# bin_window_filter

## config.mk

```make
export PLATFORM = sky130hd
export DESIGN_NAME = bin_window_filter
export DESIGN_NICKNAME = d
export VERILOG_FILES = /design/src/rtl/bin_window_filter.sv
export SDC_FILE = /design/constraint.sdc
export NUM_CORES = 1
export LEC_CHECK = 0
export ABC_AREA = 1
export CAP_MARGIN = 20
export CORE_MARGIN = 8
export CORE_UTILIZATION = 40
export CTS_CLUSTER_SIZE = 12
export DETAILED_ROUTE_END_ITERATION = 7
export PLACE_DENSITY_LB_ADDON = 0.1
export SLEW_MARGIN = 20
export SYNTH_ARGS = -nofsm -noshare
export SYNTH_HDL_FRONTEND = slang
export SYNTH_SLANG_ARGS = --single-unit
```

## constraint.sdc

```tcl
create_clock -name clk -period 2.1 [get_ports clk]
set_input_delay 0.42 -clock clk [delete_from_list [all_inputs] [get_ports clk]]
set_output_delay 0.42 -clock clk [all_outputs]
set_load 0.01 [all_outputs]
```

## src/rtl/bin_window_filter.sv

```systemverilog
// Purpose     : zero every FFT bin whose global index lies outside a per-frame window [lo, hi].
// Latency     : 1 cycle from input handshake to registered output.
// Backpressure: single output register; s_ready = !m_valid || m_ready, so a full stage stalls the input.
//
// Ports:
//   clk, rst_n        clock and asynchronous active-low reset
//   s_valid/s_ready   input beat handshake
//   s_data            LANES bins per beat, lane k at [k*W +: W], lane 0 is the lowest bin
//   s_lo/s_hi         inclusive window bounds, sampled on beat 0 of each frame only
//   s_notch           (BWF_NOTCH_EN only) invert the keep decision for the frame, sampled on beat 0
//   m_valid/m_ready   output beat handshake
//   m_data            filtered beat, same lane packing
//   m_keep            per-lane keep mask
//   m_last            final beat of the frame
// Optional feature: define BWF_NOTCH_EN to add the s_notch port and notch mode.
module bin_window_filter #(
  parameter int W     = 8,
  parameter int LANES = 8,
  parameter int BEATS = 4,
  localparam int BIN_W = $clog2(LANES*BEATS)
) (
  input  logic                 clk,
  input  logic                 rst_n,
  input  logic                 s_valid,
  output logic                 s_ready,
  input  logic [LANES*W-1:0]   s_data,
  input  logic [BIN_W-1:0]     s_lo,
  input  logic [BIN_W-1:0]     s_hi,
`ifdef BWF_NOTCH_EN
  input  logic                 s_notch,
`endif
  output logic                 m_valid,
  input  logic                 m_ready,
  output logic [LANES*W-1:0]   m_data,
  output logic [LANES-1:0]     m_keep,
  output logic                 m_last
);

  localparam int BEAT_W = (BEATS > 1) ? $clog2(BEATS) : 1;
  localparam logic [BEAT_W-1:0] LAST_BEAT = BEAT_W'(BEATS-1);

  logic [BEAT_W-1:0]   beat;
  logic [BIN_W-1:0]    lo_q;
  logic [BIN_W-1:0]    hi_q;
  logic                s_hs;
  logic                first_beat;
  logic [BIN_W-1:0]    lo_eff;
  logic [BIN_W-1:0]    hi_eff;
  logic                notch_eff;
  logic [BIN_W-1:0]    idx;
  logic                in_win;
  logic [LANES-1:0]    keep_nxt;
  logic [LANES*W-1:0]  data_nxt;

`ifdef BWF_NOTCH_EN
  logic                notch_q;
`endif

  assign s_ready    = !m_valid || m_ready;
  assign s_hs       = s_valid && s_ready;
  assign first_beat = (beat == '0);

  // Beat 0 uses the live bounds so the window applies to the frame's very
  // first beat; later beats use the copy captured on that beat.
  assign lo_eff = first_beat ? s_lo : lo_q;
  assign hi_eff = first_beat ? s_hi : hi_q;

`ifdef BWF_NOTCH_EN
  assign notch_eff = first_beat ? s_notch : notch_q;
`else
  assign notch_eff = 1'b0;
`endif

  // lo > hi makes in_win false for every lane, which yields an all-zero
  // frame in window mode and an all-pass frame in notch mode.
  always_comb begin
    idx      = '0;
    in_win   = 1'b0;
    keep_nxt = '0;
    data_nxt = '0;
    for (int k = 0; k < LANES; k++) begin
      idx         = BIN_W'(32'(beat) * LANES + k);
      in_win      = (idx >= lo_eff) && (idx <= hi_eff);
      keep_nxt[k] = in_win ^ notch_eff;
      data_nxt[k*W +: W] = keep_nxt[k] ? s_data[k*W +: W] : {W{1'b0}};
    end
  end

  always_ff @(posedge clk or negedge rst_n) begin
    if (!rst_n) begin
      m_valid <= 1'b0;
      m_data  <= '0;
      m_keep  <= '0;
      m_last  <= 1'b0;
      beat    <= '0;
      lo_q    <= '0;
      hi_q    <= '0;
`ifdef BWF_NOTCH_EN
      notch_q <= 1'b0;
`endif
    end else begin
      if (s_hs) begin
        m_valid <= 1'b1;
        m_data  <= data_nxt;
        m_keep  <= keep_nxt;
        m_last  <= (beat == LAST_BEAT);
        beat    <= (beat == LAST_BEAT) ? '0 : beat + 1'b1;
        if (first_beat) begin
          lo_q    <= s_lo;
          hi_q    <= s_hi;
`ifdef BWF_NOTCH_EN
          notch_q <= s_notch;
`endif
        end
      end else if (m_ready) begin
        m_valid <= 1'b0;
      end
    end
  end

endmodule
```

# eth_pcs_tx_sched

<file path="config.mk">
export PLATFORM = sky130hd
export DESIGN_NAME = eth_pcs_tx_sched
export DESIGN_NICKNAME = d
export VERILOG_FILES = /design/src/rtl/eth_pcs_tx_sched.sv
export SDC_FILE = /design/constraint.sdc
export NUM_CORES = 1
export LEC_CHECK = 0
export ABC_AREA = 1
export ABC_CLOCK_PERIOD_IN_PS = 1600
export CAP_MARGIN = 20
export CORE_MARGIN = 2
export CORE_UTILIZATION = 41
export CTS_CLUSTER_SIZE = 12
export DETAILED_ROUTE_END_ITERATION = 8
export HOLD_SLACK_MARGIN = 0.1
export PLACE_DENSITY = 0.77
export SLEW_MARGIN = 20
export SYNTH_ARGS = -nofsm -noshare
export SYNTH_HDL_FRONTEND = slang
export SYNTH_SLANG_ARGS = --single-unit
</file>
<file path="constraint.sdc">
create_clock -name i_clk -period 1.6 [get_ports i_clk]
set_input_delay 0.24 -clock i_clk [delete_from_list [all_inputs] [get_ports i_clk]]
set_output_delay 0.24 -clock i_clk [all_outputs]
set_load 0.02 [all_outputs]
</file>
<file path="src/rtl/eth_pcs_tx_sched.sv">
// eth_pcs_tx_sched
//
// Frame scheduler between the MAC transmit stream and the 10G PCS transmit
// path. Converts a valid/ready stream of 64-bit MAC words into XGMII lane
// traffic: a start/preamble word, the payload, then a terminate (/T/) or an
// error (/E/) word, followed by a minimum run of idle words. Everything
// advances only while the gearbox asserts i_clk_en.
//
// Parameters:
//   N_CHANNELS     XGMII lanes per word (lane 0 = bits [7:0], first on wire)
//   W_BYTE         bits per lane
//   MIN_IPG_WORDS  idle words emitted after /T/ or /E/ (0..15)
//
// Ports:
//   i_clk, i_reset_n   PCS transmit clock, async active-low reset
//   i_clk_en           gearbox advance enable
//   i_mac_valid/o_mac_ready/i_mac_data/i_mac_keep/i_mac_last
//                      MAC transmit stream (keep all-ones except last word)
//   o_xgmii_ctrl/o_xgmii_data   registered XGMII lane control and data
//   o_underrun         one enabled-cycle pulse when a frame is aborted
//   o_frame_cnt, o_underrun_cnt frame statistics
//
// Build option: define ETH_PCS_TX_SCHED_STATS_EN to add o_frame_cnt and
// o_underrun_cnt. Without it the ports and counters do not exist.

module eth_pcs_tx_sched #(
  parameter int N_CHANNELS    = 8,
  parameter int W_BYTE        = 8,
  parameter int MIN_IPG_WORDS = 1
) (
  input  logic                         i_clk,
  input  logic                         i_reset_n,
  input  logic                         i_clk_en,
  input  logic                         i_mac_valid,
  output logic                         o_mac_ready,
  input  logic [N_CHANNELS*W_BYTE-1:0] i_mac_data,
  input  logic [N_CHANNELS-1:0]        i_mac_keep,
  input  logic                         i_mac_last,
  output logic [N_CHANNELS-1:0]        o_xgmii_ctrl,
  output logic [N_CHANNELS*W_BYTE-1:0] o_xgmii_data,
  output logic                         o_underrun
`ifdef ETH_PCS_TX_SCHED_STATS_EN
  ,
  output logic [31:0]                  o_frame_cnt,
  output logic [15:0]                  o_underrun_cnt
`endif
);

  localparam int DW = N_CHANNELS * W_BYTE;
  localparam int KW = $clog2(N_CHANNELS + 1);

  localparam logic [W_BYTE-1:0] CH_IDLE  = W_BYTE'(8'h07);
  localparam logic [W_BYTE-1:0] CH_START = W_BYTE'(8'hFB);
  localparam logic [W_BYTE-1:0] CH_PRE   = W_BYTE'(8'h55);
  localparam logic [W_BYTE-1:0] CH_SFD   = W_BYTE'(8'hD5);
  localparam logic [W_BYTE-1:0] CH_TERM  = W_BYTE'(8'hFD);
  localparam logic [W_BYTE-1:0] CH_ERR   = W_BYTE'(8'hFE);

  localparam logic [DW-1:0] IDLE_WORD = {N_CHANNELS{CH_IDLE}};
  localparam logic [DW-1:0] PRE_WORD  = {CH_SFD, {(N_CHANNELS-2){CH_PRE}}, CH_START};
  localparam logic [DW-1:0] TERM_WORD = {{(N_CHANNELS-1){CH_IDLE}}, CH_TERM};
  localparam logic [DW-1:0] ERR_WORD  = {N_CHANNELS{CH_ERR}};

  localparam logic [N_CHANNELS-1:0] CTRL_PRE = N_CHANNELS'(1);
  localparam logic [3:0]            IPG_LOAD = 4'(MIN_IPG_WORDS);

  typedef enum logic [1:0] {
    ST_IDLE,
    ST_PREAMBLE,
    ST_DATA,
    ST_IPG
  } state_t;

  // With a zero gap the frame end drops straight back to IDLE.
  localparam state_t END_STATE = (MIN_IPG_WORDS == 0) ? ST_IDLE : ST_IPG;

  state_t                  state, state_next;
  logic                    term_pending, term_pending_next;
  logic [3:0]              gap_cnt, gap_next;
  logic [N_CHANNELS-1:0]   ctrl_next;
  logic [DW-1:0]           data_next;
  logic                    underrun_next;
  logic [KW-1:0]           keep_len;
  logic                    keep_run;
  logic [N_CHANNELS-1:0]   last_ctrl;
  logic [DW-1:0]           last_data;

  // Ready never looks at valid, and is withheld while the separate
  // terminate word of a full last word is still owed.
  assign o_mac_ready = (state == ST_DATA) && !term_pending && i_clk_en;

  // Length of the run of ones in keep starting at lane 0; an empty run
  // is treated as one byte so the terminate always has a lane to land in.
  always_comb begin
    keep_len = '0;
    keep_run = 1'b1;
    for (int i = 0; i < N_CHANNELS; i++) begin
      if (keep_run && i_mac_keep[i]) keep_len = KW'(i + 1);
      else                           keep_run = 1'b0;
    end
    if (keep_len == '0) keep_len = KW'(1);
  end

  // Short last word: data lanes, then /T/ in the first empty lane, then idles.
  always_comb begin
    last_ctrl = '0;
    last_data = i_mac_data;
    for (int k = 0; k < N_CHANNELS; k++) begin
      if (KW'(k) == keep_len) begin
        last_ctrl[k]                  = 1'b1;
        last_data[k*W_BYTE +: W_BYTE] = CH_TERM;
      end else if (KW'(k) > keep_len) begin
        last_ctrl[k]                  = 1'b1;
        last_data[k*W_BYTE +: W_BYTE] = CH_IDLE;
      end
    end
  end

  always_comb begin
    state_next        = state;
    term_pending_next = term_pending;
    gap_next          = gap_cnt;
    ctrl_next         = '1;
    data_next         = IDLE_WORD;
    underrun_next     = 1'b0;
    case (state)
      ST_IDLE: begin
        if (i_mac_valid) state_next = ST_PREAMBLE;
      end
      ST_PREAMBLE: begin
        ctrl_next  = CTRL_PRE;
        data_next  = PRE_WORD;
        state_next = ST_DATA;
      end
      ST_DATA: begin
        if (term_pending) begin
          data_next         = TERM_WORD;
          term_pending_next = 1'b0;
          state_next        = END_STATE;
          gap_next          = IPG_LOAD;
        end else if (!i_mac_valid) begin
          data_next     = ERR_WORD;
          underrun_next = 1'b1;
          state_next    = END_STATE;
          gap_next      = IPG_LOAD;
        end else if (!i_mac_last) begin
          ctrl_next = '0;
          data_next = i_mac_data;
        end else if (keep_len == KW'(N_CHANNELS)) begin
          ctrl_next         = '0;
          data_next         = i_mac_data;
          term_pending_next = 1'b1;
        end else begin
          ctrl_next  = last_ctrl;
          data_next  = last_data;
          state_next = END_STATE;
          gap_next   = IPG_LOAD;
        end
      end
      ST_IPG: begin
        if (gap_cnt <= 4'd1) begin
          gap_next   = 4'd0;
          state_next = ST_IDLE;
        end else begin
          gap_next = gap_cnt - 4'd1;
        end
      end
      default: state_next = ST_IDLE;
    endcase
  end

  // Everything, including the underrun flag, only moves on enabled cycles.
  always_ff @(posedge i_clk or negedge i_reset_n) begin
    if (!i_reset_n) begin
      state        <= ST_IDLE;
      term_pending <= 1'b0;
      gap_cnt      <= 4'd0;
      o_xgmii_ctrl <= '1;
      o_xgmii_data <= IDLE_WORD;
      o_underrun   <= 1'b0;
    end else if (i_clk_en) begin
      state        <= state_next;
      term_pending <= term_pending_next;
      gap_cnt      <= gap_next;
      o_xgmii_ctrl <= ctrl_next;
      o_xgmii_data <= data_next;
      o_underrun   <= underrun_next;
    end
  end

`ifdef ETH_PCS_TX_SCHED_STATS_EN
  // A /T/ goes out either as the separate terminate word or inside a short last word.
  logic term_out;
  assign term_out = (state == ST_DATA) &&
                    (term_pending ||
                     (i_mac_valid && i_mac_last && keep_len != KW'(N_CHANNELS)));

  always_ff @(posedge i_clk or negedge i_reset_n) begin
    if (!i_reset_n) begin
      o_frame_cnt    <= '0;
      o_underrun_cnt <= '0;
    end else if (i_clk_en) begin
      if (term_out)      o_frame_cnt    <= o_frame_cnt + 32'd1;
      if (underrun_next) o_underrun_cnt <= o_underrun_cnt + 16'd1;
    end
  end
`endif

endmodule
</file>
### Metal 4, bin_window_filter

The bar under the picture is 20 um long. Supply wires on this layer in grey. Cells faint in the background.
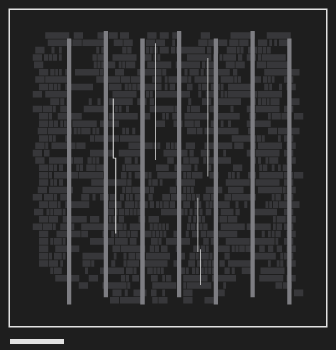
nets with wire on the layer	4
share of all routed wire	1.4%
main direction	vertical
wire length on this layer	170 um
longest straight run	43.5 um

==> impl_metrics.json, bin_window_filter <==
{
  "met2_usage": 0.285,
  "relSlewSlack": 0.711,
  "status": "complete, no violations",
  "regArea_mm2": 0.00215,
  "post_drt_wl_per_cell_um": 15.2,
  "ctsHoldBuffers": 1,
  "dpl_cell_area_mm2": 0.00586,
  "lay_top_cells": "nand2_1 (189), clkdlybuf4s50_1 (151), dfrtp_1 (86)",
  "top_cell": "nand2_1",
  "topCombFamilyByArea": "simple AND/OR/NAND/NOR gates",
  "clkPwrFrac": 0.141,
  "top_area_frac": 0.529,
  "intPower_w": 0.00534,
  "fin_crit_sh": 0.968,
  "power_frac_comb": 0.578,
  "route.vias.total": 3875,
  "dieHeight_um": 117,
  "synthArstFlopShare": 1.00,
  "pg_comb_w": 0.00546,
  "slowest_stage": "dfrtp_1",
  "clk_share": 0.0371,
  "max_stage_delay_ns": 0.37,
  "power_w": 0.00944,
  "seq_cell_count": 86,
  "busiest_layer": "met2",
  "seq_share": 0.345,
  "max_freq_ghz": 0.492,
  "met2_length_um": 5540,
  "final_core_util": 0.618,
  "crit_fanout": 6,
  "num_antenna_cells": 0,
  "drt-pass1-iter-count": 4,
  "synth-xor-area-share": 0,
  "grt-ovfl-total": 0,
  "synth-area-yosys_mm2": 0.00407,
  "end_kind": "register",
  "grt_pass1_wl_um": 18900,
  "crit_chain": "inv_2 -> ha_4 -> buf_4 -> nand2_1 -> nand2_2 -> ha_4 -> nand3_1 -> nand3b_1 -> nand2_2 -> nand3_4 -> o21ai_2",
  "reg2reg_from": "beat[0]$_DFFE_PN0P_",
  "path_clk_slew_ns": 0.09,
  "skew_ns": 0.0115,
  "synth_warnings": 0
}
## bin_window_filter: critical path, delay by kind of cell (launching register included)
kind	cells	cell delay (ns)
DFF	1	0.37
adders and majority gates	2	0.48
buffers and inverters	2	0.20
and+or+nand+nor	6	0.78
AOI/OAI and AO/OA	1	0.14
## bin_window_filter: state kept, by name, indices dropped and copies added, names as in the netlist
signal,count
lo_q,5
beat,2
hi_q,5
m_keep,8
m_data,64
m_valid,1
m_last,1
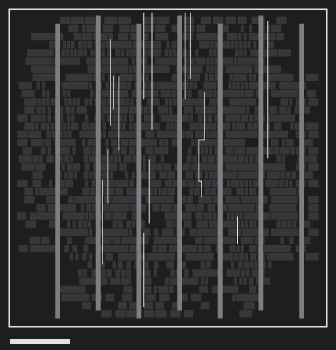
*Metal 4, eth_pcs_tx_sched*
The bar under the picture is 20 um long. Supply wires on this layer in grey. Cells faint in the background.
nets with wire on the layer	12
wire length on this layer	365 um
share of all routed wire	2.5%
main direction	vertical

==> impl_metrics.json, eth_pcs_tx_sched <==
{
  "status": "complete, no violations",
  "final_cells": 913,
  "vdd_drop_max_mv": 0.864,
  "ys_cells": 557,
  "comb_area_mm2": 0.00201,
  "flop_cell": "dfrtp_1",
  "antenna_left": 0,
  "hp-class": "primary input to asynchronous set/reset pin",
  "cts_sinks": 80,
  "edf_count": 0,
  "mux_share": 0,
  "route.vias.total": 4696,
  "dpl_cell_area_mm2": 0.00633,
  "postSynthSeqShare": 0.484,
  "inverters_excl_clock": 52,
  "grt-ovfl-total": 0,
  "wl_met3_um": 806,
  "drc": 0
}
eth_pcs_tx_sched: report_power, final:
part / switching [W] / internal (W) / total [W] / leakage, nW
sequential: 0.000459 / 0.00305 / 0.00351 / 0.982
clock: 0.000804 / 0.00136 / 0.00216 / 0.144
combinational: 0.00306 / 0.00238 / 0.00543 / 2.63
total: 0.00432 / 0.00679 / 0.0111 / 3.76
eth_pcs_tx_sched: state kept, by name (all words and copies together), names as in the netlist:
name and cells:
o_xgmii_data 64, o_underrun 1, o_xgmii_ctrl 8, term_pending 1
gap_cnt 4, state 2

# pipe_stage_reg

### Metal 4, pipe_stage_reg

The bar under the picture is 20 um long. Supply wires on this layer in grey. Cells faint in the background.
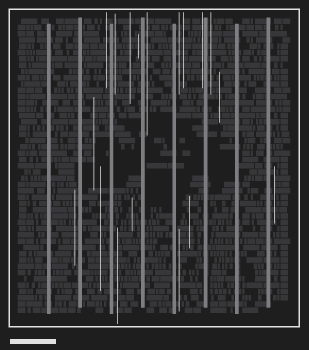

--- config.mk ---
export PLATFORM = sky130hd
export DESIGN_NAME = pipe_stage_reg
export DESIGN_NICKNAME = d
export VERILOG_FILES = /design/src/rtl/pipe_pkg.sv /design/src/rtl/pipe_stage_reg_stage.sv /design/src/rtl/pipe_stage_reg.sv
export SDC_FILE = /design/constraint.sdc
export NUM_CORES = 1
export LEC_CHECK = 0
export ABC_AREA = 1
export CAP_MARGIN = 10
export CORE_ASPECT_RATIO = 1.1
export CORE_MARGIN = 3
export CORE_UTILIZATION = 44
export CTS_CLUSTER_SIZE = 10
export DETAILED_ROUTE_END_ITERATION = 10
export HOLD_SLACK_MARGIN = 0.03
export PLACE_DENSITY = 0.86
export SLEW_MARGIN = 20
export SYNTH_ARGS = -nofsm -noshare
export SYNTH_HDL_FRONTEND = slang
export SYNTH_SLANG_ARGS = --single-unit
--- constraint.sdc ---
create_clock -name clk -period 3.1 [get_ports clk]
set_clock_uncertainty 0.1 [all_clocks]
set_input_delay 0.62 -clock clk [delete_from_list [all_inputs] [get_ports clk]]
set_output_delay 0.62 -clock clk [all_outputs]
set_load 0.01 [all_outputs]
--- src/rtl/pipe_pkg.sv ---
// Shared definitions for the inter-stage pipeline registers of the RV32IM core:
// control-vector defaults, control field offsets and counter helpers.
package pipe_pkg;

   localparam int CTRL_W_DEF = 16;
   localparam logic [CTRL_W_DEF-1:0] CTRL_BUBBLE_DEF = '0;

   // Widest event counter the helper below can reason about.
   localparam int CNT_MAX_W = 32;

   // Bit offsets of the fields packed into the control vector.
   localparam int REG_WR_BIT   = 0;   // [0]     register-file write enable
   localparam int WB_SEL_LSB   = 1;   // [2:1]   write-back source select
   localparam int FUNCT3_LSB   = 3;   // [5:3]   funct3
   localparam int OPCODE_LSB   = 6;   // [12:6]  opcode
   localparam int BR_TAKEN_BIT = 13;  // [13]    branch taken
   localparam int LWSTALL_BIT  = 14;  // [14]    load-use stall marker

   // Saturating-increment helper: true while a counter of width w holding
   // value v can still be incremented without passing 2^w-1.
   function automatic logic sat_inc_ok(input logic [CNT_MAX_W-1:0] v,
                                       input int unsigned          w);
      logic [CNT_MAX_W-1:0] max_v;
      max_v = (w >= CNT_MAX_W) ? '1
                               : ((CNT_MAX_W'(1) << w) - CNT_MAX_W'(1));
      return (v < max_v);
   endfunction

endpackage

--- src/rtl/pipe_stage_reg_stage.sv ---
// One pipeline slot (valid, control, data) with rst > flush > stall > load priority.
module pipe_stage
   import pipe_pkg::*;
#(
   parameter int                DATA_W      = 32,
   parameter int                NUM_CH      = 4,
   parameter int                CTRL_W      = CTRL_W_DEF,
   parameter logic [CTRL_W-1:0] CTRL_BUBBLE = CTRL_W'(CTRL_BUBBLE_DEF)
) (
   input  logic                     clk,
   input  logic                     rst,
   input  logic                     stall,
   input  logic                     flush,
   input  logic                     valid_d,
   input  logic [CTRL_W-1:0]        ctrl_d,
   input  logic [NUM_CH*DATA_W-1:0] data_d,
   output logic                     valid_q,
   output logic [CTRL_W-1:0]        ctrl_q,
   output logic [NUM_CH*DATA_W-1:0] data_q
);

   // Slot register: reset/flush insert a clean bubble, stall holds, otherwise load.
   // NOTE: non-blocking (<=) keeps every stage sampling its neighbour's old value,
   // so the chain shifts by exactly one slot per edge.
   always_ff @(posedge clk) begin
      if (rst || flush) begin
         valid_q <= 1'b0;
         ctrl_q  <= CTRL_BUBBLE;
         data_q  <= '0;
      end else if (!stall) begin
         valid_q <= valid_d;
         // An invalid slot must never carry live write enables downstream.
         ctrl_q  <= valid_d ? ctrl_d : CTRL_BUBBLE;
         data_q  <= data_d;
      end
   end

endmodule

--- src/rtl/pipe_stage_reg.sv ---
// Parametrised inter-stage pipeline register: DEPTH chained slots plus
// saturating stall/flush event counters.
module pipe_stage_reg
   import pipe_pkg::*;
#(
   parameter int                DATA_W      = 32,
   parameter int                NUM_CH      = 4,
   parameter int                CTRL_W      = CTRL_W_DEF,
   parameter logic [CTRL_W-1:0] CTRL_BUBBLE = CTRL_W'(CTRL_BUBBLE_DEF),
   parameter int                DEPTH       = 1,
   parameter int                CNT_W       = 16
) (
   input  logic                     clk,
   input  logic                     rst,
   input  logic                     stall_i,
   input  logic                     flush_i,
   input  logic                     valid_i,
   input  logic [CTRL_W-1:0]        ctrl_i,
   input  logic [NUM_CH*DATA_W-1:0] data_i,
   output logic                     valid_o,
   output logic [CTRL_W-1:0]        ctrl_o,
   output logic [NUM_CH*DATA_W-1:0] data_o,
   output logic [CNT_W-1:0]         stall_cnt_o,
   output logic [CNT_W-1:0]         flush_cnt_o
);

   // Index 0 is the input slot; index k is the output of stage k-1.
   logic                     valid_s [DEPTH+1];
   logic [CTRL_W-1:0]        ctrl_s  [DEPTH+1];
   logic [NUM_CH*DATA_W-1:0] data_s  [DEPTH+1];

   assign valid_s[0] = valid_i;
   assign ctrl_s[0]  = ctrl_i;
   assign data_s[0]  = data_i;

   genvar g;
   for (g = 0; g < DEPTH; g++) begin : g_stage
      pipe_stage #(
         .DATA_W      (DATA_W),
         .NUM_CH      (NUM_CH),
         .CTRL_W      (CTRL_W),
         .CTRL_BUBBLE (CTRL_BUBBLE)
      ) u_stage (
         .clk     (clk),
         .rst     (rst),
         .stall   (stall_i),
         .flush   (flush_i),
         .valid_d (valid_s[g]),
         .ctrl_d  (ctrl_s[g]),
         .data_d  (data_s[g]),
         .valid_q (valid_s[g+1]),
         .ctrl_q  (ctrl_s[g+1]),
         .data_q  (data_s[g+1])
      );
   end

   assign valid_o = valid_s[DEPTH];
   assign ctrl_o  = ctrl_s[DEPTH];
   assign data_o  = data_s[DEPTH];

   logic [CNT_W-1:0] stall_cnt_q;
   logic [CNT_W-1:0] flush_cnt_q;

   // Event counters: flush wins over stall, both saturate and clear only on rst.
   always_ff @(posedge clk) begin
      if (rst) begin
         stall_cnt_q <= '0;
         flush_cnt_q <= '0;
      end else if (flush_i) begin
         if (sat_inc_ok(CNT_MAX_W'(flush_cnt_q), CNT_W))
            flush_cnt_q <= flush_cnt_q + CNT_W'(1);
      end else if (stall_i) begin
         if (sat_inc_ok(CNT_MAX_W'(stall_cnt_q), CNT_W))
            stall_cnt_q <= stall_cnt_q + CNT_W'(1);
      end
   end

   assign stall_cnt_o = stall_cnt_q;
   assign flush_cnt_o = flush_cnt_q;

endmodule
# prm_edge_scan_seq

File: src/rtl/prm_edge_scan_seq.sv
// Query-side sequencer for PRM obstacle-check lookups: sweeps a code range into the
// combinational checker one code per cycle and packs the returned mask bits into words.
module prm_edge_scan_seq #(
   parameter int QW   = 15,
   parameter int PACK = 16,
   parameter int CW   = 16
) (
   input  logic            clk,
   input  logic            rst_n,
   input  logic            start,
   input  logic [QW-1:0]   base_code,
   input  logic [CW-1:0]   count,
   output logic [QW-1:0]   query,
   output logic            query_vld,
   input  logic            edge_mask_in,
   output logic [PACK-1:0] m_data,
   output logic            m_last,
   output logic            m_valid,
   input  logic            m_ready,
   output logic            busy,
   output logic            done,
   output logic [CW-1:0]   blocked_cnt,
   output logic [1:0]      dbg_state
);

   localparam int IW = (PACK > 1) ? $clog2(PACK) : 1;

   typedef enum logic [1:0] {IDLE, SCAN, FLUSH, FIN} state_t;

   // Stream handshake: a word transfers on a rising edge where m_valid && m_ready;
   // m_data/m_last/m_valid hold steady while m_valid && !m_ready.
   state_t          state;
   logic [CW-1:0]   rem;
   logic [PACK-1:0] pack;
   logic [IW-1:0]   idx;
   logic            pend;
   logic            pend_last;

   logic            acc;
   logic            out_free;
   logic            is_last;
   logic            word_done;
   logic [PACK-1:0] new_pack;

   assign acc       = m_valid & m_ready;
   assign out_free  = ~m_valid | acc;
   assign is_last   = (rem == CW'(1));
   assign word_done = (idx == IW'(PACK - 1)) | is_last;
   assign new_pack  = pack | (PACK'(edge_mask_in) << idx);
   assign dbg_state = state;

   always_ff @(posedge clk or negedge rst_n) begin
      if (!rst_n) begin
         state       <= IDLE;
         query       <= '0;
         query_vld   <= 1'b0;
         rem         <= '0;
         pack        <= '0;
         idx         <= '0;
         pend        <= 1'b0;
         pend_last   <= 1'b0;
         m_data      <= '0;
         m_last      <= 1'b0;
         m_valid     <= 1'b0;
         busy        <= 1'b0;
         done        <= 1'b0;
         blocked_cnt <= '0;
      end else begin
         done <= 1'b0;
         case (state)
            IDLE: begin
               if (start) begin
                  query       <= base_code;
                  rem         <= count;
                  pack        <= '0;
                  idx         <= '0;
                  pend        <= 1'b0;
                  blocked_cnt <= '0;
                  busy        <= 1'b1;
                  if (count != '0) begin
                     state     <= SCAN;
                     query_vld <= 1'b1;
                  end else begin
                     state <= FIN;
                     done  <= 1'b1;
                  end
               end
            end
            SCAN, FLUSH: begin
               if (query_vld) begin
                  query <= query + QW'(1);
                  rem   <= rem - CW'(1);
                  idx   <= word_done ? '0 : idx + IW'(1);
                  if (edge_mask_in && (blocked_cnt != {CW{1'b1}}))
                     blocked_cnt <= blocked_cnt + CW'(1);
                  if (word_done) begin
                     if (out_free) begin
                        m_data  <= new_pack;
                        m_last  <= is_last;
                        m_valid <= 1'b1;
                        pack    <= '0;
                     end else begin
                        // Output register still busy: park the word and freeze the sweep.
                        pack      <= new_pack;
                        pend      <= 1'b1;
                        pend_last <= is_last;
                        query_vld <= 1'b0;
                     end
                  end else begin
                     pack <= new_pack;
                     if (acc) m_valid <= 1'b0;
                  end
                  if (is_last) begin
                     query_vld <= 1'b0;
                     state     <= FLUSH;
                  end
               end else if (pend && out_free) begin
                  m_data  <= pack;
                  m_last  <= pend_last;
                  m_valid <= 1'b1;
                  pack    <= '0;
                  pend    <= 1'b0;
                  if (state == SCAN) query_vld <= 1'b1;
               end else begin
                  if (acc) m_valid <= 1'b0;
                  if ((state == FLUSH) && acc && m_last) begin
                     state <= FIN;
                     done  <= 1'b1;
                  end
               end
            end
            FIN: begin
               state <= IDLE;
               busy  <= 1'b0;
            end
            default: state <= IDLE;
         endcase
      end
   end

endmodule

File: config.mk
export PLATFORM = sky130hd
export DESIGN_NAME = prm_edge_scan_seq
export DESIGN_NICKNAME = d
export VERILOG_FILES = /design/src/rtl/prm_edge_scan_seq.sv
export SDC_FILE = /design/constraint.sdc
export NUM_CORES = 1
export LEC_CHECK = 0
export CORE_MARGIN = 8
export CORE_UTILIZATION = 48
export DETAILED_ROUTE_END_ITERATION = 6
export GPL_ROUTABILITY_DRIVEN = 1
export PLACE_DENSITY = 0.73
export SYNTH_ARGS = -nofsm -noshare
export SYNTH_HDL_FRONTEND = slang
export SYNTH_SLANG_ARGS = --single-unit
File: constraint.sdc
create_clock -name clk -period 2 [get_ports clk]
set_input_delay 0.4 -clock clk [delete_from_list [all_inputs] [get_ports clk]]
set_output_delay 0.4 -clock clk [all_outputs]
set_load 0.02 [all_outputs]
### The metal 3 layer, pipe_stage_reg

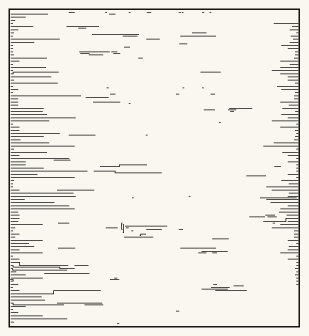
nets with wire on the layer	232
share of all routed wire	8.6%
longest straight run	32.9 um
wire length on this layer	1880 um
main direction	horizontal
M3 GR Usage: 0.0867
Post-Route WL: 21900 um
via count: 7151

Notes on 'Metal 4' of pipe_stage_reg above:
longest straight run	53.7 um
nets with wire on the layer	15
wire length on this layer	592 um
share of all routed wire	2.7%
main direction	vertical

==> impl_metrics.json, pipe_stage_reg <==
{
  "seq_power_w": 0.00239,
  "startpoint_type": "register",
  "pwr-share-seq": 0.443,
  "comb_area_mm2": 0.00298,
  "status": "complete, no violations",
  "n_all_buffers": 333,
  "path_depth": 1,
  "syn-instance-count": 938,
  "finalWorstSetupSlack_ns": 0.921,
  "met2_usage": 0.437,
  "largest_area_cell": "dfxtp_1",
  "drive_gt1_frac": 0.0519,
  "seq_cell_count": 177,
  "max_freq_ghz": 0.459,
  "antenna_found_initial": 0,
  "end_kind": "output pin",
  "largest_reg_flops": 128,
  "hp-start": "g_stage[0].u_stage.ctrl_q[5]$_SDFFE_PP0N_",
  "slowest_stage": "clkdlybuf4s50_1"
}
pipe_stage_reg: layer usage:
metal	vias up	routed length, um
met5	-	0
met4	0	592
met3	40	1880
met2	326	11100
met1	3200	8360
li1	3585	-
pipe_stage_reg: layout by cell type, fill, tap and decap left out, types with 5 or more instances in the layout:
cell type	n
nand3_1	23
nand2_1	369
a21oi_1	160
nor2_1	81
buf_4	6
dfxtp_1	177
inv_6	5
nor2_2	7
clkbuf_16	17
bufinv_16	5
clkdlybuf4s50_1	324
inv_1	26
o21ai_0	8
nand2_2	9
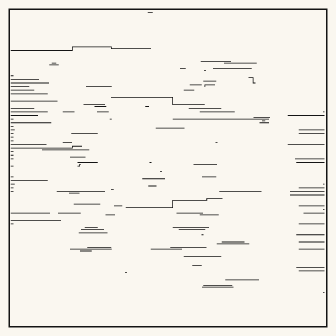
*The metal 3 layer, prm_edge_scan_seq*
main direction	horizontal
nets with wire on the layer	108
longest straight run	35.9 um

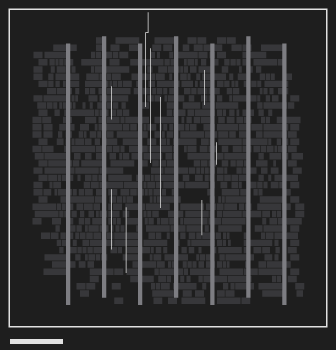
*Metal 4, prm_edge_scan_seq*
The bar under the picture is 20 um long. Supply wires on this layer in grey. Cells faint in the background.
longest straight run	42.8 um
wire length on this layer	214 um
main direction	vertical
via count: 5073
Post-Route WL: 14900 um

==> impl_metrics.json, prm_edge_scan_seq <==
{
  "min_to": "m_data[5]$_DFFE_PN0P_",
  "status": "finished with violations",
  "fillerInstances": 804,
  "failed_checks": "setup timing",
  "comb_area_mm2": 0.00277,
  "dp_hpwl_um": 10600,
  "via_per_inst": 5.96,
  "ys_sh_adder": 0.0246,
  "largest_area_cell": "dfrtp_1",
  "met2_length_um": 6890,
  "flop_cell": "dfrtp_1",
  "clock_path_buffers": 2,
  "syn_nets": 598,
  "regArea_mm2": 0.00231,
  "end_kind": "register",
  "cts_sinks": 92,
  "taps": 136,
  "grt_pass1_vias": 4955,
  "coreArea_mm2": 0.0103,
  "clk_share": 0.0293,
  "finalInstanceArea_mm2": 0.00717,
  "setup_viol": 1,
  "grt_pass1_wl_um": 24800,
  "wl_met1_um": 6790,
  "rsz0062_at_grt": "true",
  "finalWorstSetupSlack_ns": -0.00337,
  "cp.arrival_ns": 2.29,
  "area_growth_syn_to_layout_pct": 41.0,
  "dieHeight_um": 119,
  "path_class": "register to register",
  "swShare": 0.437,
  "whs_ns": 0.503,
  "seq_power_w": 0.00294,
  "p_per_area_mw_per_mm2": 1550,
  "syn_area_per_cell_um2": 9.21,
  "p_switching_w": 0.00486,
  "drt-pass1-iter-count": 5
}
## prm_edge_scan_seq: sequential cells by signal, indices dropped and copies added (netlist names)
name / cells
dbg_state: 2
m_last: 1
done: 1
pack: 16
blocked_cnt: 16
query: 15
m_data: 16
query_vld: 1
pend_last: 1
pend: 1
m_valid: 1
rem: 16
busy: 1
idx: 4
## prm_edge_scan_seq: timing repair
action,4_1_cts,5_1_grt
resized,11,48
hold endpoints to repair,30,0
buffers inserted,3,10
pin swaps,1,10
hold buffers,1,0
setup endpoints to repair,18,63
gates cloned,0,1

## Gallery

Metal 1.
Supply wires on this layer in grey.
image #1
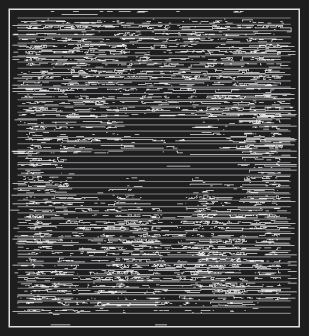
image #2
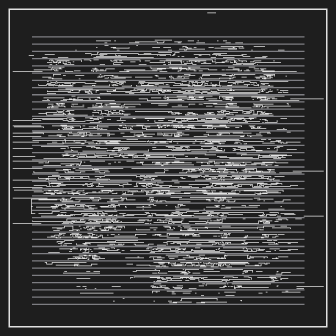
pipe_stage_reg: image #1
prm_edge_scan_seq: image #2

Key to image #1:
wire length on this layer	8360 um
longest straight run	31.3 um
main direction	horizontal
nets with wire on the layer	1231
share of all routed wire	38%


# prog_clock_divider_flat

### The clock network, prog_clock_divider_flat

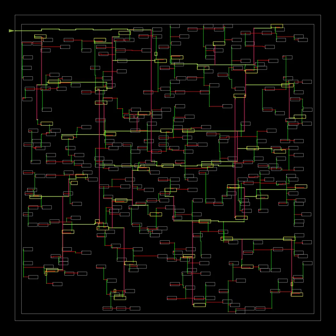

File: src/rtl/prog_clock_divider_pkg.sv
// ------------------------------------------------------------------
// | clk_div_pkg : shared mode encoding and sizing helpers           |
// | Revision    : 1.0                                               |
// ------------------------------------------------------------------
`default_nettype none

package clk_div_pkg;

    typedef enum logic {
        MODE_TOGGLE = 1'b0,
        MODE_TICK   = 1'b1
    } ch_mode_e;

    localparam int CNT_W_DEFAULT = 25;

    // Channel-select width never collapses to zero for a single channel
    function automatic int ch_idx_w(input int n);
        return (n > 1) ? $clog2(n) : 1;
    endfunction

endpackage

`default_nettype wire

File: src/rtl/prog_clock_divider_if.sv
// ------------------------------------------------------------------
// | prog_clock_divider_if : control/load bus and per-channel outputs |
// | Revision              : 1.0                                      |
// ------------------------------------------------------------------
`default_nettype none

interface prog_clock_divider_if
    import clk_div_pkg::*;
#(
    parameter int NUM_CH = 4,
    parameter int CNT_W  = CNT_W_DEFAULT
);
    localparam int CH_W = ch_idx_w(NUM_CH);

    logic [NUM_CH-1:0] en;
    logic [NUM_CH-1:0] mode;
    logic              sync;
    logic              div_load;
    logic [CH_W-1:0]   div_ch;
    logic [CNT_W-1:0]  div_value;
    logic [NUM_CH-1:0] slow_clk;
    logic [NUM_CH-1:0] tick;
    logic [NUM_CH-1:0] pending;

    modport master (
        output en, mode, sync, div_load, div_ch, div_value,
        input  slow_clk, tick, pending
    );

    modport slave (
        input  en, mode, sync, div_load, div_ch, div_value,
        output slow_clk, tick, pending
    );

endinterface

`default_nettype wire

File: src/rtl/prog_clock_divider_channel.sv
// ------------------------------------------------------------------
// | div_channel : one divider with active/shadow divisor and outputs |
// | Revision    : 1.0                                                |
// ------------------------------------------------------------------
`default_nettype none

module div_channel
    import clk_div_pkg::*;
#(
    parameter int          CNT_W       = CNT_W_DEFAULT,
    parameter int unsigned DEFAULT_DIV = 25000000
) (
    input  wire logic             clk,
    input  wire logic             rst,
    input  wire logic             en_i,
    input  wire logic             mode_i,
    input  wire logic             sync_i,
    input  wire logic             load_i,
    input  wire logic [CNT_W-1:0] load_value_i,
    output logic                  slow_clk_o,
    output logic                  tick_o,
    output logic                  pending_o
);

    localparam logic [CNT_W-1:0] c_default_div = CNT_W'(DEFAULT_DIV);

    logic [CNT_W-1:0] cnt_q, cnt_d;
    logic [CNT_W-1:0] act_q, act_d;
    logic [CNT_W-1:0] shd_q, shd_d;
    logic             pend_q, pend_d;
    logic             slow_q, slow_d;
    logic             tick_q, tick_d;
    ch_mode_e         w_mode;
    logic             w_term;

    assign w_mode = ch_mode_e'(mode_i);
    assign w_term = (cnt_q >= act_q);

    always_comb begin
        cnt_d  = cnt_q;
        act_d  = act_q;
        shd_d  = shd_q;
        pend_d = pend_q;
        slow_d = slow_q;
        tick_d = 1'b0;
        if (sync_i) begin
            cnt_d  = '0;
            slow_d = 1'b0;
            if (load_i) begin
                act_d  = load_value_i;
                shd_d  = load_value_i;
                pend_d = 1'b0;
            end else if (pend_q) begin
                act_d  = shd_q;
                pend_d = 1'b0;
            end
        end else begin
            if (en_i) begin
                if (w_term) begin
                    cnt_d  = '0;
                    tick_d = 1'b1;
                    slow_d = (w_mode == MODE_TOGGLE) ? ~slow_q : 1'b0;
                    if (pend_q) begin
                        act_d  = shd_q;
                        pend_d = 1'b0;
                    end
                end else begin
                    cnt_d = cnt_q + CNT_W'(1);
                    if (w_mode == MODE_TICK) slow_d = 1'b0;
                end
            end else begin
                if (w_mode == MODE_TICK) slow_d = 1'b0;
                // Committing while paused: clamp a held count above the new divisor
                if (pend_q) begin
                    act_d  = shd_q;
                    pend_d = 1'b0;
                    if (cnt_q > shd_q) cnt_d = shd_q;
                end
            end
            // A load racing a commit lands in the shadow and stays pending
            if (load_i) begin
                shd_d  = load_value_i;
                pend_d = 1'b1;
            end
        end
    end

    always_ff @(posedge clk) begin
        if (rst) begin
            cnt_q  <= '0;
            act_q  <= c_default_div;
            shd_q  <= c_default_div;
            pend_q <= 1'b0;
            slow_q <= 1'b0;
            tick_q <= 1'b0;
        end else begin
            cnt_q  <= cnt_d;
            act_q  <= act_d;
            shd_q  <= shd_d;
            pend_q <= pend_d;
            slow_q <= slow_d;
            tick_q <= tick_d;
        end
    end

    assign slow_clk_o = slow_q;
    assign tick_o     = tick_q;
    assign pending_o  = pend_q;

endmodule

`default_nettype wire

File: src/rtl/prog_clock_divider.sv
// ------------------------------------------------------------------
// | prog_clock_divider : multi-channel programmable divider / ticks  |
// | Revision           : 1.0                                         |
// ------------------------------------------------------------------
`default_nettype none

module prog_clock_divider
    import clk_div_pkg::*;
#(
    parameter int          NUM_CH      = 4,
    parameter int          CNT_W       = CNT_W_DEFAULT,
    parameter int unsigned DEFAULT_DIV = 25000000
) (
    input wire logic              clk,
    input wire logic              rst,
    prog_clock_divider_if.slave   bus_io
);

    localparam int CH_W = ch_idx_w(NUM_CH);

    logic [NUM_CH-1:0] w_slow;
    logic [NUM_CH-1:0] w_tick;
    logic [NUM_CH-1:0] w_pend;

    generate
        for (genvar g = 0; g < NUM_CH; g++) begin : g_ch
            logic w_load;

            // Full-width compare, so selects at or beyond NUM_CH hit no channel
            assign w_load = bus_io.div_load && (bus_io.div_ch == CH_W'(g));

            div_channel #(
                .CNT_W       (CNT_W),
                .DEFAULT_DIV (DEFAULT_DIV)
            ) u_ch (
                .clk          (clk),
                .rst          (rst),
                .en_i         (bus_io.en[g]),
                .mode_i       (bus_io.mode[g]),
                .sync_i       (bus_io.sync),
                .load_i       (w_load),
                .load_value_i (bus_io.div_value),
                .slow_clk_o   (w_slow[g]),
                .tick_o       (w_tick[g]),
                .pending_o    (w_pend[g])
            );
        end
    endgenerate

    assign bus_io.slow_clk = w_slow;
    assign bus_io.tick     = w_tick;
    assign bus_io.pending  = w_pend;

endmodule

`default_nettype wire

File: src/flat_wrapper.sv
// flat-port wrapper written by rule: the top's interface ports become plain ports
module prog_clock_divider_flat import clk_div_pkg::*;
#(
    parameter int          NUM_CH      = 4,
    parameter int          CNT_W       = CNT_W_DEFAULT,
    parameter int unsigned DEFAULT_DIV = 25000000
)
  (clk, rst, bus_io_en, bus_io_mode, bus_io_sync, bus_io_div_load, bus_io_div_ch, bus_io_div_value, bus_io_slow_clk, bus_io_tick, bus_io_pending);
  prog_clock_divider_if #(.NUM_CH(NUM_CH), .CNT_W(CNT_W)) bus_io_i ();
  input wire logic clk;
  input wire logic rst;
  input wire logic [$bits(bus_io_i.en)-1:0] bus_io_en;
  input wire logic [$bits(bus_io_i.mode)-1:0] bus_io_mode;
  input wire logic [$bits(bus_io_i.sync)-1:0] bus_io_sync;
  input wire logic [$bits(bus_io_i.div_load)-1:0] bus_io_div_load;
  input wire logic [$bits(bus_io_i.div_ch)-1:0] bus_io_div_ch;
  input wire logic [$bits(bus_io_i.div_value)-1:0] bus_io_div_value;
  output wire logic [$bits(bus_io_i.slow_clk)-1:0] bus_io_slow_clk;
  output wire logic [$bits(bus_io_i.tick)-1:0] bus_io_tick;
  output wire logic [$bits(bus_io_i.pending)-1:0] bus_io_pending;
  assign bus_io_i.en = bus_io_en;
  assign bus_io_i.mode = bus_io_mode;
  assign bus_io_i.sync = bus_io_sync;
  assign bus_io_i.div_load = bus_io_div_load;
  assign bus_io_i.div_ch = bus_io_div_ch;
  assign bus_io_i.div_value = bus_io_div_value;
  assign bus_io_slow_clk = bus_io_i.slow_clk;
  assign bus_io_tick = bus_io_i.tick;
  assign bus_io_pending = bus_io_i.pending;
  prog_clock_divider #(.NUM_CH(NUM_CH), .CNT_W(CNT_W), .DEFAULT_DIV(DEFAULT_DIV)) u_core (.clk(clk), .rst(rst), .bus_io(bus_io_i));
endmodule
File: config.mk
export PLATFORM = sky130hd
export DESIGN_NAME = prog_clock_divider_flat
export DESIGN_NICKNAME = d
export VERILOG_FILES = /design/src/rtl/prog_clock_divider_pkg.sv /design/src/rtl/prog_clock_divider_if.sv /design/src/rtl/prog_clock_divider_channel.sv /design/src/rtl/prog_clock_divider.sv /design/src/flat_wrapper.sv
export SDC_FILE = /design/constraint.sdc
export NUM_CORES = 1
export LEC_CHECK = 0
export CELL_PAD_IN_SITES_DETAIL_PLACEMENT = 1
export CELL_PAD_IN_SITES_GLOBAL_PLACEMENT = 2
export CORE_MARGIN = 5
export CORE_UTILIZATION = 38
export CTS_CLUSTER_SIZE = 8
export DETAILED_ROUTE_END_ITERATION = 10
export PLACE_DENSITY = 0.77
export SKIP_LAST_GASP = 1
export SYNTH_ARGS = -nofsm -noshare
export SYNTH_HDL_FRONTEND = slang
export SYNTH_SLANG_ARGS = --single-unit
File: constraint.sdc
create_clock -name clk -period 3.5 [get_ports clk]
set_input_delay 0.7 -clock clk [delete_from_list [all_inputs] [get_ports clk]]
set_output_delay 0.7 -clock clk [all_outputs]
set_load 0.05 [all_outputs]
# alu_sequencer_flat

--- config.mk ---
export PLATFORM = sky130hd
export DESIGN_NAME = alu_sequencer_flat
export DESIGN_NICKNAME = d
export VERILOG_FILES = /design/src/rtl/alu_sequencer_pkg.sv /design/src/rtl/alu_sequencer_if.sv /design/src/rtl/alu_seq_stats.sv /design/src/rtl/alu_sequencer.sv /design/src/flat_wrapper.sv
export SDC_FILE = /design/constraint.sdc
export NUM_CORES = 1
export LEC_CHECK = 0
export ABC_AREA = 1
export CELL_PAD_IN_SITES_DETAIL_PLACEMENT = 0
export CELL_PAD_IN_SITES_GLOBAL_PLACEMENT = 1
export CORE_MARGIN = 8
export CORE_UTILIZATION = 31
export CTS_BUF_LIST = sky130_fd_sc_hd__clkbuf_8
export DETAILED_ROUTE_END_ITERATION = 8
export MAX_ROUTING_LAYER = met4
export PLACE_DENSITY = 0.95
export SYNTH_ARGS = -nofsm -noshare
export SYNTH_HDL_FRONTEND = slang
export SYNTH_SLANG_ARGS = --single-unit
--- constraint.sdc ---
create_clock -name clk -period 1.9 [get_ports clk]
set_clock_uncertainty 0.1 [all_clocks]
set_input_delay 0.19 -clock clk [delete_from_list [all_inputs] [get_ports clk]]
set_output_delay 0.19 -clock clk [all_outputs]
set_load 0.05 [all_outputs]
--- src/rtl/alu_sequencer_pkg.sv ---
// Shared definitions for the ALU issue sequencer: width defaults, ALU select
// codes, FSM state encoding and a saturating-increment helper.
package alu_sequencer_pkg;

  localparam int ALU_DATA_W = 8;
  localparam int ALU_SEL_W  = 3;

  localparam logic [ALU_SEL_W-1:0] ALU_SEL_ADD = 3'b000;
  localparam logic [ALU_SEL_W-1:0] ALU_SEL_OR  = 3'b100;

  typedef enum logic [1:0] {
    ST_IDLE   = 2'b00,
    ST_SETTLE = 2'b01,
    ST_RESP   = 2'b10
  } seq_state_e;

  function automatic logic [15:0] sat_inc16(input logic [15:0] v);
    return (v == 16'hFFFF) ? v : v + 16'd1;
  endfunction

endpackage

--- src/rtl/alu_sequencer_if.sv ---
// Request / ALU operand / response bundle of the ALU issue sequencer.
// slave = sequencer side, master = control + ALU side.
interface alu_sequencer_if #(
  parameter int DATA_W = 8,
  parameter int SEL_W  = 3,
  parameter int TAG_W  = 4
);
  logic              req_valid;
  logic              req_ready;
  logic [DATA_W-1:0] req_a;
  logic [DATA_W-1:0] req_b;
  logic [SEL_W-1:0]  req_sel;
  logic [TAG_W-1:0]  req_tag;

  logic [DATA_W-1:0] alu_in1;
  logic [DATA_W-1:0] alu_in2;
  logic [SEL_W-1:0]  alu_sel;
  logic [DATA_W-1:0] alu_out;
  logic              alu_z;

  logic              rsp_valid;
  logic              rsp_ready;
  logic [DATA_W-1:0] rsp_result;
  logic              rsp_zero;
  logic [TAG_W-1:0]  rsp_tag;

  logic              busy;

  modport slave (
    input  req_valid, req_a, req_b, req_sel, req_tag,
    output req_ready,
    output alu_in1, alu_in2, alu_sel,
    input  alu_out, alu_z,
    output rsp_valid, rsp_result, rsp_zero, rsp_tag,
    input  rsp_ready,
    output busy
  );

  modport master (
    output req_valid, req_a, req_b, req_sel, req_tag,
    input  req_ready,
    input  alu_in1, alu_in2, alu_sel,
    output alu_out, alu_z,
    input  rsp_valid, rsp_result, rsp_zero, rsp_tag,
    output rsp_ready,
    input  busy
  );

endinterface

--- src/rtl/alu_seq_stats.sv ---
// Saturating completed-response and zero-result counters for alu_sequencer.
// Only exists when ALU_SEQ_STATS_EN is defined.
`ifdef ALU_SEQ_STATS_EN
module alu_seq_stats
  import alu_sequencer_pkg::*;
(
  input  logic        clk,
  input  logic        reset,
  input  logic        rsp_fire_i,
  input  logic        rsp_zero_i,
  output logic [15:0] stat_ops_o,
  output logic [15:0] stat_zero_o
);

  logic [15:0] ops_q, ops_d;
  logic [15:0] zero_q, zero_d;

  always_comb begin
    ops_d  = ops_q;
    zero_d = zero_q;
    if (rsp_fire_i) begin
      ops_d = sat_inc16(ops_q);
      if (rsp_zero_i) begin
        zero_d = sat_inc16(zero_q);
      end
    end
  end

  always_ff @(posedge clk) begin
    if (reset) begin
      ops_q  <= '0;
      zero_q <= '0;
    end else begin
      ops_q  <= ops_d;
      zero_q <= zero_d;
    end
  end

  assign stat_ops_o  = ops_q;
  assign stat_zero_o = zero_q;

endmodule
`endif

--- src/rtl/alu_sequencer.sv ---
// Issues one operation to a combinational ALU, waits SETTLE_CYCLES edges, then
// returns the captured result/zero flag with its tag. ALU_SEQ_STATS_EN adds counters.
module alu_sequencer
  import alu_sequencer_pkg::*;
#(
  parameter int DATA_W        = ALU_DATA_W,
  parameter int SEL_W         = ALU_SEL_W,
  parameter int TAG_W         = 4,
  parameter int SETTLE_CYCLES = 1
) (
  input  logic        clk,
  input  logic        reset,
  alu_sequencer_if.slave bus
`ifdef ALU_SEQ_STATS_EN
  ,
  output logic [15:0] stat_ops,
  output logic [15:0] stat_zero
`endif
);

  if (SETTLE_CYCLES < 1) begin : g_bad_settle
    $error("alu_sequencer: SETTLE_CYCLES must be >= 1");
  end

  localparam int CNT_W = (SETTLE_CYCLES > 1) ? $clog2(SETTLE_CYCLES) : 1;
  localparam logic [CNT_W-1:0] CNT_LOAD = CNT_W'(SETTLE_CYCLES - 1);

  seq_state_e        state_q, state_d;
  logic [CNT_W-1:0]  cnt_q, cnt_d;
  logic [DATA_W-1:0] in1_q, in1_d;
  logic [DATA_W-1:0] in2_q, in2_d;
  logic [SEL_W-1:0]  sel_q, sel_d;
  logic [TAG_W-1:0]  tag_q, tag_d;
  logic              rsp_valid_q, rsp_valid_d;
  logic [DATA_W-1:0] rsp_result_q, rsp_result_d;
  logic              rsp_zero_q, rsp_zero_d;
  logic [TAG_W-1:0]  rsp_tag_q, rsp_tag_d;

  logic req_ready;
  logic accept;

  // Ready depends on state and rsp_ready only, so a caller may wait on it.
  assign req_ready = (state_q == ST_IDLE) || ((state_q == ST_RESP) && bus.rsp_ready);
  assign accept    = bus.req_valid && req_ready;

  always_comb begin
    state_d      = state_q;
    cnt_d        = cnt_q;
    in1_d        = in1_q;
    in2_d        = in2_q;
    sel_d        = sel_q;
    tag_d        = tag_q;
    rsp_valid_d  = rsp_valid_q;
    rsp_result_d = rsp_result_q;
    rsp_zero_d   = rsp_zero_q;
    rsp_tag_d    = rsp_tag_q;

    case (state_q)
      ST_IDLE: begin
      end
      ST_SETTLE: begin
        if (cnt_q == '0) begin
          rsp_result_d = bus.alu_out;
          rsp_zero_d   = bus.alu_z;
          rsp_tag_d    = tag_q;
          rsp_valid_d  = 1'b1;
          state_d      = ST_RESP;
        end else begin
          cnt_d = cnt_q - CNT_W'(1);
        end
      end
      ST_RESP: begin
        if (bus.rsp_ready) begin
          rsp_valid_d = 1'b0;
          state_d     = ST_IDLE;
        end
      end
      default: state_d = ST_IDLE;
    endcase

    // A retiring response and a new request may share the same edge.
    if (accept) begin
      in1_d   = bus.req_a;
      in2_d   = bus.req_b;
      sel_d   = bus.req_sel;
      tag_d   = bus.req_tag;
      cnt_d   = CNT_LOAD;
      state_d = ST_SETTLE;
    end
  end

  always_ff @(posedge clk) begin
    if (reset) begin
      state_q      <= ST_IDLE;
      cnt_q        <= '0;
      in1_q        <= '0;
      in2_q        <= '0;
      sel_q        <= '0;
      tag_q        <= '0;
      rsp_valid_q  <= 1'b0;
      rsp_result_q <= '0;
      rsp_zero_q   <= 1'b0;
      rsp_tag_q    <= '0;
    end else begin
      state_q      <= state_d;
      cnt_q        <= cnt_d;
      in1_q        <= in1_d;
      in2_q        <= in2_d;
      sel_q        <= sel_d;
      tag_q        <= tag_d;
      rsp_valid_q  <= rsp_valid_d;
      rsp_result_q <= rsp_result_d;
      rsp_zero_q   <= rsp_zero_d;
      rsp_tag_q    <= rsp_tag_d;
    end
  end

  assign bus.req_ready  = req_ready;
  assign bus.alu_in1    = in1_q;
  assign bus.alu_in2    = in2_q;
  assign bus.alu_sel    = sel_q;
  assign bus.rsp_valid  = rsp_valid_q;
  assign bus.rsp_result = rsp_result_q;
  assign bus.rsp_zero   = rsp_zero_q;
  assign bus.rsp_tag    = rsp_tag_q;
  assign bus.busy       = (state_q != ST_IDLE);

`ifdef ALU_SEQ_STATS_EN
  alu_seq_stats u_stats (
    .clk         (clk),
    .reset       (reset),
    .rsp_fire_i  (rsp_valid_q && bus.rsp_ready),
    .rsp_zero_i  (rsp_zero_q),
    .stat_ops_o  (stat_ops),
    .stat_zero_o (stat_zero)
  );
`endif

endmodule

--- src/flat_wrapper.sv ---
// flat-port wrapper written by rule: the top's interface ports become plain ports
module alu_sequencer_flat import alu_sequencer_pkg::*;
#(
  parameter int DATA_W        = ALU_DATA_W,
  parameter int SEL_W         = ALU_SEL_W,
  parameter int TAG_W         = 4,
  parameter int SETTLE_CYCLES = 1
)
  (clk, reset, bus_req_valid, bus_req_a, bus_req_b, bus_req_sel, bus_req_tag, bus_req_ready, bus_alu_in1, bus_alu_in2, bus_alu_sel, bus_alu_out, bus_alu_z, bus_rsp_valid, bus_rsp_result, bus_rsp_zero, bus_rsp_tag, bus_rsp_ready, bus_busy);
  alu_sequencer_if #(.DATA_W(DATA_W), .SEL_W(SEL_W), .TAG_W(TAG_W)) bus_i ();
  input  logic clk;
  input  logic reset;
  input wire logic [$bits(bus_i.req_valid)-1:0] bus_req_valid;
  input wire logic [$bits(bus_i.req_a)-1:0] bus_req_a;
  input wire logic [$bits(bus_i.req_b)-1:0] bus_req_b;
  input wire logic [$bits(bus_i.req_sel)-1:0] bus_req_sel;
  input wire logic [$bits(bus_i.req_tag)-1:0] bus_req_tag;
  output wire logic [$bits(bus_i.req_ready)-1:0] bus_req_ready;
  output wire logic [$bits(bus_i.alu_in1)-1:0] bus_alu_in1;
  output wire logic [$bits(bus_i.alu_in2)-1:0] bus_alu_in2;
  output wire logic [$bits(bus_i.alu_sel)-1:0] bus_alu_sel;
  input wire logic [$bits(bus_i.alu_out)-1:0] bus_alu_out;
  input wire logic [$bits(bus_i.alu_z)-1:0] bus_alu_z;
  output wire logic [$bits(bus_i.rsp_valid)-1:0] bus_rsp_valid;
  output wire logic [$bits(bus_i.rsp_result)-1:0] bus_rsp_result;
  output wire logic [$bits(bus_i.rsp_zero)-1:0] bus_rsp_zero;
  output wire logic [$bits(bus_i.rsp_tag)-1:0] bus_rsp_tag;
  input wire logic [$bits(bus_i.rsp_ready)-1:0] bus_rsp_ready;
  output wire logic [$bits(bus_i.busy)-1:0] bus_busy;
  assign bus_i.req_valid = bus_req_valid;
  assign bus_i.req_a = bus_req_a;
  assign bus_i.req_b = bus_req_b;
  assign bus_i.req_sel = bus_req_sel;
  assign bus_i.req_tag = bus_req_tag;
  assign bus_req_ready = bus_i.req_ready;
  assign bus_alu_in1 = bus_i.alu_in1;
  assign bus_alu_in2 = bus_i.alu_in2;
  assign bus_alu_sel = bus_i.alu_sel;
  assign bus_i.alu_out = bus_alu_out;
  assign bus_i.alu_z = bus_alu_z;
  assign bus_rsp_valid = bus_i.rsp_valid;
  assign bus_rsp_result = bus_i.rsp_result;
  assign bus_rsp_zero = bus_i.rsp_zero;
  assign bus_rsp_tag = bus_i.rsp_tag;
  assign bus_i.rsp_ready = bus_rsp_ready;
  assign bus_busy = bus_i.busy;
  alu_sequencer #(.DATA_W(DATA_W), .SEL_W(SEL_W), .TAG_W(TAG_W), .SETTLE_CYCLES(SETTLE_CYCLES)) u_core (.clk(clk), .reset(reset), .bus(bus_i));
endmodule
### The metal 3 layer, prog_clock_divider_flat

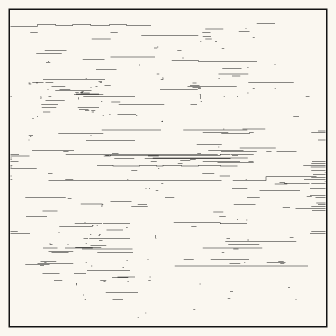
share of all routed wire	4.6%
nets with wire on the layer	174
longest straight run	130 um
Post-Route WL: 76400 um
M3 GR Usage: 0.0383

About 'The clock network' of prog_clock_divider_flat:
worst-skew pair later-pin latency: 0.58 ns
clock network power: 0.00407 W
clock skew: 0.0175 ns
CTS Buf Count: 45

==> impl_metrics.json, prog_clock_divider_flat <==
{
  "power_frac_comb": 0.114,
  "top_area_cell_class": "combinational gates",
  "whs_ns": 0.466,
  "dpl_cell_area_mm2": 0.0211,
  "seq_share": 0.280,
  "status": "complete, no violations",
  "worstHoldPathCells": 2,
  "grtUsageTotal": 0.263,
  "maxCapViolations": 0,
  "startpoint_type": "register",
  "min_to": "u_core.g_ch[3].u_ch.shd_q[15]$_SDFFE_PP0P_",
  "lay_top_cells": "dfxtp_1 (311), nand2_1 (268), inv_1 (221)",
  "dp_slack_ns": -0.187,
  "n_all_buffers": 123,
  "io-pin-count": 51,
  "inverters_excl_clock": 222,
  "ctsHtreeMaxLevel": 2,
  "grt_pass1_wl_um": 118000,
  "fillerInstances": 6276,
  "taps": 680,
  "end_kind": "register",
  "p_switching_w": 0.00246,
  "min_period_ns": 3.30,
  "swShare": 0.278,
  "synthArstFlopShare": 0,
  "finalWorstSetupSlack_ns": 0.203,
  "mux_share": 0.0222,
  "drive_gt1_frac": 0.0662,
  "p_per_area_mw_per_mm2": 396,
  "final_core_util": 0.434,
  "pg_comb_w": 0.00101
}
[prog_clock_divider_flat: sequential cells by signal, indices dropped and copies added (netlist names)]
signal	count
u_core.g_ch.u_ch.cnt_q	100
u_core.g_ch.u_ch.slow_clk_o	4
u_core.g_ch.u_ch.act_q	100
u_core.g_ch.u_ch.pending_o	4
u_core.g_ch.u_ch.tick_o	4
u_core.g_ch.u_ch.shd_q	100
[prog_clock_divider_flat: routing by layer]
layer / share of wire / routed length (um)
met1: 0.45 / 34100
met2: 0.47 / 35700
met3: 0.046 / 3510
met4: 0.041 / 3100
met5: 0 / 0
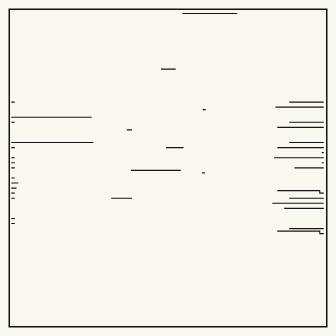
*The metal 3 layer, alu_sequencer_flat*
main direction	horizontal
wire length on this layer	249 um
Post-Route WL: 4090 um
via count: 1473
M3 GR Usage: 0.0357

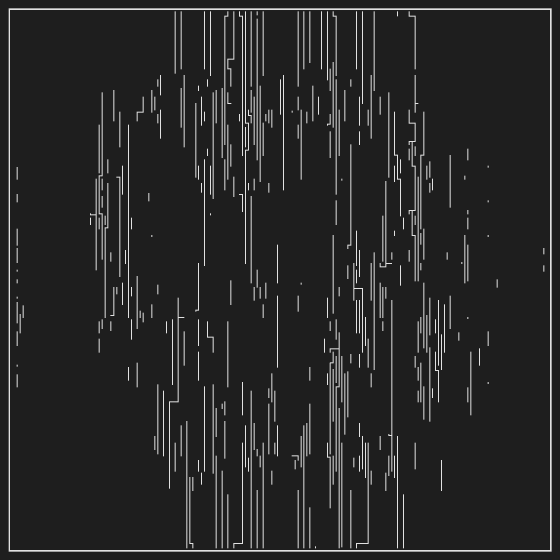
*Met2 routing, alu_sequencer_flat*
wire length on this layer	1940 um
main direction	vertical
share of all routed wire	47%
longest straight run	30.3 um
nets with wire on the layer	224
met2 Use GR: 0.191

==> impl_metrics.json, alu_sequencer_flat <==
{
  "dpl_cell_area_mm2": 0.00222,
  "top_cell": "dfxtp_1",
  "comb_cells": 120,
  "top_area_frac": 0.530,
  "lay_top_cells": "clkdlybuf4s50_1 (68), dfxtp_1 (39), nor2_1 (28)",
  "status": "complete, no violations",
  "syn_area_per_cell_um2": 8.23,
  "startpoint_type": "register",
  "path_clk_slew_ns": 0.08,
  "taps": 54,
  "worstMarginPinSlew_ns": 0.519,
  "crit_end": "bus_rsp_tag[1]",
  "hp-class": "primary input to register",
  "topCombFamilyByArea": "simple AND/OR/NAND/NOR gates",
  "dp_cells": 295,
  "aoi_share": 0.0586,
  "grt_pass1_wl_um": 6700,
  "mux_share": 0,
  "path_class": "register to output pin",
  "worst-path-buf-inv": 1,
  "grt_pass1_vias": 1450,
  "clkLatencyLatePin_ns": 0.28,
  "nets": 284,
  "relSlewSlack": 0.653,
  "p_per_area_mw_per_mm2": 834,
  "post_drt_wl_per_cell_um": 13.5
}
==> alu_sequencer_flat: power breakdown <==
| part | total [W] | leakage, nW | internal [W] | switching (W) |
|---|---|---|---|---|
| logic | 0.000497 | 0.621 | 0.000193 | 0.000304 |
| clock network | 0.000522 | 0.0505 | 0.000247 | 0.000275 |
| registers | 0.000902 | 0.321 | 0.000873 | 0.0000290 |
| total | 0.00192 | 0.992 | 0.00131 | 0.000608 |

## Gallery

Metal 1.
Supply wires on this layer in grey.
picture 1
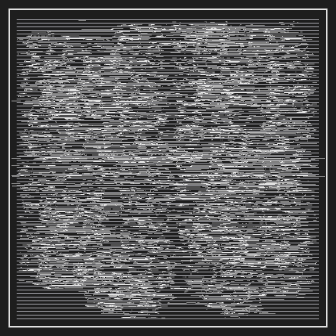
picture 2
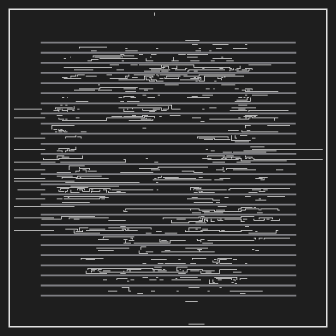
| from | picture |
|---|---|
| prog_clock_divider_flat | picture 1 |
| alu_sequencer_flat | picture 2 |

Key to picture 1:
share of all routed wire	45%
longest straight run	91.1 um
nets with wire on the layer	2611
wire length on this layer	34.1 mm
main direction	horizontal


# race_control

### The clock network, race_control

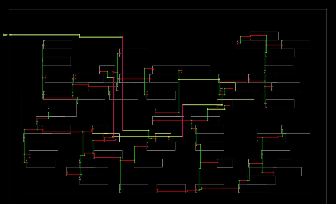

## src/rtl/race_control.sv

```systemverilog
// Race game-flow controller: sequences idle, ready countdown, run and finish,
// drives the seconds counter's enable/clear and keeps the best finish time.
module race_control #(
  parameter int TICK_COUNT = 50_000_000,
  parameter int READY_SECS = 3
) (
  input  logic       clock,
  input  logic       reset_n,
  input  logic       start,
  input  logic       finish,
  input  logic [3:0] time_ones,
  input  logic [3:0] time_tens,
  output logic       timer_enable,
  output logic       timer_clear_n,
  output logic [1:0] state,
  output logic [3:0] countdown,
  output logic [3:0] best_ones,
  output logic [3:0] best_tens,
  output logic       best_valid,
  output logic       new_record,
  output logic       timed_out
);

  localparam int            TW          = $clog2(TICK_COUNT);
  localparam logic [TW-1:0] TICK_RELOAD = TW'(TICK_COUNT - 1);
  localparam logic [TW-1:0] TICK_ONE    = TW'(1);
  localparam logic [3:0]    READY_LOAD  = 4'(READY_SECS);

  typedef enum logic [1:0] {
    IDLE  = 2'd0,
    READY = 2'd1,
    RUN   = 2'd2,
    DONE  = 2'd3
  } state_t;

  // BCD digits compare correctly as plain unsigned bytes.
  function automatic logic is_faster(input logic [7:0] cand, input logic [7:0] best,
                                     input logic valid);
    is_faster = !valid || (cand < best);
  endfunction

  logic          start_s1_r, start_s2_r, start_prev_r;
  logic          finish_s1_r, finish_s2_r, finish_prev_r;
  logic          start_edge_s, finish_edge_s, at_limit_s, take_best_s;
  state_t        state_r, state_nxt_s;
  logic [TW-1:0] tick_r, tick_nxt_s;
  logic [3:0]    countdown_r, countdown_nxt_s;
  logic          timed_out_r, timed_out_nxt_s;
  logic          capture_r, capture_nxt_s;
  logic          enable_r, clear_n_r;
  logic [3:0]    best_ones_r, best_tens_r;
  logic          best_valid_r, new_record_r;

  // Two-flop synchronizers plus previous-value flops for edge detection.
  always_ff @(posedge clock or negedge reset_n) begin
    if (!reset_n) begin
      start_s1_r    <= 1'b0;
      start_s2_r    <= 1'b0;
      start_prev_r  <= 1'b0;
      finish_s1_r   <= 1'b0;
      finish_s2_r   <= 1'b0;
      finish_prev_r <= 1'b0;
    end else begin
      start_s1_r    <= start;
      start_s2_r    <= start_s1_r;
      start_prev_r  <= start_s2_r;
      finish_s1_r   <= finish;
      finish_s2_r   <= finish_s1_r;
      finish_prev_r <= finish_s2_r;
    end
  end

  assign start_edge_s  = start_s2_r & ~start_prev_r;
  assign finish_edge_s = finish_s2_r & ~finish_prev_r;
  assign at_limit_s    = (time_tens == 4'd9) && (time_ones == 4'd9);
  assign take_best_s   = capture_r &&
                         is_faster({time_tens, time_ones}, {best_tens_r, best_ones_r}, best_valid_r);

  // Next-state and datapath decode for the race sequencer.
  always_comb begin
    state_nxt_s     = state_r;
    tick_nxt_s      = tick_r;
    countdown_nxt_s = countdown_r;
    timed_out_nxt_s = timed_out_r;
    capture_nxt_s   = 1'b0;
    case (state_r)
      IDLE: begin
        if (start_edge_s) begin
          state_nxt_s     = READY;
          countdown_nxt_s = READY_LOAD;
          tick_nxt_s      = TICK_RELOAD;
          timed_out_nxt_s = 1'b0;
        end else begin
          state_nxt_s = IDLE;
        end
      end
      READY: begin
        if (!start_s2_r) begin
          state_nxt_s     = IDLE;
          countdown_nxt_s = 4'd0;
        end else if (tick_r == '0) begin
          tick_nxt_s = TICK_RELOAD;
          if (countdown_r == 4'd1) begin
            state_nxt_s     = RUN;
            countdown_nxt_s = 4'd0;
          end else begin
            countdown_nxt_s = countdown_r - 4'd1;
          end
        end else begin
          tick_nxt_s = tick_r - TICK_ONE;
        end
      end
      RUN: begin
        if (!start_s2_r) begin
          state_nxt_s = IDLE;
        end else if (finish_edge_s) begin
          state_nxt_s   = DONE;
          capture_nxt_s = 1'b1;
        end else if (at_limit_s) begin
          state_nxt_s     = DONE;
          timed_out_nxt_s = 1'b1;
        end else begin
          state_nxt_s = RUN;
        end
      end
      DONE: begin
        if (!start_s2_r) begin
          state_nxt_s = IDLE;
        end else begin
          state_nxt_s = DONE;
        end
      end
      default: begin
        state_nxt_s = IDLE;
      end
    endcase
  end

  // State, counters, counter controls and best-time record.
  always_ff @(posedge clock or negedge reset_n) begin
    if (!reset_n) begin
      state_r      <= IDLE;
      tick_r       <= '0;
      countdown_r  <= 4'd0;
      timed_out_r  <= 1'b0;
      capture_r    <= 1'b0;
      enable_r     <= 1'b0;
      clear_n_r    <= 1'b0;
      best_ones_r  <= 4'd0;
      best_tens_r  <= 4'd0;
      best_valid_r <= 1'b0;
      new_record_r <= 1'b0;
    end else begin
      state_r      <= state_nxt_s;
      tick_r       <= tick_nxt_s;
      countdown_r  <= countdown_nxt_s;
      timed_out_r  <= timed_out_nxt_s;
      capture_r    <= capture_nxt_s;
      enable_r     <= (state_nxt_s == RUN);
      clear_n_r    <= (state_nxt_s == RUN) || (state_nxt_s == DONE);
      new_record_r <= take_best_s;
      if (take_best_s) begin
        best_ones_r  <= time_ones;
        best_tens_r  <= time_tens;
        best_valid_r <= 1'b1;
      end
    end
  end

  assign state         = state_r;
  assign countdown     = countdown_r;
  assign timed_out     = timed_out_r;
  assign timer_enable  = enable_r;
  assign timer_clear_n = clear_n_r;
  assign best_ones     = best_ones_r;
  assign best_tens     = best_tens_r;
  assign best_valid    = best_valid_r;
  assign new_record    = new_record_r;

endmodule

```

## config.mk

```make
export PLATFORM = sky130hd
export DESIGN_NAME = race_control
export DESIGN_NICKNAME = d
export VERILOG_FILES = /design/src/rtl/race_control.sv
export SDC_FILE = /design/constraint.sdc
export NUM_CORES = 1
export LEC_CHECK = 0
export CAP_MARGIN = 20
export CORE_ASPECT_RATIO = 0.6
export CORE_MARGIN = 4
export CORE_UTILIZATION = 57
export DETAILED_ROUTE_END_ITERATION = 10
export GPL_TIMING_DRIVEN = 0
export PLACE_DENSITY = 0.88
export SETUP_SLACK_MARGIN = 0.1
export SLEW_MARGIN = 0
export SYNTH_ARGS = -nofsm -noshare
export SYNTH_HDL_FRONTEND = slang
export SYNTH_SLANG_ARGS = --single-unit
```

## constraint.sdc

```tcl
create_clock -name clock -period 2.5 [get_ports clock]
set_input_delay 0.5 -clock clock [delete_from_list [all_inputs] [get_ports clock]]
set_output_delay 0.5 -clock clock [all_outputs]
set_load 0.01 [all_outputs]
```

# fifo_1r1w_sync_flat

<file path="config.mk">
export PLATFORM = sky130hd
export DESIGN_NAME = fifo_1r1w_sync_flat
export DESIGN_NICKNAME = d
export VERILOG_FILES = /design/src/rtl/fifo_1r1w_sync_if.sv /design/src/rtl/fifo_1r1w_sync.sv /design/src/flat_wrapper.sv
export SDC_FILE = /design/constraint.sdc
export NUM_CORES = 1
export LEC_CHECK = 0
export ABC_AREA = 1
export CORE_MARGIN = 2
export CORE_UTILIZATION = 35
export DETAILED_ROUTE_END_ITERATION = 8
export GPL_TIMING_DRIVEN = 0
export SETUP_SLACK_MARGIN = 0.05
export SLEW_MARGIN = 20
export SYNTH_ARGS = -nofsm -noshare
export SYNTH_HDL_FRONTEND = slang
export SYNTH_SLANG_ARGS = --single-unit
</file>
<file path="constraint.sdc">
create_clock -name clk_i -period 4.1 [get_ports clk_i]
set_input_delay 0.41 -clock clk_i [delete_from_list [all_inputs] [get_ports clk_i]]
set_output_delay 0.41 -clock clk_i [all_outputs]
set_load 0.1 [all_outputs]
</file>
<file path="src/rtl/fifo_1r1w_sync_if.sv">
// ----------------------------------------------------------------------------
// fifo_1r1w_sync_if
// Groups the write-side and read-side handshake signals of fifo_1r1w_sync.
//
// Handshake semantics (both sides):
//   A transfer happens on a rising clock edge when valid and ready are both 1.
//   The sender holds data and valid steady until the transfer happens.
//   The receiver may raise or lower ready at any time.
//
// Signals
//   data_i   write data              (producer -> FIFO)
//   valid_i  producer has data       (producer -> FIFO)
//   ready_o  FIFO can accept         (FIFO -> producer)
//   data_o   head-of-queue data      (FIFO -> consumer)
//   valid_o  data_o holds an entry   (FIFO -> consumer)
//   ready_i  consumer accepts data_o (consumer -> FIFO)
//
// Modports
//   slave  : the FIFO itself
//   master : the environment driving the FIFO (producer + consumer)
// ----------------------------------------------------------------------------
interface fifo_1r1w_sync_if #(
  parameter int width_p = 8
);
  logic [width_p-1:0] data_i;
  logic               valid_i;
  logic               ready_o;
  logic [width_p-1:0] data_o;
  logic               valid_o;
  logic               ready_i;

  modport slave (
    input  data_i,
    input  valid_i,
    input  ready_i,
    output ready_o,
    output data_o,
    output valid_o
  );

  modport master (
    output data_i,
    output valid_i,
    output ready_i,
    input  ready_o,
    input  data_o,
    input  valid_o
  );
endinterface

</file>
<file path="src/rtl/fifo_1r1w_sync.sv">
// ----------------------------------------------------------------------------
// fifo_1r1w_sync
// Single-clock FIFO with one write port and one read port, ready/valid on
// both sides. Storage is an output (head) register plus a depth_p-entry
// circular buffer, so total capacity is depth_p+1. All outputs come from
// registered state; nothing on the input side reaches an output in the same
// cycle.
//
// Parameters
//   width_p  data width in bits (>=1)
//   depth_p  circular-buffer entries (>=2)
//
// Ports
//   clk_i    clock, all state updates on the rising edge
//   reset_i  synchronous, active-high reset
//   bus      fifo_1r1w_sync_if.slave (data_i/valid_i/ready_o on the write
//            side, data_o/valid_o/ready_i on the read side)
//
// Optional build macro
//   FIFO_1R1W_ASSERT_EN  when defined, adds simulation-only concurrent
//                        assertions on occupancy, flags and output stability.
// ----------------------------------------------------------------------------
module fifo_1r1w_sync #(
  parameter int width_p = 8,
  parameter int depth_p = 8
) (
  input  logic                  clk_i,
  input  logic                  reset_i,
  fifo_1r1w_sync_if.slave       bus
);

  localparam int ptr_w = (depth_p > 1) ? $clog2(depth_p) : 1;
  localparam int cnt_w = $clog2(depth_p + 2);

  localparam logic [ptr_w-1:0] last_ptr_c = ptr_w'(depth_p - 1);
  localparam logic [cnt_w-1:0] full_c     = cnt_w'(depth_p + 1);
  localparam logic [cnt_w-1:0] one_c      = cnt_w'(1);

  // Storage
  logic [width_p-1:0] mem [depth_p];
  logic [width_p-1:0] head_r;
  logic [ptr_w-1:0]   wr_ptr_r;
  logic [ptr_w-1:0]   rd_ptr_r;
  logic [cnt_w-1:0]   count_r;

  // Handshake flags come only from the registered count.
  logic ready_w;
  logic valid_w;
  assign ready_w = (count_r != full_c);
  assign valid_w = (count_r != '0);

  assign bus.ready_o = ready_w;
  assign bus.valid_o = valid_w;
  assign bus.data_o  = head_r;

  logic wr_fire;
  logic rd_fire;
  assign wr_fire = bus.valid_i & ready_w;
  assign rd_fire = valid_w & bus.ready_i;

  // The buffer holds every entry except the one sitting in the head register.
  logic buf_nonempty;
  assign buf_nonempty = (count_r > one_c);

  logic             head_load_in;   // head <= data_i (bypass the buffer)
  logic             head_load_buf;  // head <= buffer entry at rd_ptr
  logic             buf_push;       // buffer[wr_ptr] <= data_i
  logic [cnt_w-1:0] count_next;

  always_comb begin
    head_load_in  = 1'b0;
    head_load_buf = 1'b0;
    buf_push      = 1'b0;
    count_next    = count_r;

    // Head is refilled from the buffer whenever it is read and the buffer
    // has something; otherwise a write goes straight to the head if the head
    // is (or is about to become) free, which also keeps order when count=1
    // and both sides fire.
    if (rd_fire && buf_nonempty) begin
      head_load_buf = 1'b1;
    end

    if (wr_fire) begin
      if (!valid_w || (rd_fire && !buf_nonempty)) begin
        head_load_in = 1'b1;
      end else begin
        buf_push = 1'b1;
      end
    end

    unique case ({wr_fire, rd_fire})
      2'b10:   count_next = count_r + one_c;
      2'b01:   count_next = count_r - one_c;
      default: count_next = count_r;
    endcase
  end

  always_ff @(posedge clk_i) begin
    if (reset_i) begin
      head_r   <= '0;
      wr_ptr_r <= '0;
      rd_ptr_r <= '0;
      count_r  <= '0;
    end else begin
      count_r <= count_next;

      if (head_load_in) begin
        head_r <= bus.data_i;
      end else if (head_load_buf) begin
        head_r <= mem[rd_ptr_r];
      end

      if (head_load_buf) begin
        rd_ptr_r <= (rd_ptr_r == last_ptr_c) ? '0 : rd_ptr_r + 1'b1;
      end

      if (buf_push) begin
        wr_ptr_r <= (wr_ptr_r == last_ptr_c) ? '0 : wr_ptr_r + 1'b1;
      end
    end
  end

  // Buffer contents need no reset: an entry is only read after being written.
  always_ff @(posedge clk_i) begin
    if (buf_push && !reset_i) begin
      mem[wr_ptr_r] <= bus.data_i;
    end
  end

`ifdef FIFO_1R1W_ASSERT_EN
  // Simulation-only checks, inactive while reset is asserted.
  a_count_range: assert property (
    @(posedge clk_i) disable iff (reset_i) count_r <= full_c
  ) else $error("fifo_1r1w_sync: count %0d exceeds capacity", count_r);

  a_ready_full: assert property (
    @(posedge clk_i) disable iff (reset_i) (!bus.ready_o) == (count_r == full_c)
  ) else $error("fifo_1r1w_sync: ready_o disagrees with full state");

  a_valid_empty: assert property (
    @(posedge clk_i) disable iff (reset_i) (!bus.valid_o) == (count_r == '0)
  ) else $error("fifo_1r1w_sync: valid_o disagrees with empty state");

  a_out_stable: assert property (
    @(posedge clk_i) disable iff (reset_i)
      (bus.valid_o && !bus.ready_i) |=> (bus.valid_o && $stable(bus.data_o))
  ) else $error("fifo_1r1w_sync: data_o changed while stalled");
`else
  // Assertions compiled out; function and ports are unchanged.
`endif

endmodule

</file>
<file path="src/flat_wrapper.sv">
// flat-port wrapper written by rule: the top's interface ports become plain ports
module fifo_1r1w_sync_flat 
#(
  parameter int width_p = 8,
  parameter int depth_p = 8
)
  (clk_i, reset_i, bus_data_i, bus_valid_i, bus_ready_i, bus_ready_o, bus_data_o, bus_valid_o);
  fifo_1r1w_sync_if #(.width_p(width_p)) bus_i ();
  input  logic clk_i;
  input  logic reset_i;
  input wire logic [$bits(bus_i.data_i)-1:0] bus_data_i;
  input wire logic [$bits(bus_i.valid_i)-1:0] bus_valid_i;
  input wire logic [$bits(bus_i.ready_i)-1:0] bus_ready_i;
  output wire logic [$bits(bus_i.ready_o)-1:0] bus_ready_o;
  output wire logic [$bits(bus_i.data_o)-1:0] bus_data_o;
  output wire logic [$bits(bus_i.valid_o)-1:0] bus_valid_o;
  assign bus_i.data_i = bus_data_i;
  assign bus_i.valid_i = bus_valid_i;
  assign bus_i.ready_i = bus_ready_i;
  assign bus_ready_o = bus_i.ready_o;
  assign bus_data_o = bus_i.data_o;
  assign bus_valid_o = bus_i.valid_o;
  fifo_1r1w_sync #(.width_p(width_p), .depth_p(depth_p)) u_core (.clk_i(clk_i), .reset_i(reset_i), .bus(bus_i));
endmodule
</file>
### Met2 routing, fifo_1r1w_sync_flat

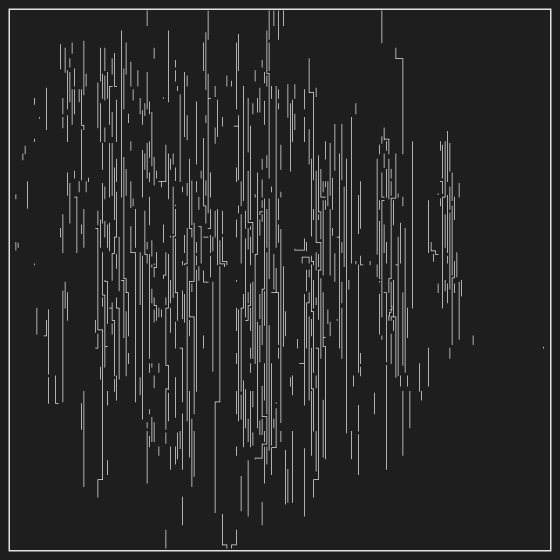
share of all routed wire	47%
wire length on this layer	3760 um
longest straight run	53.7 um
nets with wire on the layer	297
main direction	vertical

==> impl_metrics.json, fifo_1r1w_sync_flat <==
{
  "status": "complete, no violations",
  "grt_max_degree": 14,
  "taps": 136,
  "yosysUniqueCellTypes": 29,
  "mostFrequentLayoutCell": "nand2_1",
  "dp_cells": 502,
  "clock_path_buffers": 2,
  "area_growth_syn_to_layout_pct": 15.4,
  "fp_util": 0.357,
  "grt_pass1_wl_um": 12600,
  "seq_cell_count": 85,
  "hp-start": "u_core.wr_ptr_r[0]$_SDFFE_PP0P_",
  "dp_hpwl_um": 5400,
  "inverters_excl_clock": 24,
  "worst-path-buf-inv": 2,
  "grt-ovfl-total": 0,
  "mux_share": 0,
  "num_antenna_cells": 0
}
## fifo_1r1w_sync_flat: synth_stat cells (all sizes together)
cell / instances
edfxtp: 64
buf: 11
o211a: 1
clkbuf: 3
ha: 8
xor2: 1
nor3: 6
inv: 23
nand2: 93
a21oi: 13
and2: 1
nand4: 1
o21ai: 20
nor2: 20
nand3: 58
dfxtp: 21
clkinv: 1
## fifo_1r1w_sync_flat: state kept, by name (all words and copies together) (netlist names), named ones only
| register | count |
|---|---|
| u_core.wr_ptr_r | 3 |
| u_core.rd_ptr_r | 3 |
| u_core.bus.data_o | 8 |
| u_core.mem | 64 |
| u_core.count_r | 4 |
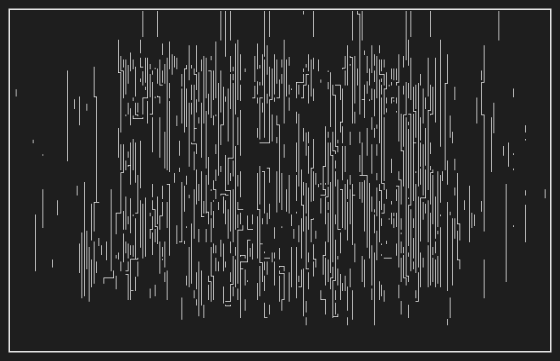
*Met2 routing, race_control*
share of all routed wire	41%
main direction	vertical
longest straight run	29.9 um
wire length on this layer	3160 um
nets with wire on the layer	333

About 'The clock network' of race_control:
clock skew: 0.0106 ns
clock buf count: 7
CTS Buf Count: 5

==> impl_metrics.json, race_control <==
{
  "status": "complete, no violations",
  "crit_chain": "or4_1 -> or4_4 -> o21a_4 -> nor2_1 -> nor2_1",
  "worstMarginPinSlew_ns": 0.730,
  "tritoncts": "built",
  "whs_ns": 0.159,
  "hold_viol": 0,
  "postSynthSeqShare": 0.432,
  "drc": 0,
  "post_drt_wl_per_cell_um": 18.0,
  "seq_cell_count": 52,
  "dp_cells": 422,
  "dp_hpwl_um": 5660,
  "crit_top_cell": "nor2_1",
  "grt_use_met3": 0.0643,
  "mostFrequentLayoutCell": "dfrtp_1",
  "ctsHtreeMaxLevel": 2,
  "worst-path-buf-inv": 0,
  "lay_top_cells": "dfrtp_1 (52), clkdlybuf4s50_1 (29), nor2_1 (22)",
  "crit_family": "simple AND/OR/NAND/NOR gates",
  "top_cells_by_area": "dfrtp_1 (43%), ha_1 (4.1%), a31oi_1 (3.5%), nand4_1 (3.1%), nor2_1 (2.7%)"
}
==> race_control: power by group through the flow <==
stage               combinational [W]  clock [W]  sequential [W]
global route                 0.000634   0.000677         0.00102
floorplan                    0.000360          0         0.00100
global placement             0.000532          0         0.00100
CTS                          0.000569   0.000637         0.00100
finish                       0.000581   0.000626         0.00100
detailed placement           0.000567          0         0.00101

==> gallery <==
The metal 3 layer.
shot_01.png
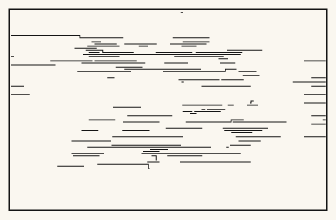
shot_02.png
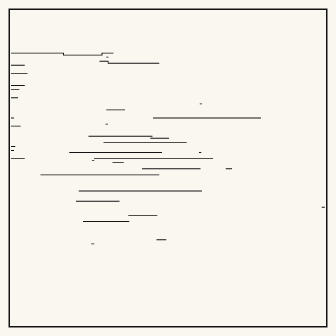
| from | picture |
|---|---|
| race_control | shot_01.png |
| fifo_1r1w_sync_flat | shot_02.png |

Key to shot_02.png:
main direction	horizontal
longest straight run	40.9 um
nets with wire on the layer	26


# serial_port_flat

### The clock network, serial_port_flat

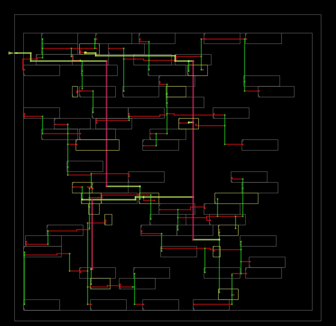

**config.mk**
```make
export PLATFORM = sky130hd
export DESIGN_NAME = serial_port_flat
export DESIGN_NICKNAME = d
export VERILOG_FILES = /design/src/rtl/serial_port_if.sv /design/src/rtl/serial_port.sv /design/src/flat_wrapper.sv
export SDC_FILE = /design/constraint.sdc
export NUM_CORES = 1
export LEC_CHECK = 0
export CAP_MARGIN = 20
export CORE_MARGIN = 2
export CORE_UTILIZATION = 52
export DETAILED_ROUTE_END_ITERATION = 8
export MAX_ROUTING_LAYER = met4
export PLACE_DENSITY_LB_ADDON = 0.25
export SYNTH_ARGS = -nofsm -noshare
export SYNTH_HDL_FRONTEND = slang
export SYNTH_SLANG_ARGS = --single-unit
```
**constraint.sdc**
```tcl
create_clock -name clk50M -period 2 [get_ports clk50M]
set_input_delay 0.4 -clock clk50M [delete_from_list [all_inputs] [get_ports clk50M]]
set_output_delay 0.4 -clock clk50M [all_outputs]
set_load 0.01 [all_outputs]
```
**src/rtl/serial_port_if.sv**
```systemverilog
// -----------------------------------------------------------------------------
// serial_port_if
// Parallel-side bus between the memory controller and the serial port.
//
// Signals:
//   data_in      byte to transmit (controller -> port)
//   enable_write one-cycle transmit request (controller -> port)
//   write_ready  transmitter idle, a new byte will be accepted (port -> controller)
//   data_out     head byte of the receive buffer (port -> controller)
//   read_ready   receive buffer non-empty (port -> controller)
//   read_ack     level held high while the CPU reads com data (controller -> port)
//
// Modports:
//   master  memory-controller side
//   slave   serial-port side
// -----------------------------------------------------------------------------
interface serial_port_if;
    logic [7:0] data_in;
    logic       enable_write;
    logic       write_ready;
    logic [7:0] data_out;
    logic       read_ready;
    logic       read_ack;

    modport master (
        output data_in, enable_write, read_ack,
        input  write_ready, data_out, read_ready
    );

    modport slave (
        input  data_in, enable_write, read_ack,
        output write_ready, data_out, read_ready
    );
endinterface

```
**src/rtl/serial_port.sv**
```systemverilog
// -----------------------------------------------------------------------------
// serial_port
// 8N1 UART with a one-frame transmitter and a small receive buffer.
//
// Parameters:
//   CLK_FREQ  input clock frequency in Hz
//   BAUD      line rate in bit/s; each bit lasts DIV = round(CLK_FREQ/BAUD) clocks
//
// Ports:
//   clk50M   system clock, all logic on its rising edge
//   rst_n    asynchronous active-low reset
//   bus      serial_port_if.slave parallel bus (see serial_port_if.sv)
//   rxd      asynchronous serial input line
//   txd      registered serial output line, idles high
//
// Build option:
//   SERIAL_RX_FIFO_EN  defined   -> receive buffer is a 4-entry FIFO
//                      undefined -> receive buffer is a single byte register
// -----------------------------------------------------------------------------
module serial_port #(
    parameter int CLK_FREQ = 50000000,
    parameter int BAUD     = 115200
) (
    input  logic          clk50M,
    input  logic          rst_n,
    serial_port_if.slave  bus,
    input  logic          rxd,
    output logic          txd
);

    localparam int DIV  = (CLK_FREQ + BAUD / 2) / BAUD;
    localparam int HALF = DIV / 2;
    localparam int CW   = $clog2(DIV);

    localparam logic [CW-1:0] BIT_LAST  = CW'(DIV - 1);
    localparam logic [CW-1:0] HALF_LAST = CW'(HALF - 1);

    typedef enum logic [1:0] {
        ST_IDLE,
        ST_START,
        ST_DATA,
        ST_STOP
    } state_e;

    // -------------------------------------------------------------------------
    // Transmitter
    // -------------------------------------------------------------------------
    state_e        tx_state_q, tx_state_d;
    logic [CW-1:0] tx_cnt_q,   tx_cnt_d;
    logic [2:0]    tx_bit_q,   tx_bit_d;
    logic [7:0]    tx_shift_q, tx_shift_d;
    logic          txd_q,      txd_d;

    // NOTE: state registers use non-blocking assignments so every flop samples
    // the pre-edge values of the others, independent of block ordering.
    always_ff @(posedge clk50M or negedge rst_n) begin
        if (!rst_n) begin
            tx_state_q <= ST_IDLE;
            tx_cnt_q   <= '0;
            tx_bit_q   <= '0;
            tx_shift_q <= '0;
            txd_q      <= 1'b1;
        end else begin
            tx_state_q <= tx_state_d;
            tx_cnt_q   <= tx_cnt_d;
            tx_bit_q   <= tx_bit_d;
            tx_shift_q <= tx_shift_d;
            txd_q      <= txd_d;
        end
    end

    // txd_d is the level of the bit that starts at the next edge, so the line
    // changes exactly on bit boundaries without an extra output stage delay.
    always_comb begin
        // NOTE: every signal gets a default before the case so no path leaves
        // one unassigned, which would otherwise infer a latch.
        tx_state_d = tx_state_q;
        tx_cnt_d   = tx_cnt_q + 1'b1;
        tx_bit_d   = tx_bit_q;
        tx_shift_d = tx_shift_q;
        txd_d      = txd_q;

        unique case (tx_state_q)
            ST_IDLE: begin
                tx_cnt_d = '0;
                txd_d    = 1'b1;
                if (bus.enable_write) begin
                    tx_state_d = ST_START;
                    tx_shift_d = bus.data_in;
                    txd_d      = 1'b0;
                end
            end
            ST_START: begin
                if (tx_cnt_q == BIT_LAST) begin
                    tx_cnt_d   = '0;
                    tx_bit_d   = '0;
                    tx_state_d = ST_DATA;
                    txd_d      = tx_shift_q[0];
                end
            end
            ST_DATA: begin
                if (tx_cnt_q == BIT_LAST) begin
                    tx_cnt_d = '0;
                    if (tx_bit_q == 3'd7) begin
                        tx_state_d = ST_STOP;
                        txd_d      = 1'b1;
                    end else begin
                        tx_bit_d   = tx_bit_q + 1'b1;
                        tx_shift_d = {1'b0, tx_shift_q[7:1]};
                        txd_d      = tx_shift_q[1];
                    end
                end
            end
            ST_STOP: begin
                if (tx_cnt_q == BIT_LAST) begin
                    tx_cnt_d   = '0;
                    tx_state_d = ST_IDLE;
                end
            end
            default: tx_state_d = ST_IDLE;
        endcase
    end

    assign txd             = txd_q;
    // Requests arriving outside IDLE are simply not looked at.
    assign bus.write_ready = (tx_state_q == ST_IDLE);

    // -------------------------------------------------------------------------
    // Receiver
    // -------------------------------------------------------------------------
    logic          rxd_meta_q, rxd_sync_q, rxd_prev_q;
    state_e        rx_state_q, rx_state_d;
    logic [CW-1:0] rx_cnt_q,   rx_cnt_d;
    logic [2:0]    rx_bit_q,   rx_bit_d;
    logic [7:0]    rx_shift_q, rx_shift_d;
    logic          push_req;

    // Synchronizer and history reset to the idle line level so release of
    // reset never looks like a start-bit edge.
    always_ff @(posedge clk50M or negedge rst_n) begin
        if (!rst_n) begin
            rxd_meta_q <= 1'b1;
            rxd_sync_q <= 1'b1;
            rxd_prev_q <= 1'b1;
            rx_state_q <= ST_IDLE;
            rx_cnt_q   <= '0;
            rx_bit_q   <= '0;
            rx_shift_q <= '0;
        end else begin
            rxd_meta_q <= rxd;
            rxd_sync_q <= rxd_meta_q;
            rxd_prev_q <= rxd_sync_q;
            rx_state_q <= rx_state_d;
            rx_cnt_q   <= rx_cnt_d;
            rx_bit_q   <= rx_bit_d;
            rx_shift_q <= rx_shift_d;
        end
    end

    always_comb begin
        rx_state_d = rx_state_q;
        rx_cnt_d   = rx_cnt_q + 1'b1;
        rx_bit_d   = rx_bit_q;
        rx_shift_d = rx_shift_q;
        push_req   = 1'b0;

        unique case (rx_state_q)
            ST_IDLE: begin
                rx_cnt_d = '0;
                if (rxd_prev_q && !rxd_sync_q) begin
                    rx_state_d = ST_START;
                end
            end
            ST_START: begin
                // Midpoint check: a line already back high was a glitch.
                if (rx_cnt_q == HALF_LAST) begin
                    rx_cnt_d   = '0;
                    rx_bit_d   = '0;
                    rx_state_d = rxd_sync_q ? ST_IDLE : ST_DATA;
                end
            end
            ST_DATA: begin
                if (rx_cnt_q == BIT_LAST) begin
                    rx_cnt_d   = '0;
                    rx_shift_d = {rxd_sync_q, rx_shift_q[7:1]};
                    if (rx_bit_q == 3'd7) begin
                        rx_state_d = ST_STOP;
                    end else begin
                        rx_bit_d = rx_bit_q + 1'b1;
                    end
                end
            end
            ST_STOP: begin
                if (rx_cnt_q == BIT_LAST) begin
                    rx_cnt_d   = '0;
                    rx_state_d = ST_IDLE;
                    // A low stop bit is a framing error; the byte is dropped.
                    push_req   = rxd_sync_q;
                end
            end
            default: rx_state_d = ST_IDLE;
        endcase
    end

    // -------------------------------------------------------------------------
    // Read acknowledge: one pop per high period of read_ack
    // -------------------------------------------------------------------------
    logic ack_q;
    logic ack_rise;

    always_ff @(posedge clk50M or negedge rst_n) begin
        if (!rst_n) begin
            ack_q <= 1'b0;
        end else begin
            ack_q <= bus.read_ack;
        end
    end

    assign ack_rise = bus.read_ack && !ack_q;

    // -------------------------------------------------------------------------
    // Receive buffer
    // -------------------------------------------------------------------------
    logic do_push;
    logic do_pop;

`ifdef SERIAL_RX_FIFO_EN
    logic [7:0] fifo_q [4];
    logic [1:0] wr_ptr_q;
    logic [1:0] rd_ptr_q;
    logic [2:0] count_q;

    // A pop in the same cycle frees the slot, so a push into a full FIFO
    // survives when both happen together.
    assign do_pop  = ack_rise && (count_q != 3'd0);
    assign do_push = push_req && ((count_q != 3'd4) || do_pop);

    // NOTE: the storage is reset along with the pointers because data_out is
    // a direct view of the head slot and must read 0 during reset.
    always_ff @(posedge clk50M or negedge rst_n) begin
        if (!rst_n) begin
            for (int i = 0; i < 4; i++) begin
                fifo_q[i] <= '0;
            end
            wr_ptr_q <= '0;
            rd_ptr_q <= '0;
            count_q  <= '0;
        end else begin
            if (do_push) begin
                fifo_q[wr_ptr_q] <= rx_shift_q;
                wr_ptr_q         <= wr_ptr_q + 1'b1;
            end
            if (do_pop) begin
                rd_ptr_q <= rd_ptr_q + 1'b1;
            end
            count_q <= count_q + {2'b00, do_push} - {2'b00, do_pop};
        end
    end

    assign bus.data_out   = fifo_q[rd_ptr_q];
    assign bus.read_ready = (count_q != 3'd0);
`else
    logic [7:0] buf_q;
    logic       full_q;

    assign do_pop  = ack_rise && full_q;
    assign do_push = push_req && (!full_q || do_pop);

    always_ff @(posedge clk50M or negedge rst_n) begin
        if (!rst_n) begin
            buf_q  <= '0;
            full_q <= 1'b0;
        end else if (do_push) begin
            buf_q  <= rx_shift_q;
            full_q <= 1'b1;
        end else if (do_pop) begin
            full_q <= 1'b0;
        end
    end

    assign bus.data_out   = buf_q;
    assign bus.read_ready = full_q;
`endif

endmodule

```
**src/flat_wrapper.sv**
```systemverilog
// flat-port wrapper written by rule: the top's interface ports become plain ports
module serial_port_flat 
#(
    parameter int CLK_FREQ = 50000000,
    parameter int BAUD     = 115200
)
  (clk50M, rst_n, rxd, txd, bus_data_in, bus_enable_write, bus_read_ack, bus_write_ready, bus_data_out, bus_read_ready);
  serial_port_if bus_i ();
  input  logic clk50M;
  input  logic rst_n;
  input  logic rxd;
  output logic txd;
  input wire logic [$bits(bus_i.data_in)-1:0] bus_data_in;
  input wire logic [$bits(bus_i.enable_write)-1:0] bus_enable_write;
  input wire logic [$bits(bus_i.read_ack)-1:0] bus_read_ack;
  output wire logic [$bits(bus_i.write_ready)-1:0] bus_write_ready;
  output wire logic [$bits(bus_i.data_out)-1:0] bus_data_out;
  output wire logic [$bits(bus_i.read_ready)-1:0] bus_read_ready;
  assign bus_i.data_in = bus_data_in;
  assign bus_i.enable_write = bus_enable_write;
  assign bus_i.read_ack = bus_read_ack;
  assign bus_write_ready = bus_i.write_ready;
  assign bus_data_out = bus_i.data_out;
  assign bus_read_ready = bus_i.read_ready;
  serial_port #(.CLK_FREQ(CLK_FREQ), .BAUD(BAUD)) u_core (.clk50M(clk50M), .rst_n(rst_n), .bus(bus_i), .rxd(rxd), .txd(txd));
endmodule
```
# top_mux_flat

**src/rtl/top_mux_if.sv**
```systemverilog
`default_nettype none
// ============================================================================
//  Module   : top_mux_if
//  Brief    : Select/data bundle for top_mux, with driver and mux-side modports.
//  Revision : 1.0 - initial release
// ============================================================================
interface top_mux_if #(
  parameter int WIDTH = 1,
  parameter int CNT_W = 8
);
  logic             select_i;
  logic [WIDTH-1:0] data_0_i;
  logic [WIDTH-1:0] data_1_i;
  logic [WIDTH-1:0] data_o;
  logic [WIDTH-1:0] data_q_o;
  logic             sel_q_o;
  logic             switch_o;
  logic [CNT_W-1:0] switch_cnt_o;

  modport master (
    output select_i, data_0_i, data_1_i,
    input  data_o, data_q_o, sel_q_o, switch_o, switch_cnt_o
  );

  modport slave (
    input  select_i, data_0_i, data_1_i,
    output data_o, data_q_o, sel_q_o, switch_o, switch_cnt_o
  );
endinterface
`default_nettype wire

```
**src/rtl/top_mux.sv**
```systemverilog
`default_nettype none
// ============================================================================
//  Module   : top_mux
//  Brief    : 2:1 combinational mux with a registered observation path and a
//             saturating select-toggle counter.
//  Revision : 1.0 - initial release
// ============================================================================
module top_mux #(
  parameter int WIDTH = 1,
  parameter int CNT_W = 8
) (
  input  wire logic clk_i,
  input  wire logic rst_n_i,
  top_mux_if.slave  bus
);

  localparam logic [CNT_W-1:0] C_CNT_MAX = {CNT_W{1'b1}};
  localparam logic [CNT_W-1:0] C_CNT_ONE = CNT_W'(1);

  logic [WIDTH-1:0] w_data;
  logic             w_toggle;
  logic             w_cnt_sat;

  logic [WIDTH-1:0] r_data_q;
  logic             r_sel_q;
  logic             r_switch;
  logic [CNT_W-1:0] r_switch_cnt;

  // Zero-latency path: must stay live while the registers are held in reset.
  assign w_data    = bus.select_i ? bus.data_1_i : bus.data_0_i;
  assign w_toggle  = (bus.select_i != r_sel_q);
  assign w_cnt_sat = (r_switch_cnt == C_CNT_MAX);

  always_ff @(posedge clk_i or negedge rst_n_i) begin
    if (!rst_n_i) begin
      r_data_q     <= '0;
      r_sel_q      <= 1'b0;
      r_switch     <= 1'b0;
      r_switch_cnt <= '0;
    end else begin
      r_data_q <= w_data;
      r_sel_q  <= bus.select_i;
      r_switch <= w_toggle;
      if (w_toggle && !w_cnt_sat) begin
        r_switch_cnt <= r_switch_cnt + C_CNT_ONE;
      end
    end
  end

  assign bus.data_o       = w_data;
  assign bus.data_q_o     = r_data_q;
  assign bus.sel_q_o      = r_sel_q;
  assign bus.switch_o     = r_switch;
  assign bus.switch_cnt_o = r_switch_cnt;

endmodule
`default_nettype wire

```
**src/flat_wrapper.sv**
```systemverilog
// flat-port wrapper written by rule: the top's interface ports become plain ports
module top_mux_flat 
#(
  parameter int WIDTH = 1,
  parameter int CNT_W = 8
)
  (clk_i, rst_n_i, bus_select_i, bus_data_0_i, bus_data_1_i, bus_data_o, bus_data_q_o, bus_sel_q_o, bus_switch_o, bus_switch_cnt_o);
  top_mux_if #(.WIDTH(WIDTH), .CNT_W(CNT_W)) bus_i ();
  input  wire logic clk_i;
  input  wire logic rst_n_i;
  input wire logic [$bits(bus_i.select_i)-1:0] bus_select_i;
  input wire logic [$bits(bus_i.data_0_i)-1:0] bus_data_0_i;
  input wire logic [$bits(bus_i.data_1_i)-1:0] bus_data_1_i;
  output wire logic [$bits(bus_i.data_o)-1:0] bus_data_o;
  output wire logic [$bits(bus_i.data_q_o)-1:0] bus_data_q_o;
  output wire logic [$bits(bus_i.sel_q_o)-1:0] bus_sel_q_o;
  output wire logic [$bits(bus_i.switch_o)-1:0] bus_switch_o;
  output wire logic [$bits(bus_i.switch_cnt_o)-1:0] bus_switch_cnt_o;
  assign bus_i.select_i = bus_select_i;
  assign bus_i.data_0_i = bus_data_0_i;
  assign bus_i.data_1_i = bus_data_1_i;
  assign bus_data_o = bus_i.data_o;
  assign bus_data_q_o = bus_i.data_q_o;
  assign bus_sel_q_o = bus_i.sel_q_o;
  assign bus_switch_o = bus_i.switch_o;
  assign bus_switch_cnt_o = bus_i.switch_cnt_o;
  top_mux #(.WIDTH(WIDTH), .CNT_W(CNT_W)) u_core (.clk_i(clk_i), .rst_n_i(rst_n_i), .bus(bus_i));
endmodule
```
**config.mk**
```make
export PLATFORM = sky130hd
export DESIGN_NAME = top_mux_flat
export DESIGN_NICKNAME = d
export VERILOG_FILES = /design/src/rtl/top_mux_if.sv /design/src/rtl/top_mux.sv /design/src/flat_wrapper.sv
export SDC_FILE = /design/constraint.sdc
export NUM_CORES = 1
export LEC_CHECK = 0
export CORE_AREA = 5 5 42 44
export CTS_BUF_LIST = sky130_fd_sc_hd__clkbuf_2 sky130_fd_sc_hd__clkbuf_4 sky130_fd_sc_hd__clkbuf_8
export DETAILED_ROUTE_END_ITERATION = 10
export DIE_AREA = 0 0 47 49
export MAX_ROUTING_LAYER = met4
export PLACE_DENSITY = 0.79
export SLEW_MARGIN = 20
export SYNTH_ARGS = -nofsm -noshare
export SYNTH_HDL_FRONTEND = slang
export SYNTH_SLANG_ARGS = --single-unit
```
**constraint.sdc**
```tcl
create_clock -name clk_i -period 3.4 [get_ports clk_i]
set_clock_uncertainty 0.1 [all_clocks]
set_input_delay 0.68 -clock clk_i [delete_from_list [all_inputs] [get_ports clk_i]]
set_output_delay 0.68 -clock clk_i [all_outputs]
set_load 0.02 [all_outputs]
```
# col_carry_normalizer

[src/rtl/col_norm_pkg.sv]
// col_norm_pkg
//   Shared definitions for the column carry normalizer.
//   SUM_W       : width of one column sum coming out of the compressor tree.
//   state_t     : frame sequencing states.
//   carry_width : carry register width for a given digit width.
package col_norm_pkg;

  localparam int SUM_W = 23;

  typedef enum logic [1:0] {
    IDLE  = 2'd0,
    RUN   = 2'd1,
    FLUSH = 2'd2
  } state_t;

  // The column sum plus the carry always stays below 2^24, so everything
  // above the digit is carry.
  function automatic int carry_width(input int digit_w);
    return 24 - digit_w;
  endfunction

endpackage

[src/rtl/col_carry_normalizer.sv]
// col_carry_normalizer
//   Resolves carries across a stream of column sums, least-significant
//   column first. Each accepted column is added to the running carry. The
//   low DIGIT_W bits go out as a digit, and the remaining bits become the
//   carry for the next column. After the last column, one extra digit
//   carries the final carry.
//
//   state | meaning
//   ------+-----------------------------------------------
//   IDLE  | no frame open, carry=0, col_cnt=0
//   RUN   | frame open, accepting columns
//   FLUSH | last column taken, emitting the carry digit
//
// Ports
//   clk_sq    in   clock, rising edge
//   reset_sq  in   asynchronous active-low reset
//   in_sum    in   23-bit column sum
//   in_valid  in   in_sum / in_last valid
//   in_last   in   final column of a frame
//   in_ready  out  a column can be accepted this cycle
//   out_digit out  normalized DIGIT_W-bit digit
//   out_valid out  out_digit / out_last valid
//   out_last  out  marks the carry digit of a frame
//   out_ready in   downstream takes out_digit
//   err_len   out  sticky frame-length mismatch flag
//   busy      out  frame in progress
module col_carry_normalizer
  import col_norm_pkg::*;
#(
  parameter int DIGIT_W  = 16,
  parameter int NUM_COLS = 34
) (
  input  logic               clk_sq,
  input  logic               reset_sq,
  input  logic [SUM_W-1:0]   in_sum,
  input  logic               in_valid,
  input  logic               in_last,
  output logic               in_ready,
  output logic [DIGIT_W-1:0] out_digit,
  output logic               out_valid,
  output logic               out_last,
  input  logic               out_ready,
  output logic               err_len,
  output logic               busy
);

  localparam int CW    = carry_width(DIGIT_W);
  localparam int CNT_W = $clog2(NUM_COLS + 1);
  localparam logic [CNT_W-1:0] LAST_IDX = CNT_W'(NUM_COLS - 1);
  localparam logic [CNT_W-1:0] CNT_MAX  = CNT_W'(NUM_COLS);

  state_t           state;
  logic [CW-1:0]    carry;
  logic [CNT_W-1:0] col_cnt;
  logic [23:0]      acc;
  logic             slot_free;
  logic             accept;

  assign slot_free = !out_valid || out_ready;
  assign in_ready  = (state != FLUSH) && slot_free;
  assign accept    = in_valid && in_ready;
  assign busy      = (state != IDLE);
  assign acc       = 24'(in_sum) + 24'(carry);

  always_ff @(posedge clk_sq or negedge reset_sq) begin
    if (!reset_sq) begin
      state     <= IDLE;
      carry     <= '0;
      col_cnt   <= '0;
      out_digit <= '0;
      out_valid <= 1'b0;
      out_last  <= 1'b0;
      err_len   <= 1'b0;
    end else begin
      if (out_valid && out_ready)
        out_valid <= 1'b0;

      if (accept) begin
        out_digit <= acc[DIGIT_W-1:0];
        out_valid <= 1'b1;
        out_last  <= 1'b0;
        carry     <= acc[23:DIGIT_W];
        // Saturate so an overlong frame cannot wrap back onto LAST_IDX.
        if (col_cnt != CNT_MAX)
          col_cnt <= col_cnt + CNT_W'(1);
        if (in_last) begin
          state <= FLUSH;
          if (col_cnt != LAST_IDX)
            err_len <= 1'b1;
        end else begin
          state <= RUN;
          if (col_cnt == LAST_IDX)
            err_len <= 1'b1;
        end
      end else if (state == FLUSH && slot_free) begin
        out_digit <= DIGIT_W'(carry);
        out_valid <= 1'b1;
        out_last  <= 1'b1;
        carry     <= '0;
        col_cnt   <= '0;
        state     <= IDLE;
      end
    end
  end

endmodule
[config.mk]
export PLATFORM = sky130hd
export DESIGN_NAME = col_carry_normalizer
export DESIGN_NICKNAME = d
export VERILOG_FILES = /design/src/rtl/col_norm_pkg.sv /design/src/rtl/col_carry_normalizer.sv
export SDC_FILE = /design/constraint.sdc
export NUM_CORES = 1
export LEC_CHECK = 0
export CORE_ASPECT_RATIO = 0.7
export CORE_UTILIZATION = 40
export DETAILED_ROUTE_END_ITERATION = 8
export PLACE_DENSITY = 0.68
export SYNTH_ARGS = -nofsm -noshare
export SYNTH_HDL_FRONTEND = slang
export SYNTH_SLANG_ARGS = --single-unit
[constraint.sdc]
create_clock -name clk_sq -period 3 [get_ports clk_sq]
set_clock_uncertainty 0.05 [all_clocks]
set_input_delay 0.6 -clock clk_sq [delete_from_list [all_inputs] [get_ports clk_sq]]
set_output_delay 0.6 -clock clk_sq [all_outputs]
set_load 0.05 [all_outputs]
### Wire density map, top_mux_flat

The bar under the picture is 10 um long. 9 x 10 tiles, from dark purple (low) to yellow (high), scaled to the fullest tile. Values are wire area over tile area, all layers added.
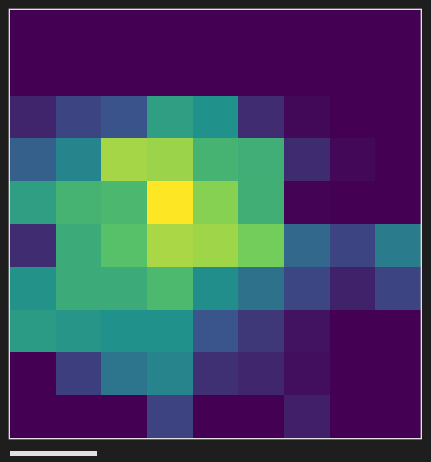
densest ninth of the die	centre
fullest tile	0.27
mean over tiles	0.069
emptiest ninth of the die	upper right
DR WL/cell: 12.4 um
Post-Route WL: 943 um
via count: 369

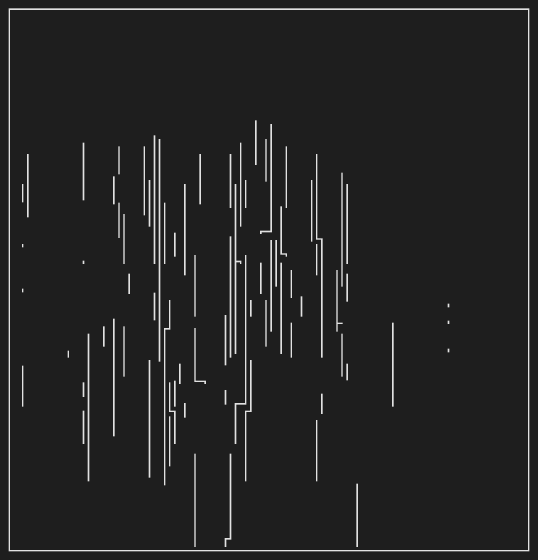
*Met2 routing, top_mux_flat*
share of all routed wire	45%
main direction	vertical

==> impl_metrics.json, top_mux_flat <==
{
  "status": "complete, no violations",
  "finalInstanceArea_um2": 703,
  "grt_use_met3": 0.0406,
  "max_freq_ghz": 0.344,
  "ctsHoldBuffers": 0,
  "crit_fanout": 3,
  "path_depth": 3,
  "warnings": 26,
  "fp.dieW_um": 47,
  "ys_top_cells_by_count": "dfrtp_1 (11), mux2_2 (5), nand2_1 (4), nand3_1 (4)",
  "max_stage_delay_ns": 0.54,
  "place_congestion": 0.762,
  "reg2reg_from": "u_core.bus.switch_cnt_o[0]$_DFFE_PN0P_",
  "p_leak_nw": 0.293,
  "p_switching_w": 0.000215,
  "numCtsBuffers": 3,
  "dpl_cell_area_um2": 673,
  "grt_pass1_vias": 388
}
## top_mux_flat: layout by cell type (no fill, tap or decap), drive strengths merged
| master | netlist | layout |
|---|---|---|
| nand3 | 4 | 4 |
| nor3 | 2 | 2 |
| nand4 | 2 | 2 |
| o21ai | 1 | 1 |
| ha | 1 | 1 |
| xnor2 | 1 | 1 |
| mux2 | 5 | 5 |
| dfrtp | 11 | 11 |
| clkbuf | 0 | 4 |
| xor2 | 4 | 4 |
| inv | 1 | 1 |
| nor2 | 3 | 3 |
| nand2b | 1 | 1 |
| clkdlybuf4s50 | 0 | 16 |
| nand2 | 4 | 4 |
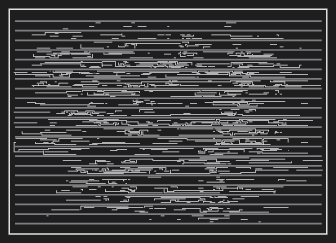
*Metal 1, col_carry_normalizer*
Supply wires on this layer in grey.
share of all routed wire	54%
main direction	horizontal
nets with wire on the layer	272
via count: 1823
Post-Route WL: 5040 um
GRT met1 Usage: 0.289

==> impl_metrics.json, col_carry_normalizer <==
{
  "p_leak_nw": 1.19,
  "power_w": 0.00242,
  "hold_viol": 0,
  "hp-start": "out_digit[1]$_DFFE_PN0P_",
  "status": "complete, no violations",
  "area_growth_syn_to_layout_pct": 35.4,
  "yosysUniqueCellTypes": 41,
  "drc": 0,
  "coreArea_mm2": 0.00494,
  "met2_length_um": 2040,
  "pwr-share-seq": 0.310,
  "power_leader": "combinational cells",
  "swShare": 0.422,
  "syn-instance-count": 226,
  "min_to": "out_digit[1]$_DFFE_PN0P_",
  "slew_violations": 0,
  "pg_clk_w": 0.000513,
  "numCtsBuffers": 5,
  "top_area_frac": 0.412,
  "wl_met3_um": 262,
  "postCtsSetupBuffers": 0,
  "p_switching_w": 0.00102,
  "top_cells_by_area": "dfrtp_1 (41%), xnor2_1 (7.4%), ha_1 (6.5%), nand3_1 (5.7%), o21ai_0 (3.8%)",
  "via_per_inst": 5.19,
  "final_cells": 351,
  "worstHoldPathCells": 2
}
col_carry_normalizer: sequential cells by signal, indices dropped and copies added, names as in the netlist:
| register | cells |
|---|---|
| out_valid | 1 |
| out_last | 1 |
| col_cnt | 6 |
| out_digit | 16 |
| err_len | 1 |
| carry | 8 |
| state | 2 |
col_carry_normalizer: area by class of cell:
type | count | area, um2 | share of cell area
multi-input combinational | 178 | 1190 | 0.416
sequential | 35 | 876 | 0.305
timing repair buffer | 56 | 563 | 0.196
tap | 69 | 86.3 | 0.0300
clock buffer | 5 | 68.8 | 0.0239
clock inverter | 3 | 67.6 | 0.0235
inverter | 5 | 18.8 | 0.00653
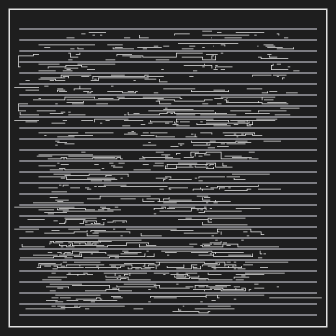
*Metal 1, serial_port_flat*
Supply wires on this layer in grey.
nets with wire on the layer	264
wire length on this layer	2360 um
main direction	horizontal

## Picture notes: 'The clock network' of serial_port_flat
clock buf count: 11
flip-flop and latch count: 58

==> impl_metrics.json, serial_port_flat <==
{
  "place_congestion": 0.797,
  "yosysUniqueCellTypes": 46,
  "cts_sinks": 58,
  "numPortBuffers": 23,
  "post_drt_wl_per_cell_um": 14.3,
  "startpoint_type": "register",
  "hp-class": "primary input to asynchronous set/reset pin",
  "grtUsageTotal": 0.192,
  "pg_comb_w": 0.000261,
  "postSynthSeqShare": 0.509,
  "crit_required_ns": 2.22,
  "maxCapViolations": 0,
  "root_buffer": "clkbuf_8",
  "largest_area_cell": "dfrtp_1",
  "clkLatencyLatePin_ns": 0.34,
  "flop_cell": "dfrtp_1",
  "status": "complete, no violations",
  "intPower_w": 0.00212,
  "setup_viol": 0,
  "syn-cell-area_mm2": 0.00286,
  "ys_top_cells_by_count": "dfrtp_1 (54), mux2_2 (32), nor2_1 (20)",
  "rsz0062_at_grt": "false",
  "wirelength_um": 4940,
  "drc": 0,
  "dp_slack_ns": 0.0381
}
[serial_port_flat: metrics by stage]
step	std cells	total power, W	instance area, um2
3_3_place_gp	330	0.00164	3200
4_1_cts	346	0.00285	3420
2_1_floorplan	237	0.00154	2860
3_5_place_dp	330	0.00165	3200
6_report	346	0.00282	3440
5_1_grt	346	0.00296	3440
[serial_port_flat: layout make-up]
cell class              instances  area, um2
fillers                       435       1770
flip-flops and latches         58       1460
multi-input cells             166       1370
repair buffers                 28        278
clock buffers                  11        141
well taps                      70       87.6
clock inverters                 5       77.6
inverters                       8       30.0

## Gallery

The metal 3 layer.
Plate I
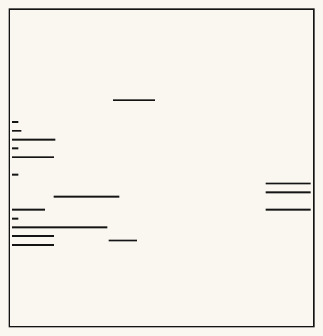
Plate II
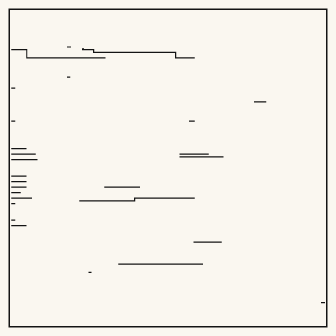
Plate III
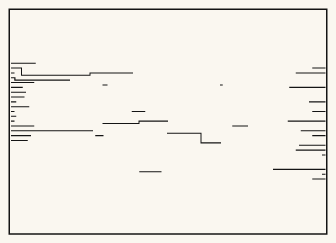
| from | picture |
|---|---|
| top_mux_flat | Plate I |
| serial_port_flat | Plate II |
| col_carry_normalizer | Plate III |



==> gallery <==
Metal 1.
Supply wires on this layer in grey.
(a)
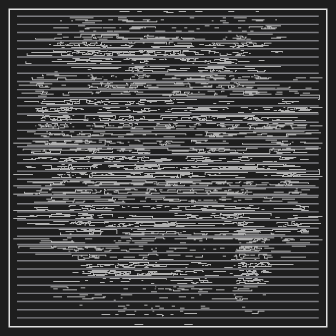
(b)
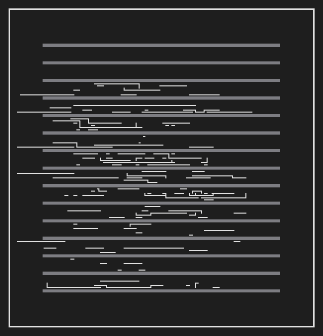
(c)
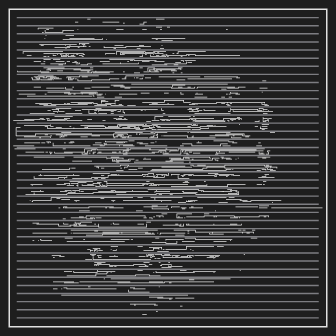
(d)
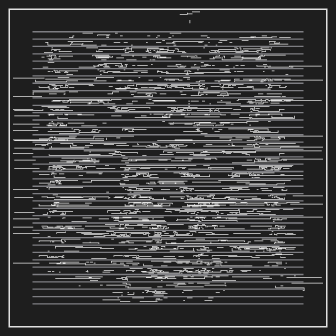
(e)
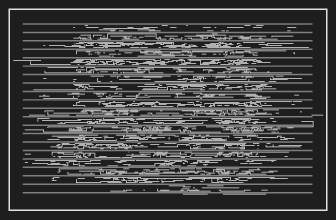
(c) -> fifo_1r1w_sync_flat
(d) -> bin_window_filter
(b) -> top_mux_flat
(a) -> eth_pcs_tx_sched
(e) -> race_control

Key to (b):
nets with wire on the layer	55
longest straight run	18.9 um


==> notes/layouts.md <==
Pictures saved along the way, in no particular order.

Met2 routing.
panel A
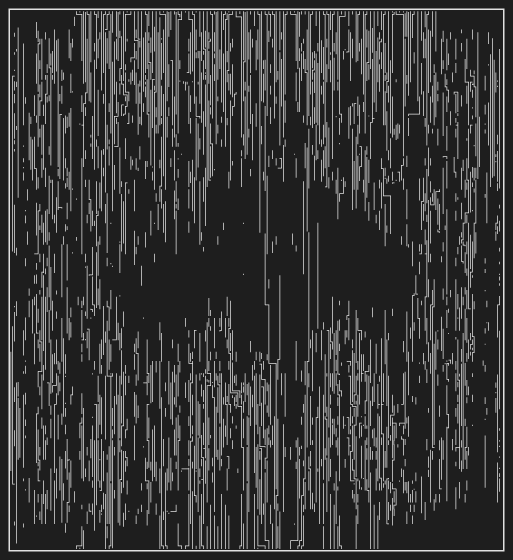
panel B
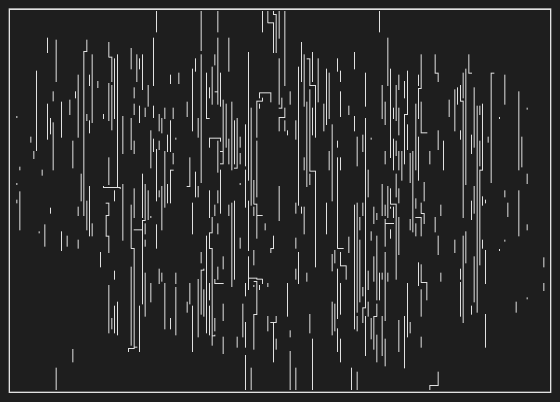
panel C
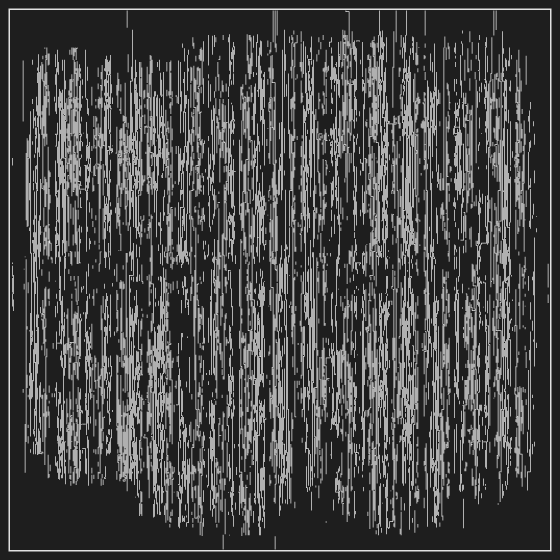
panel D
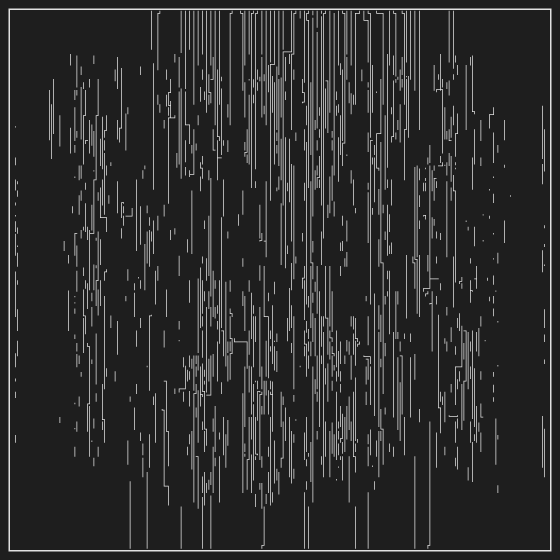
panel E
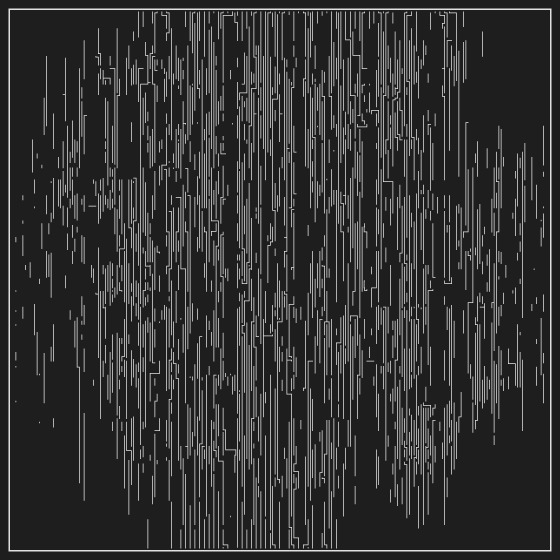
panel F
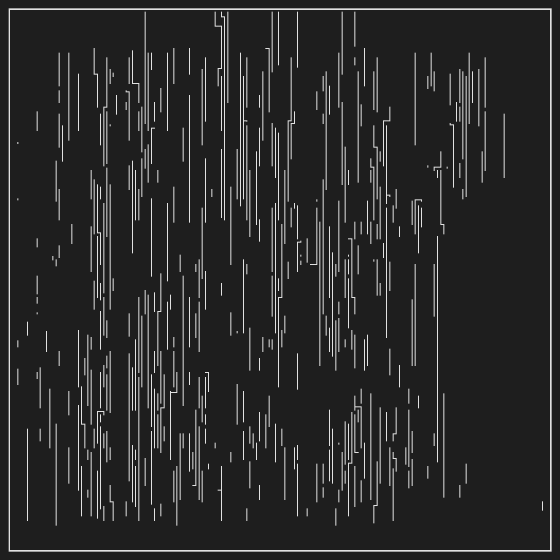
Panel B comes from col_carry_normalizer.
Panel F comes from serial_port_flat.
Panel D comes from bin_window_filter.
Panel C comes from prog_clock_divider_flat.
Panel E comes from eth_pcs_tx_sched.
Panel A comes from pipe_stage_reg.

Key to panel F:
main direction	vertical
nets with wire on the layer	252
longest straight run	32.6 um
wire length on this layer	2300 um

No activity file was given, so power comes from the tool's default toggle rates.
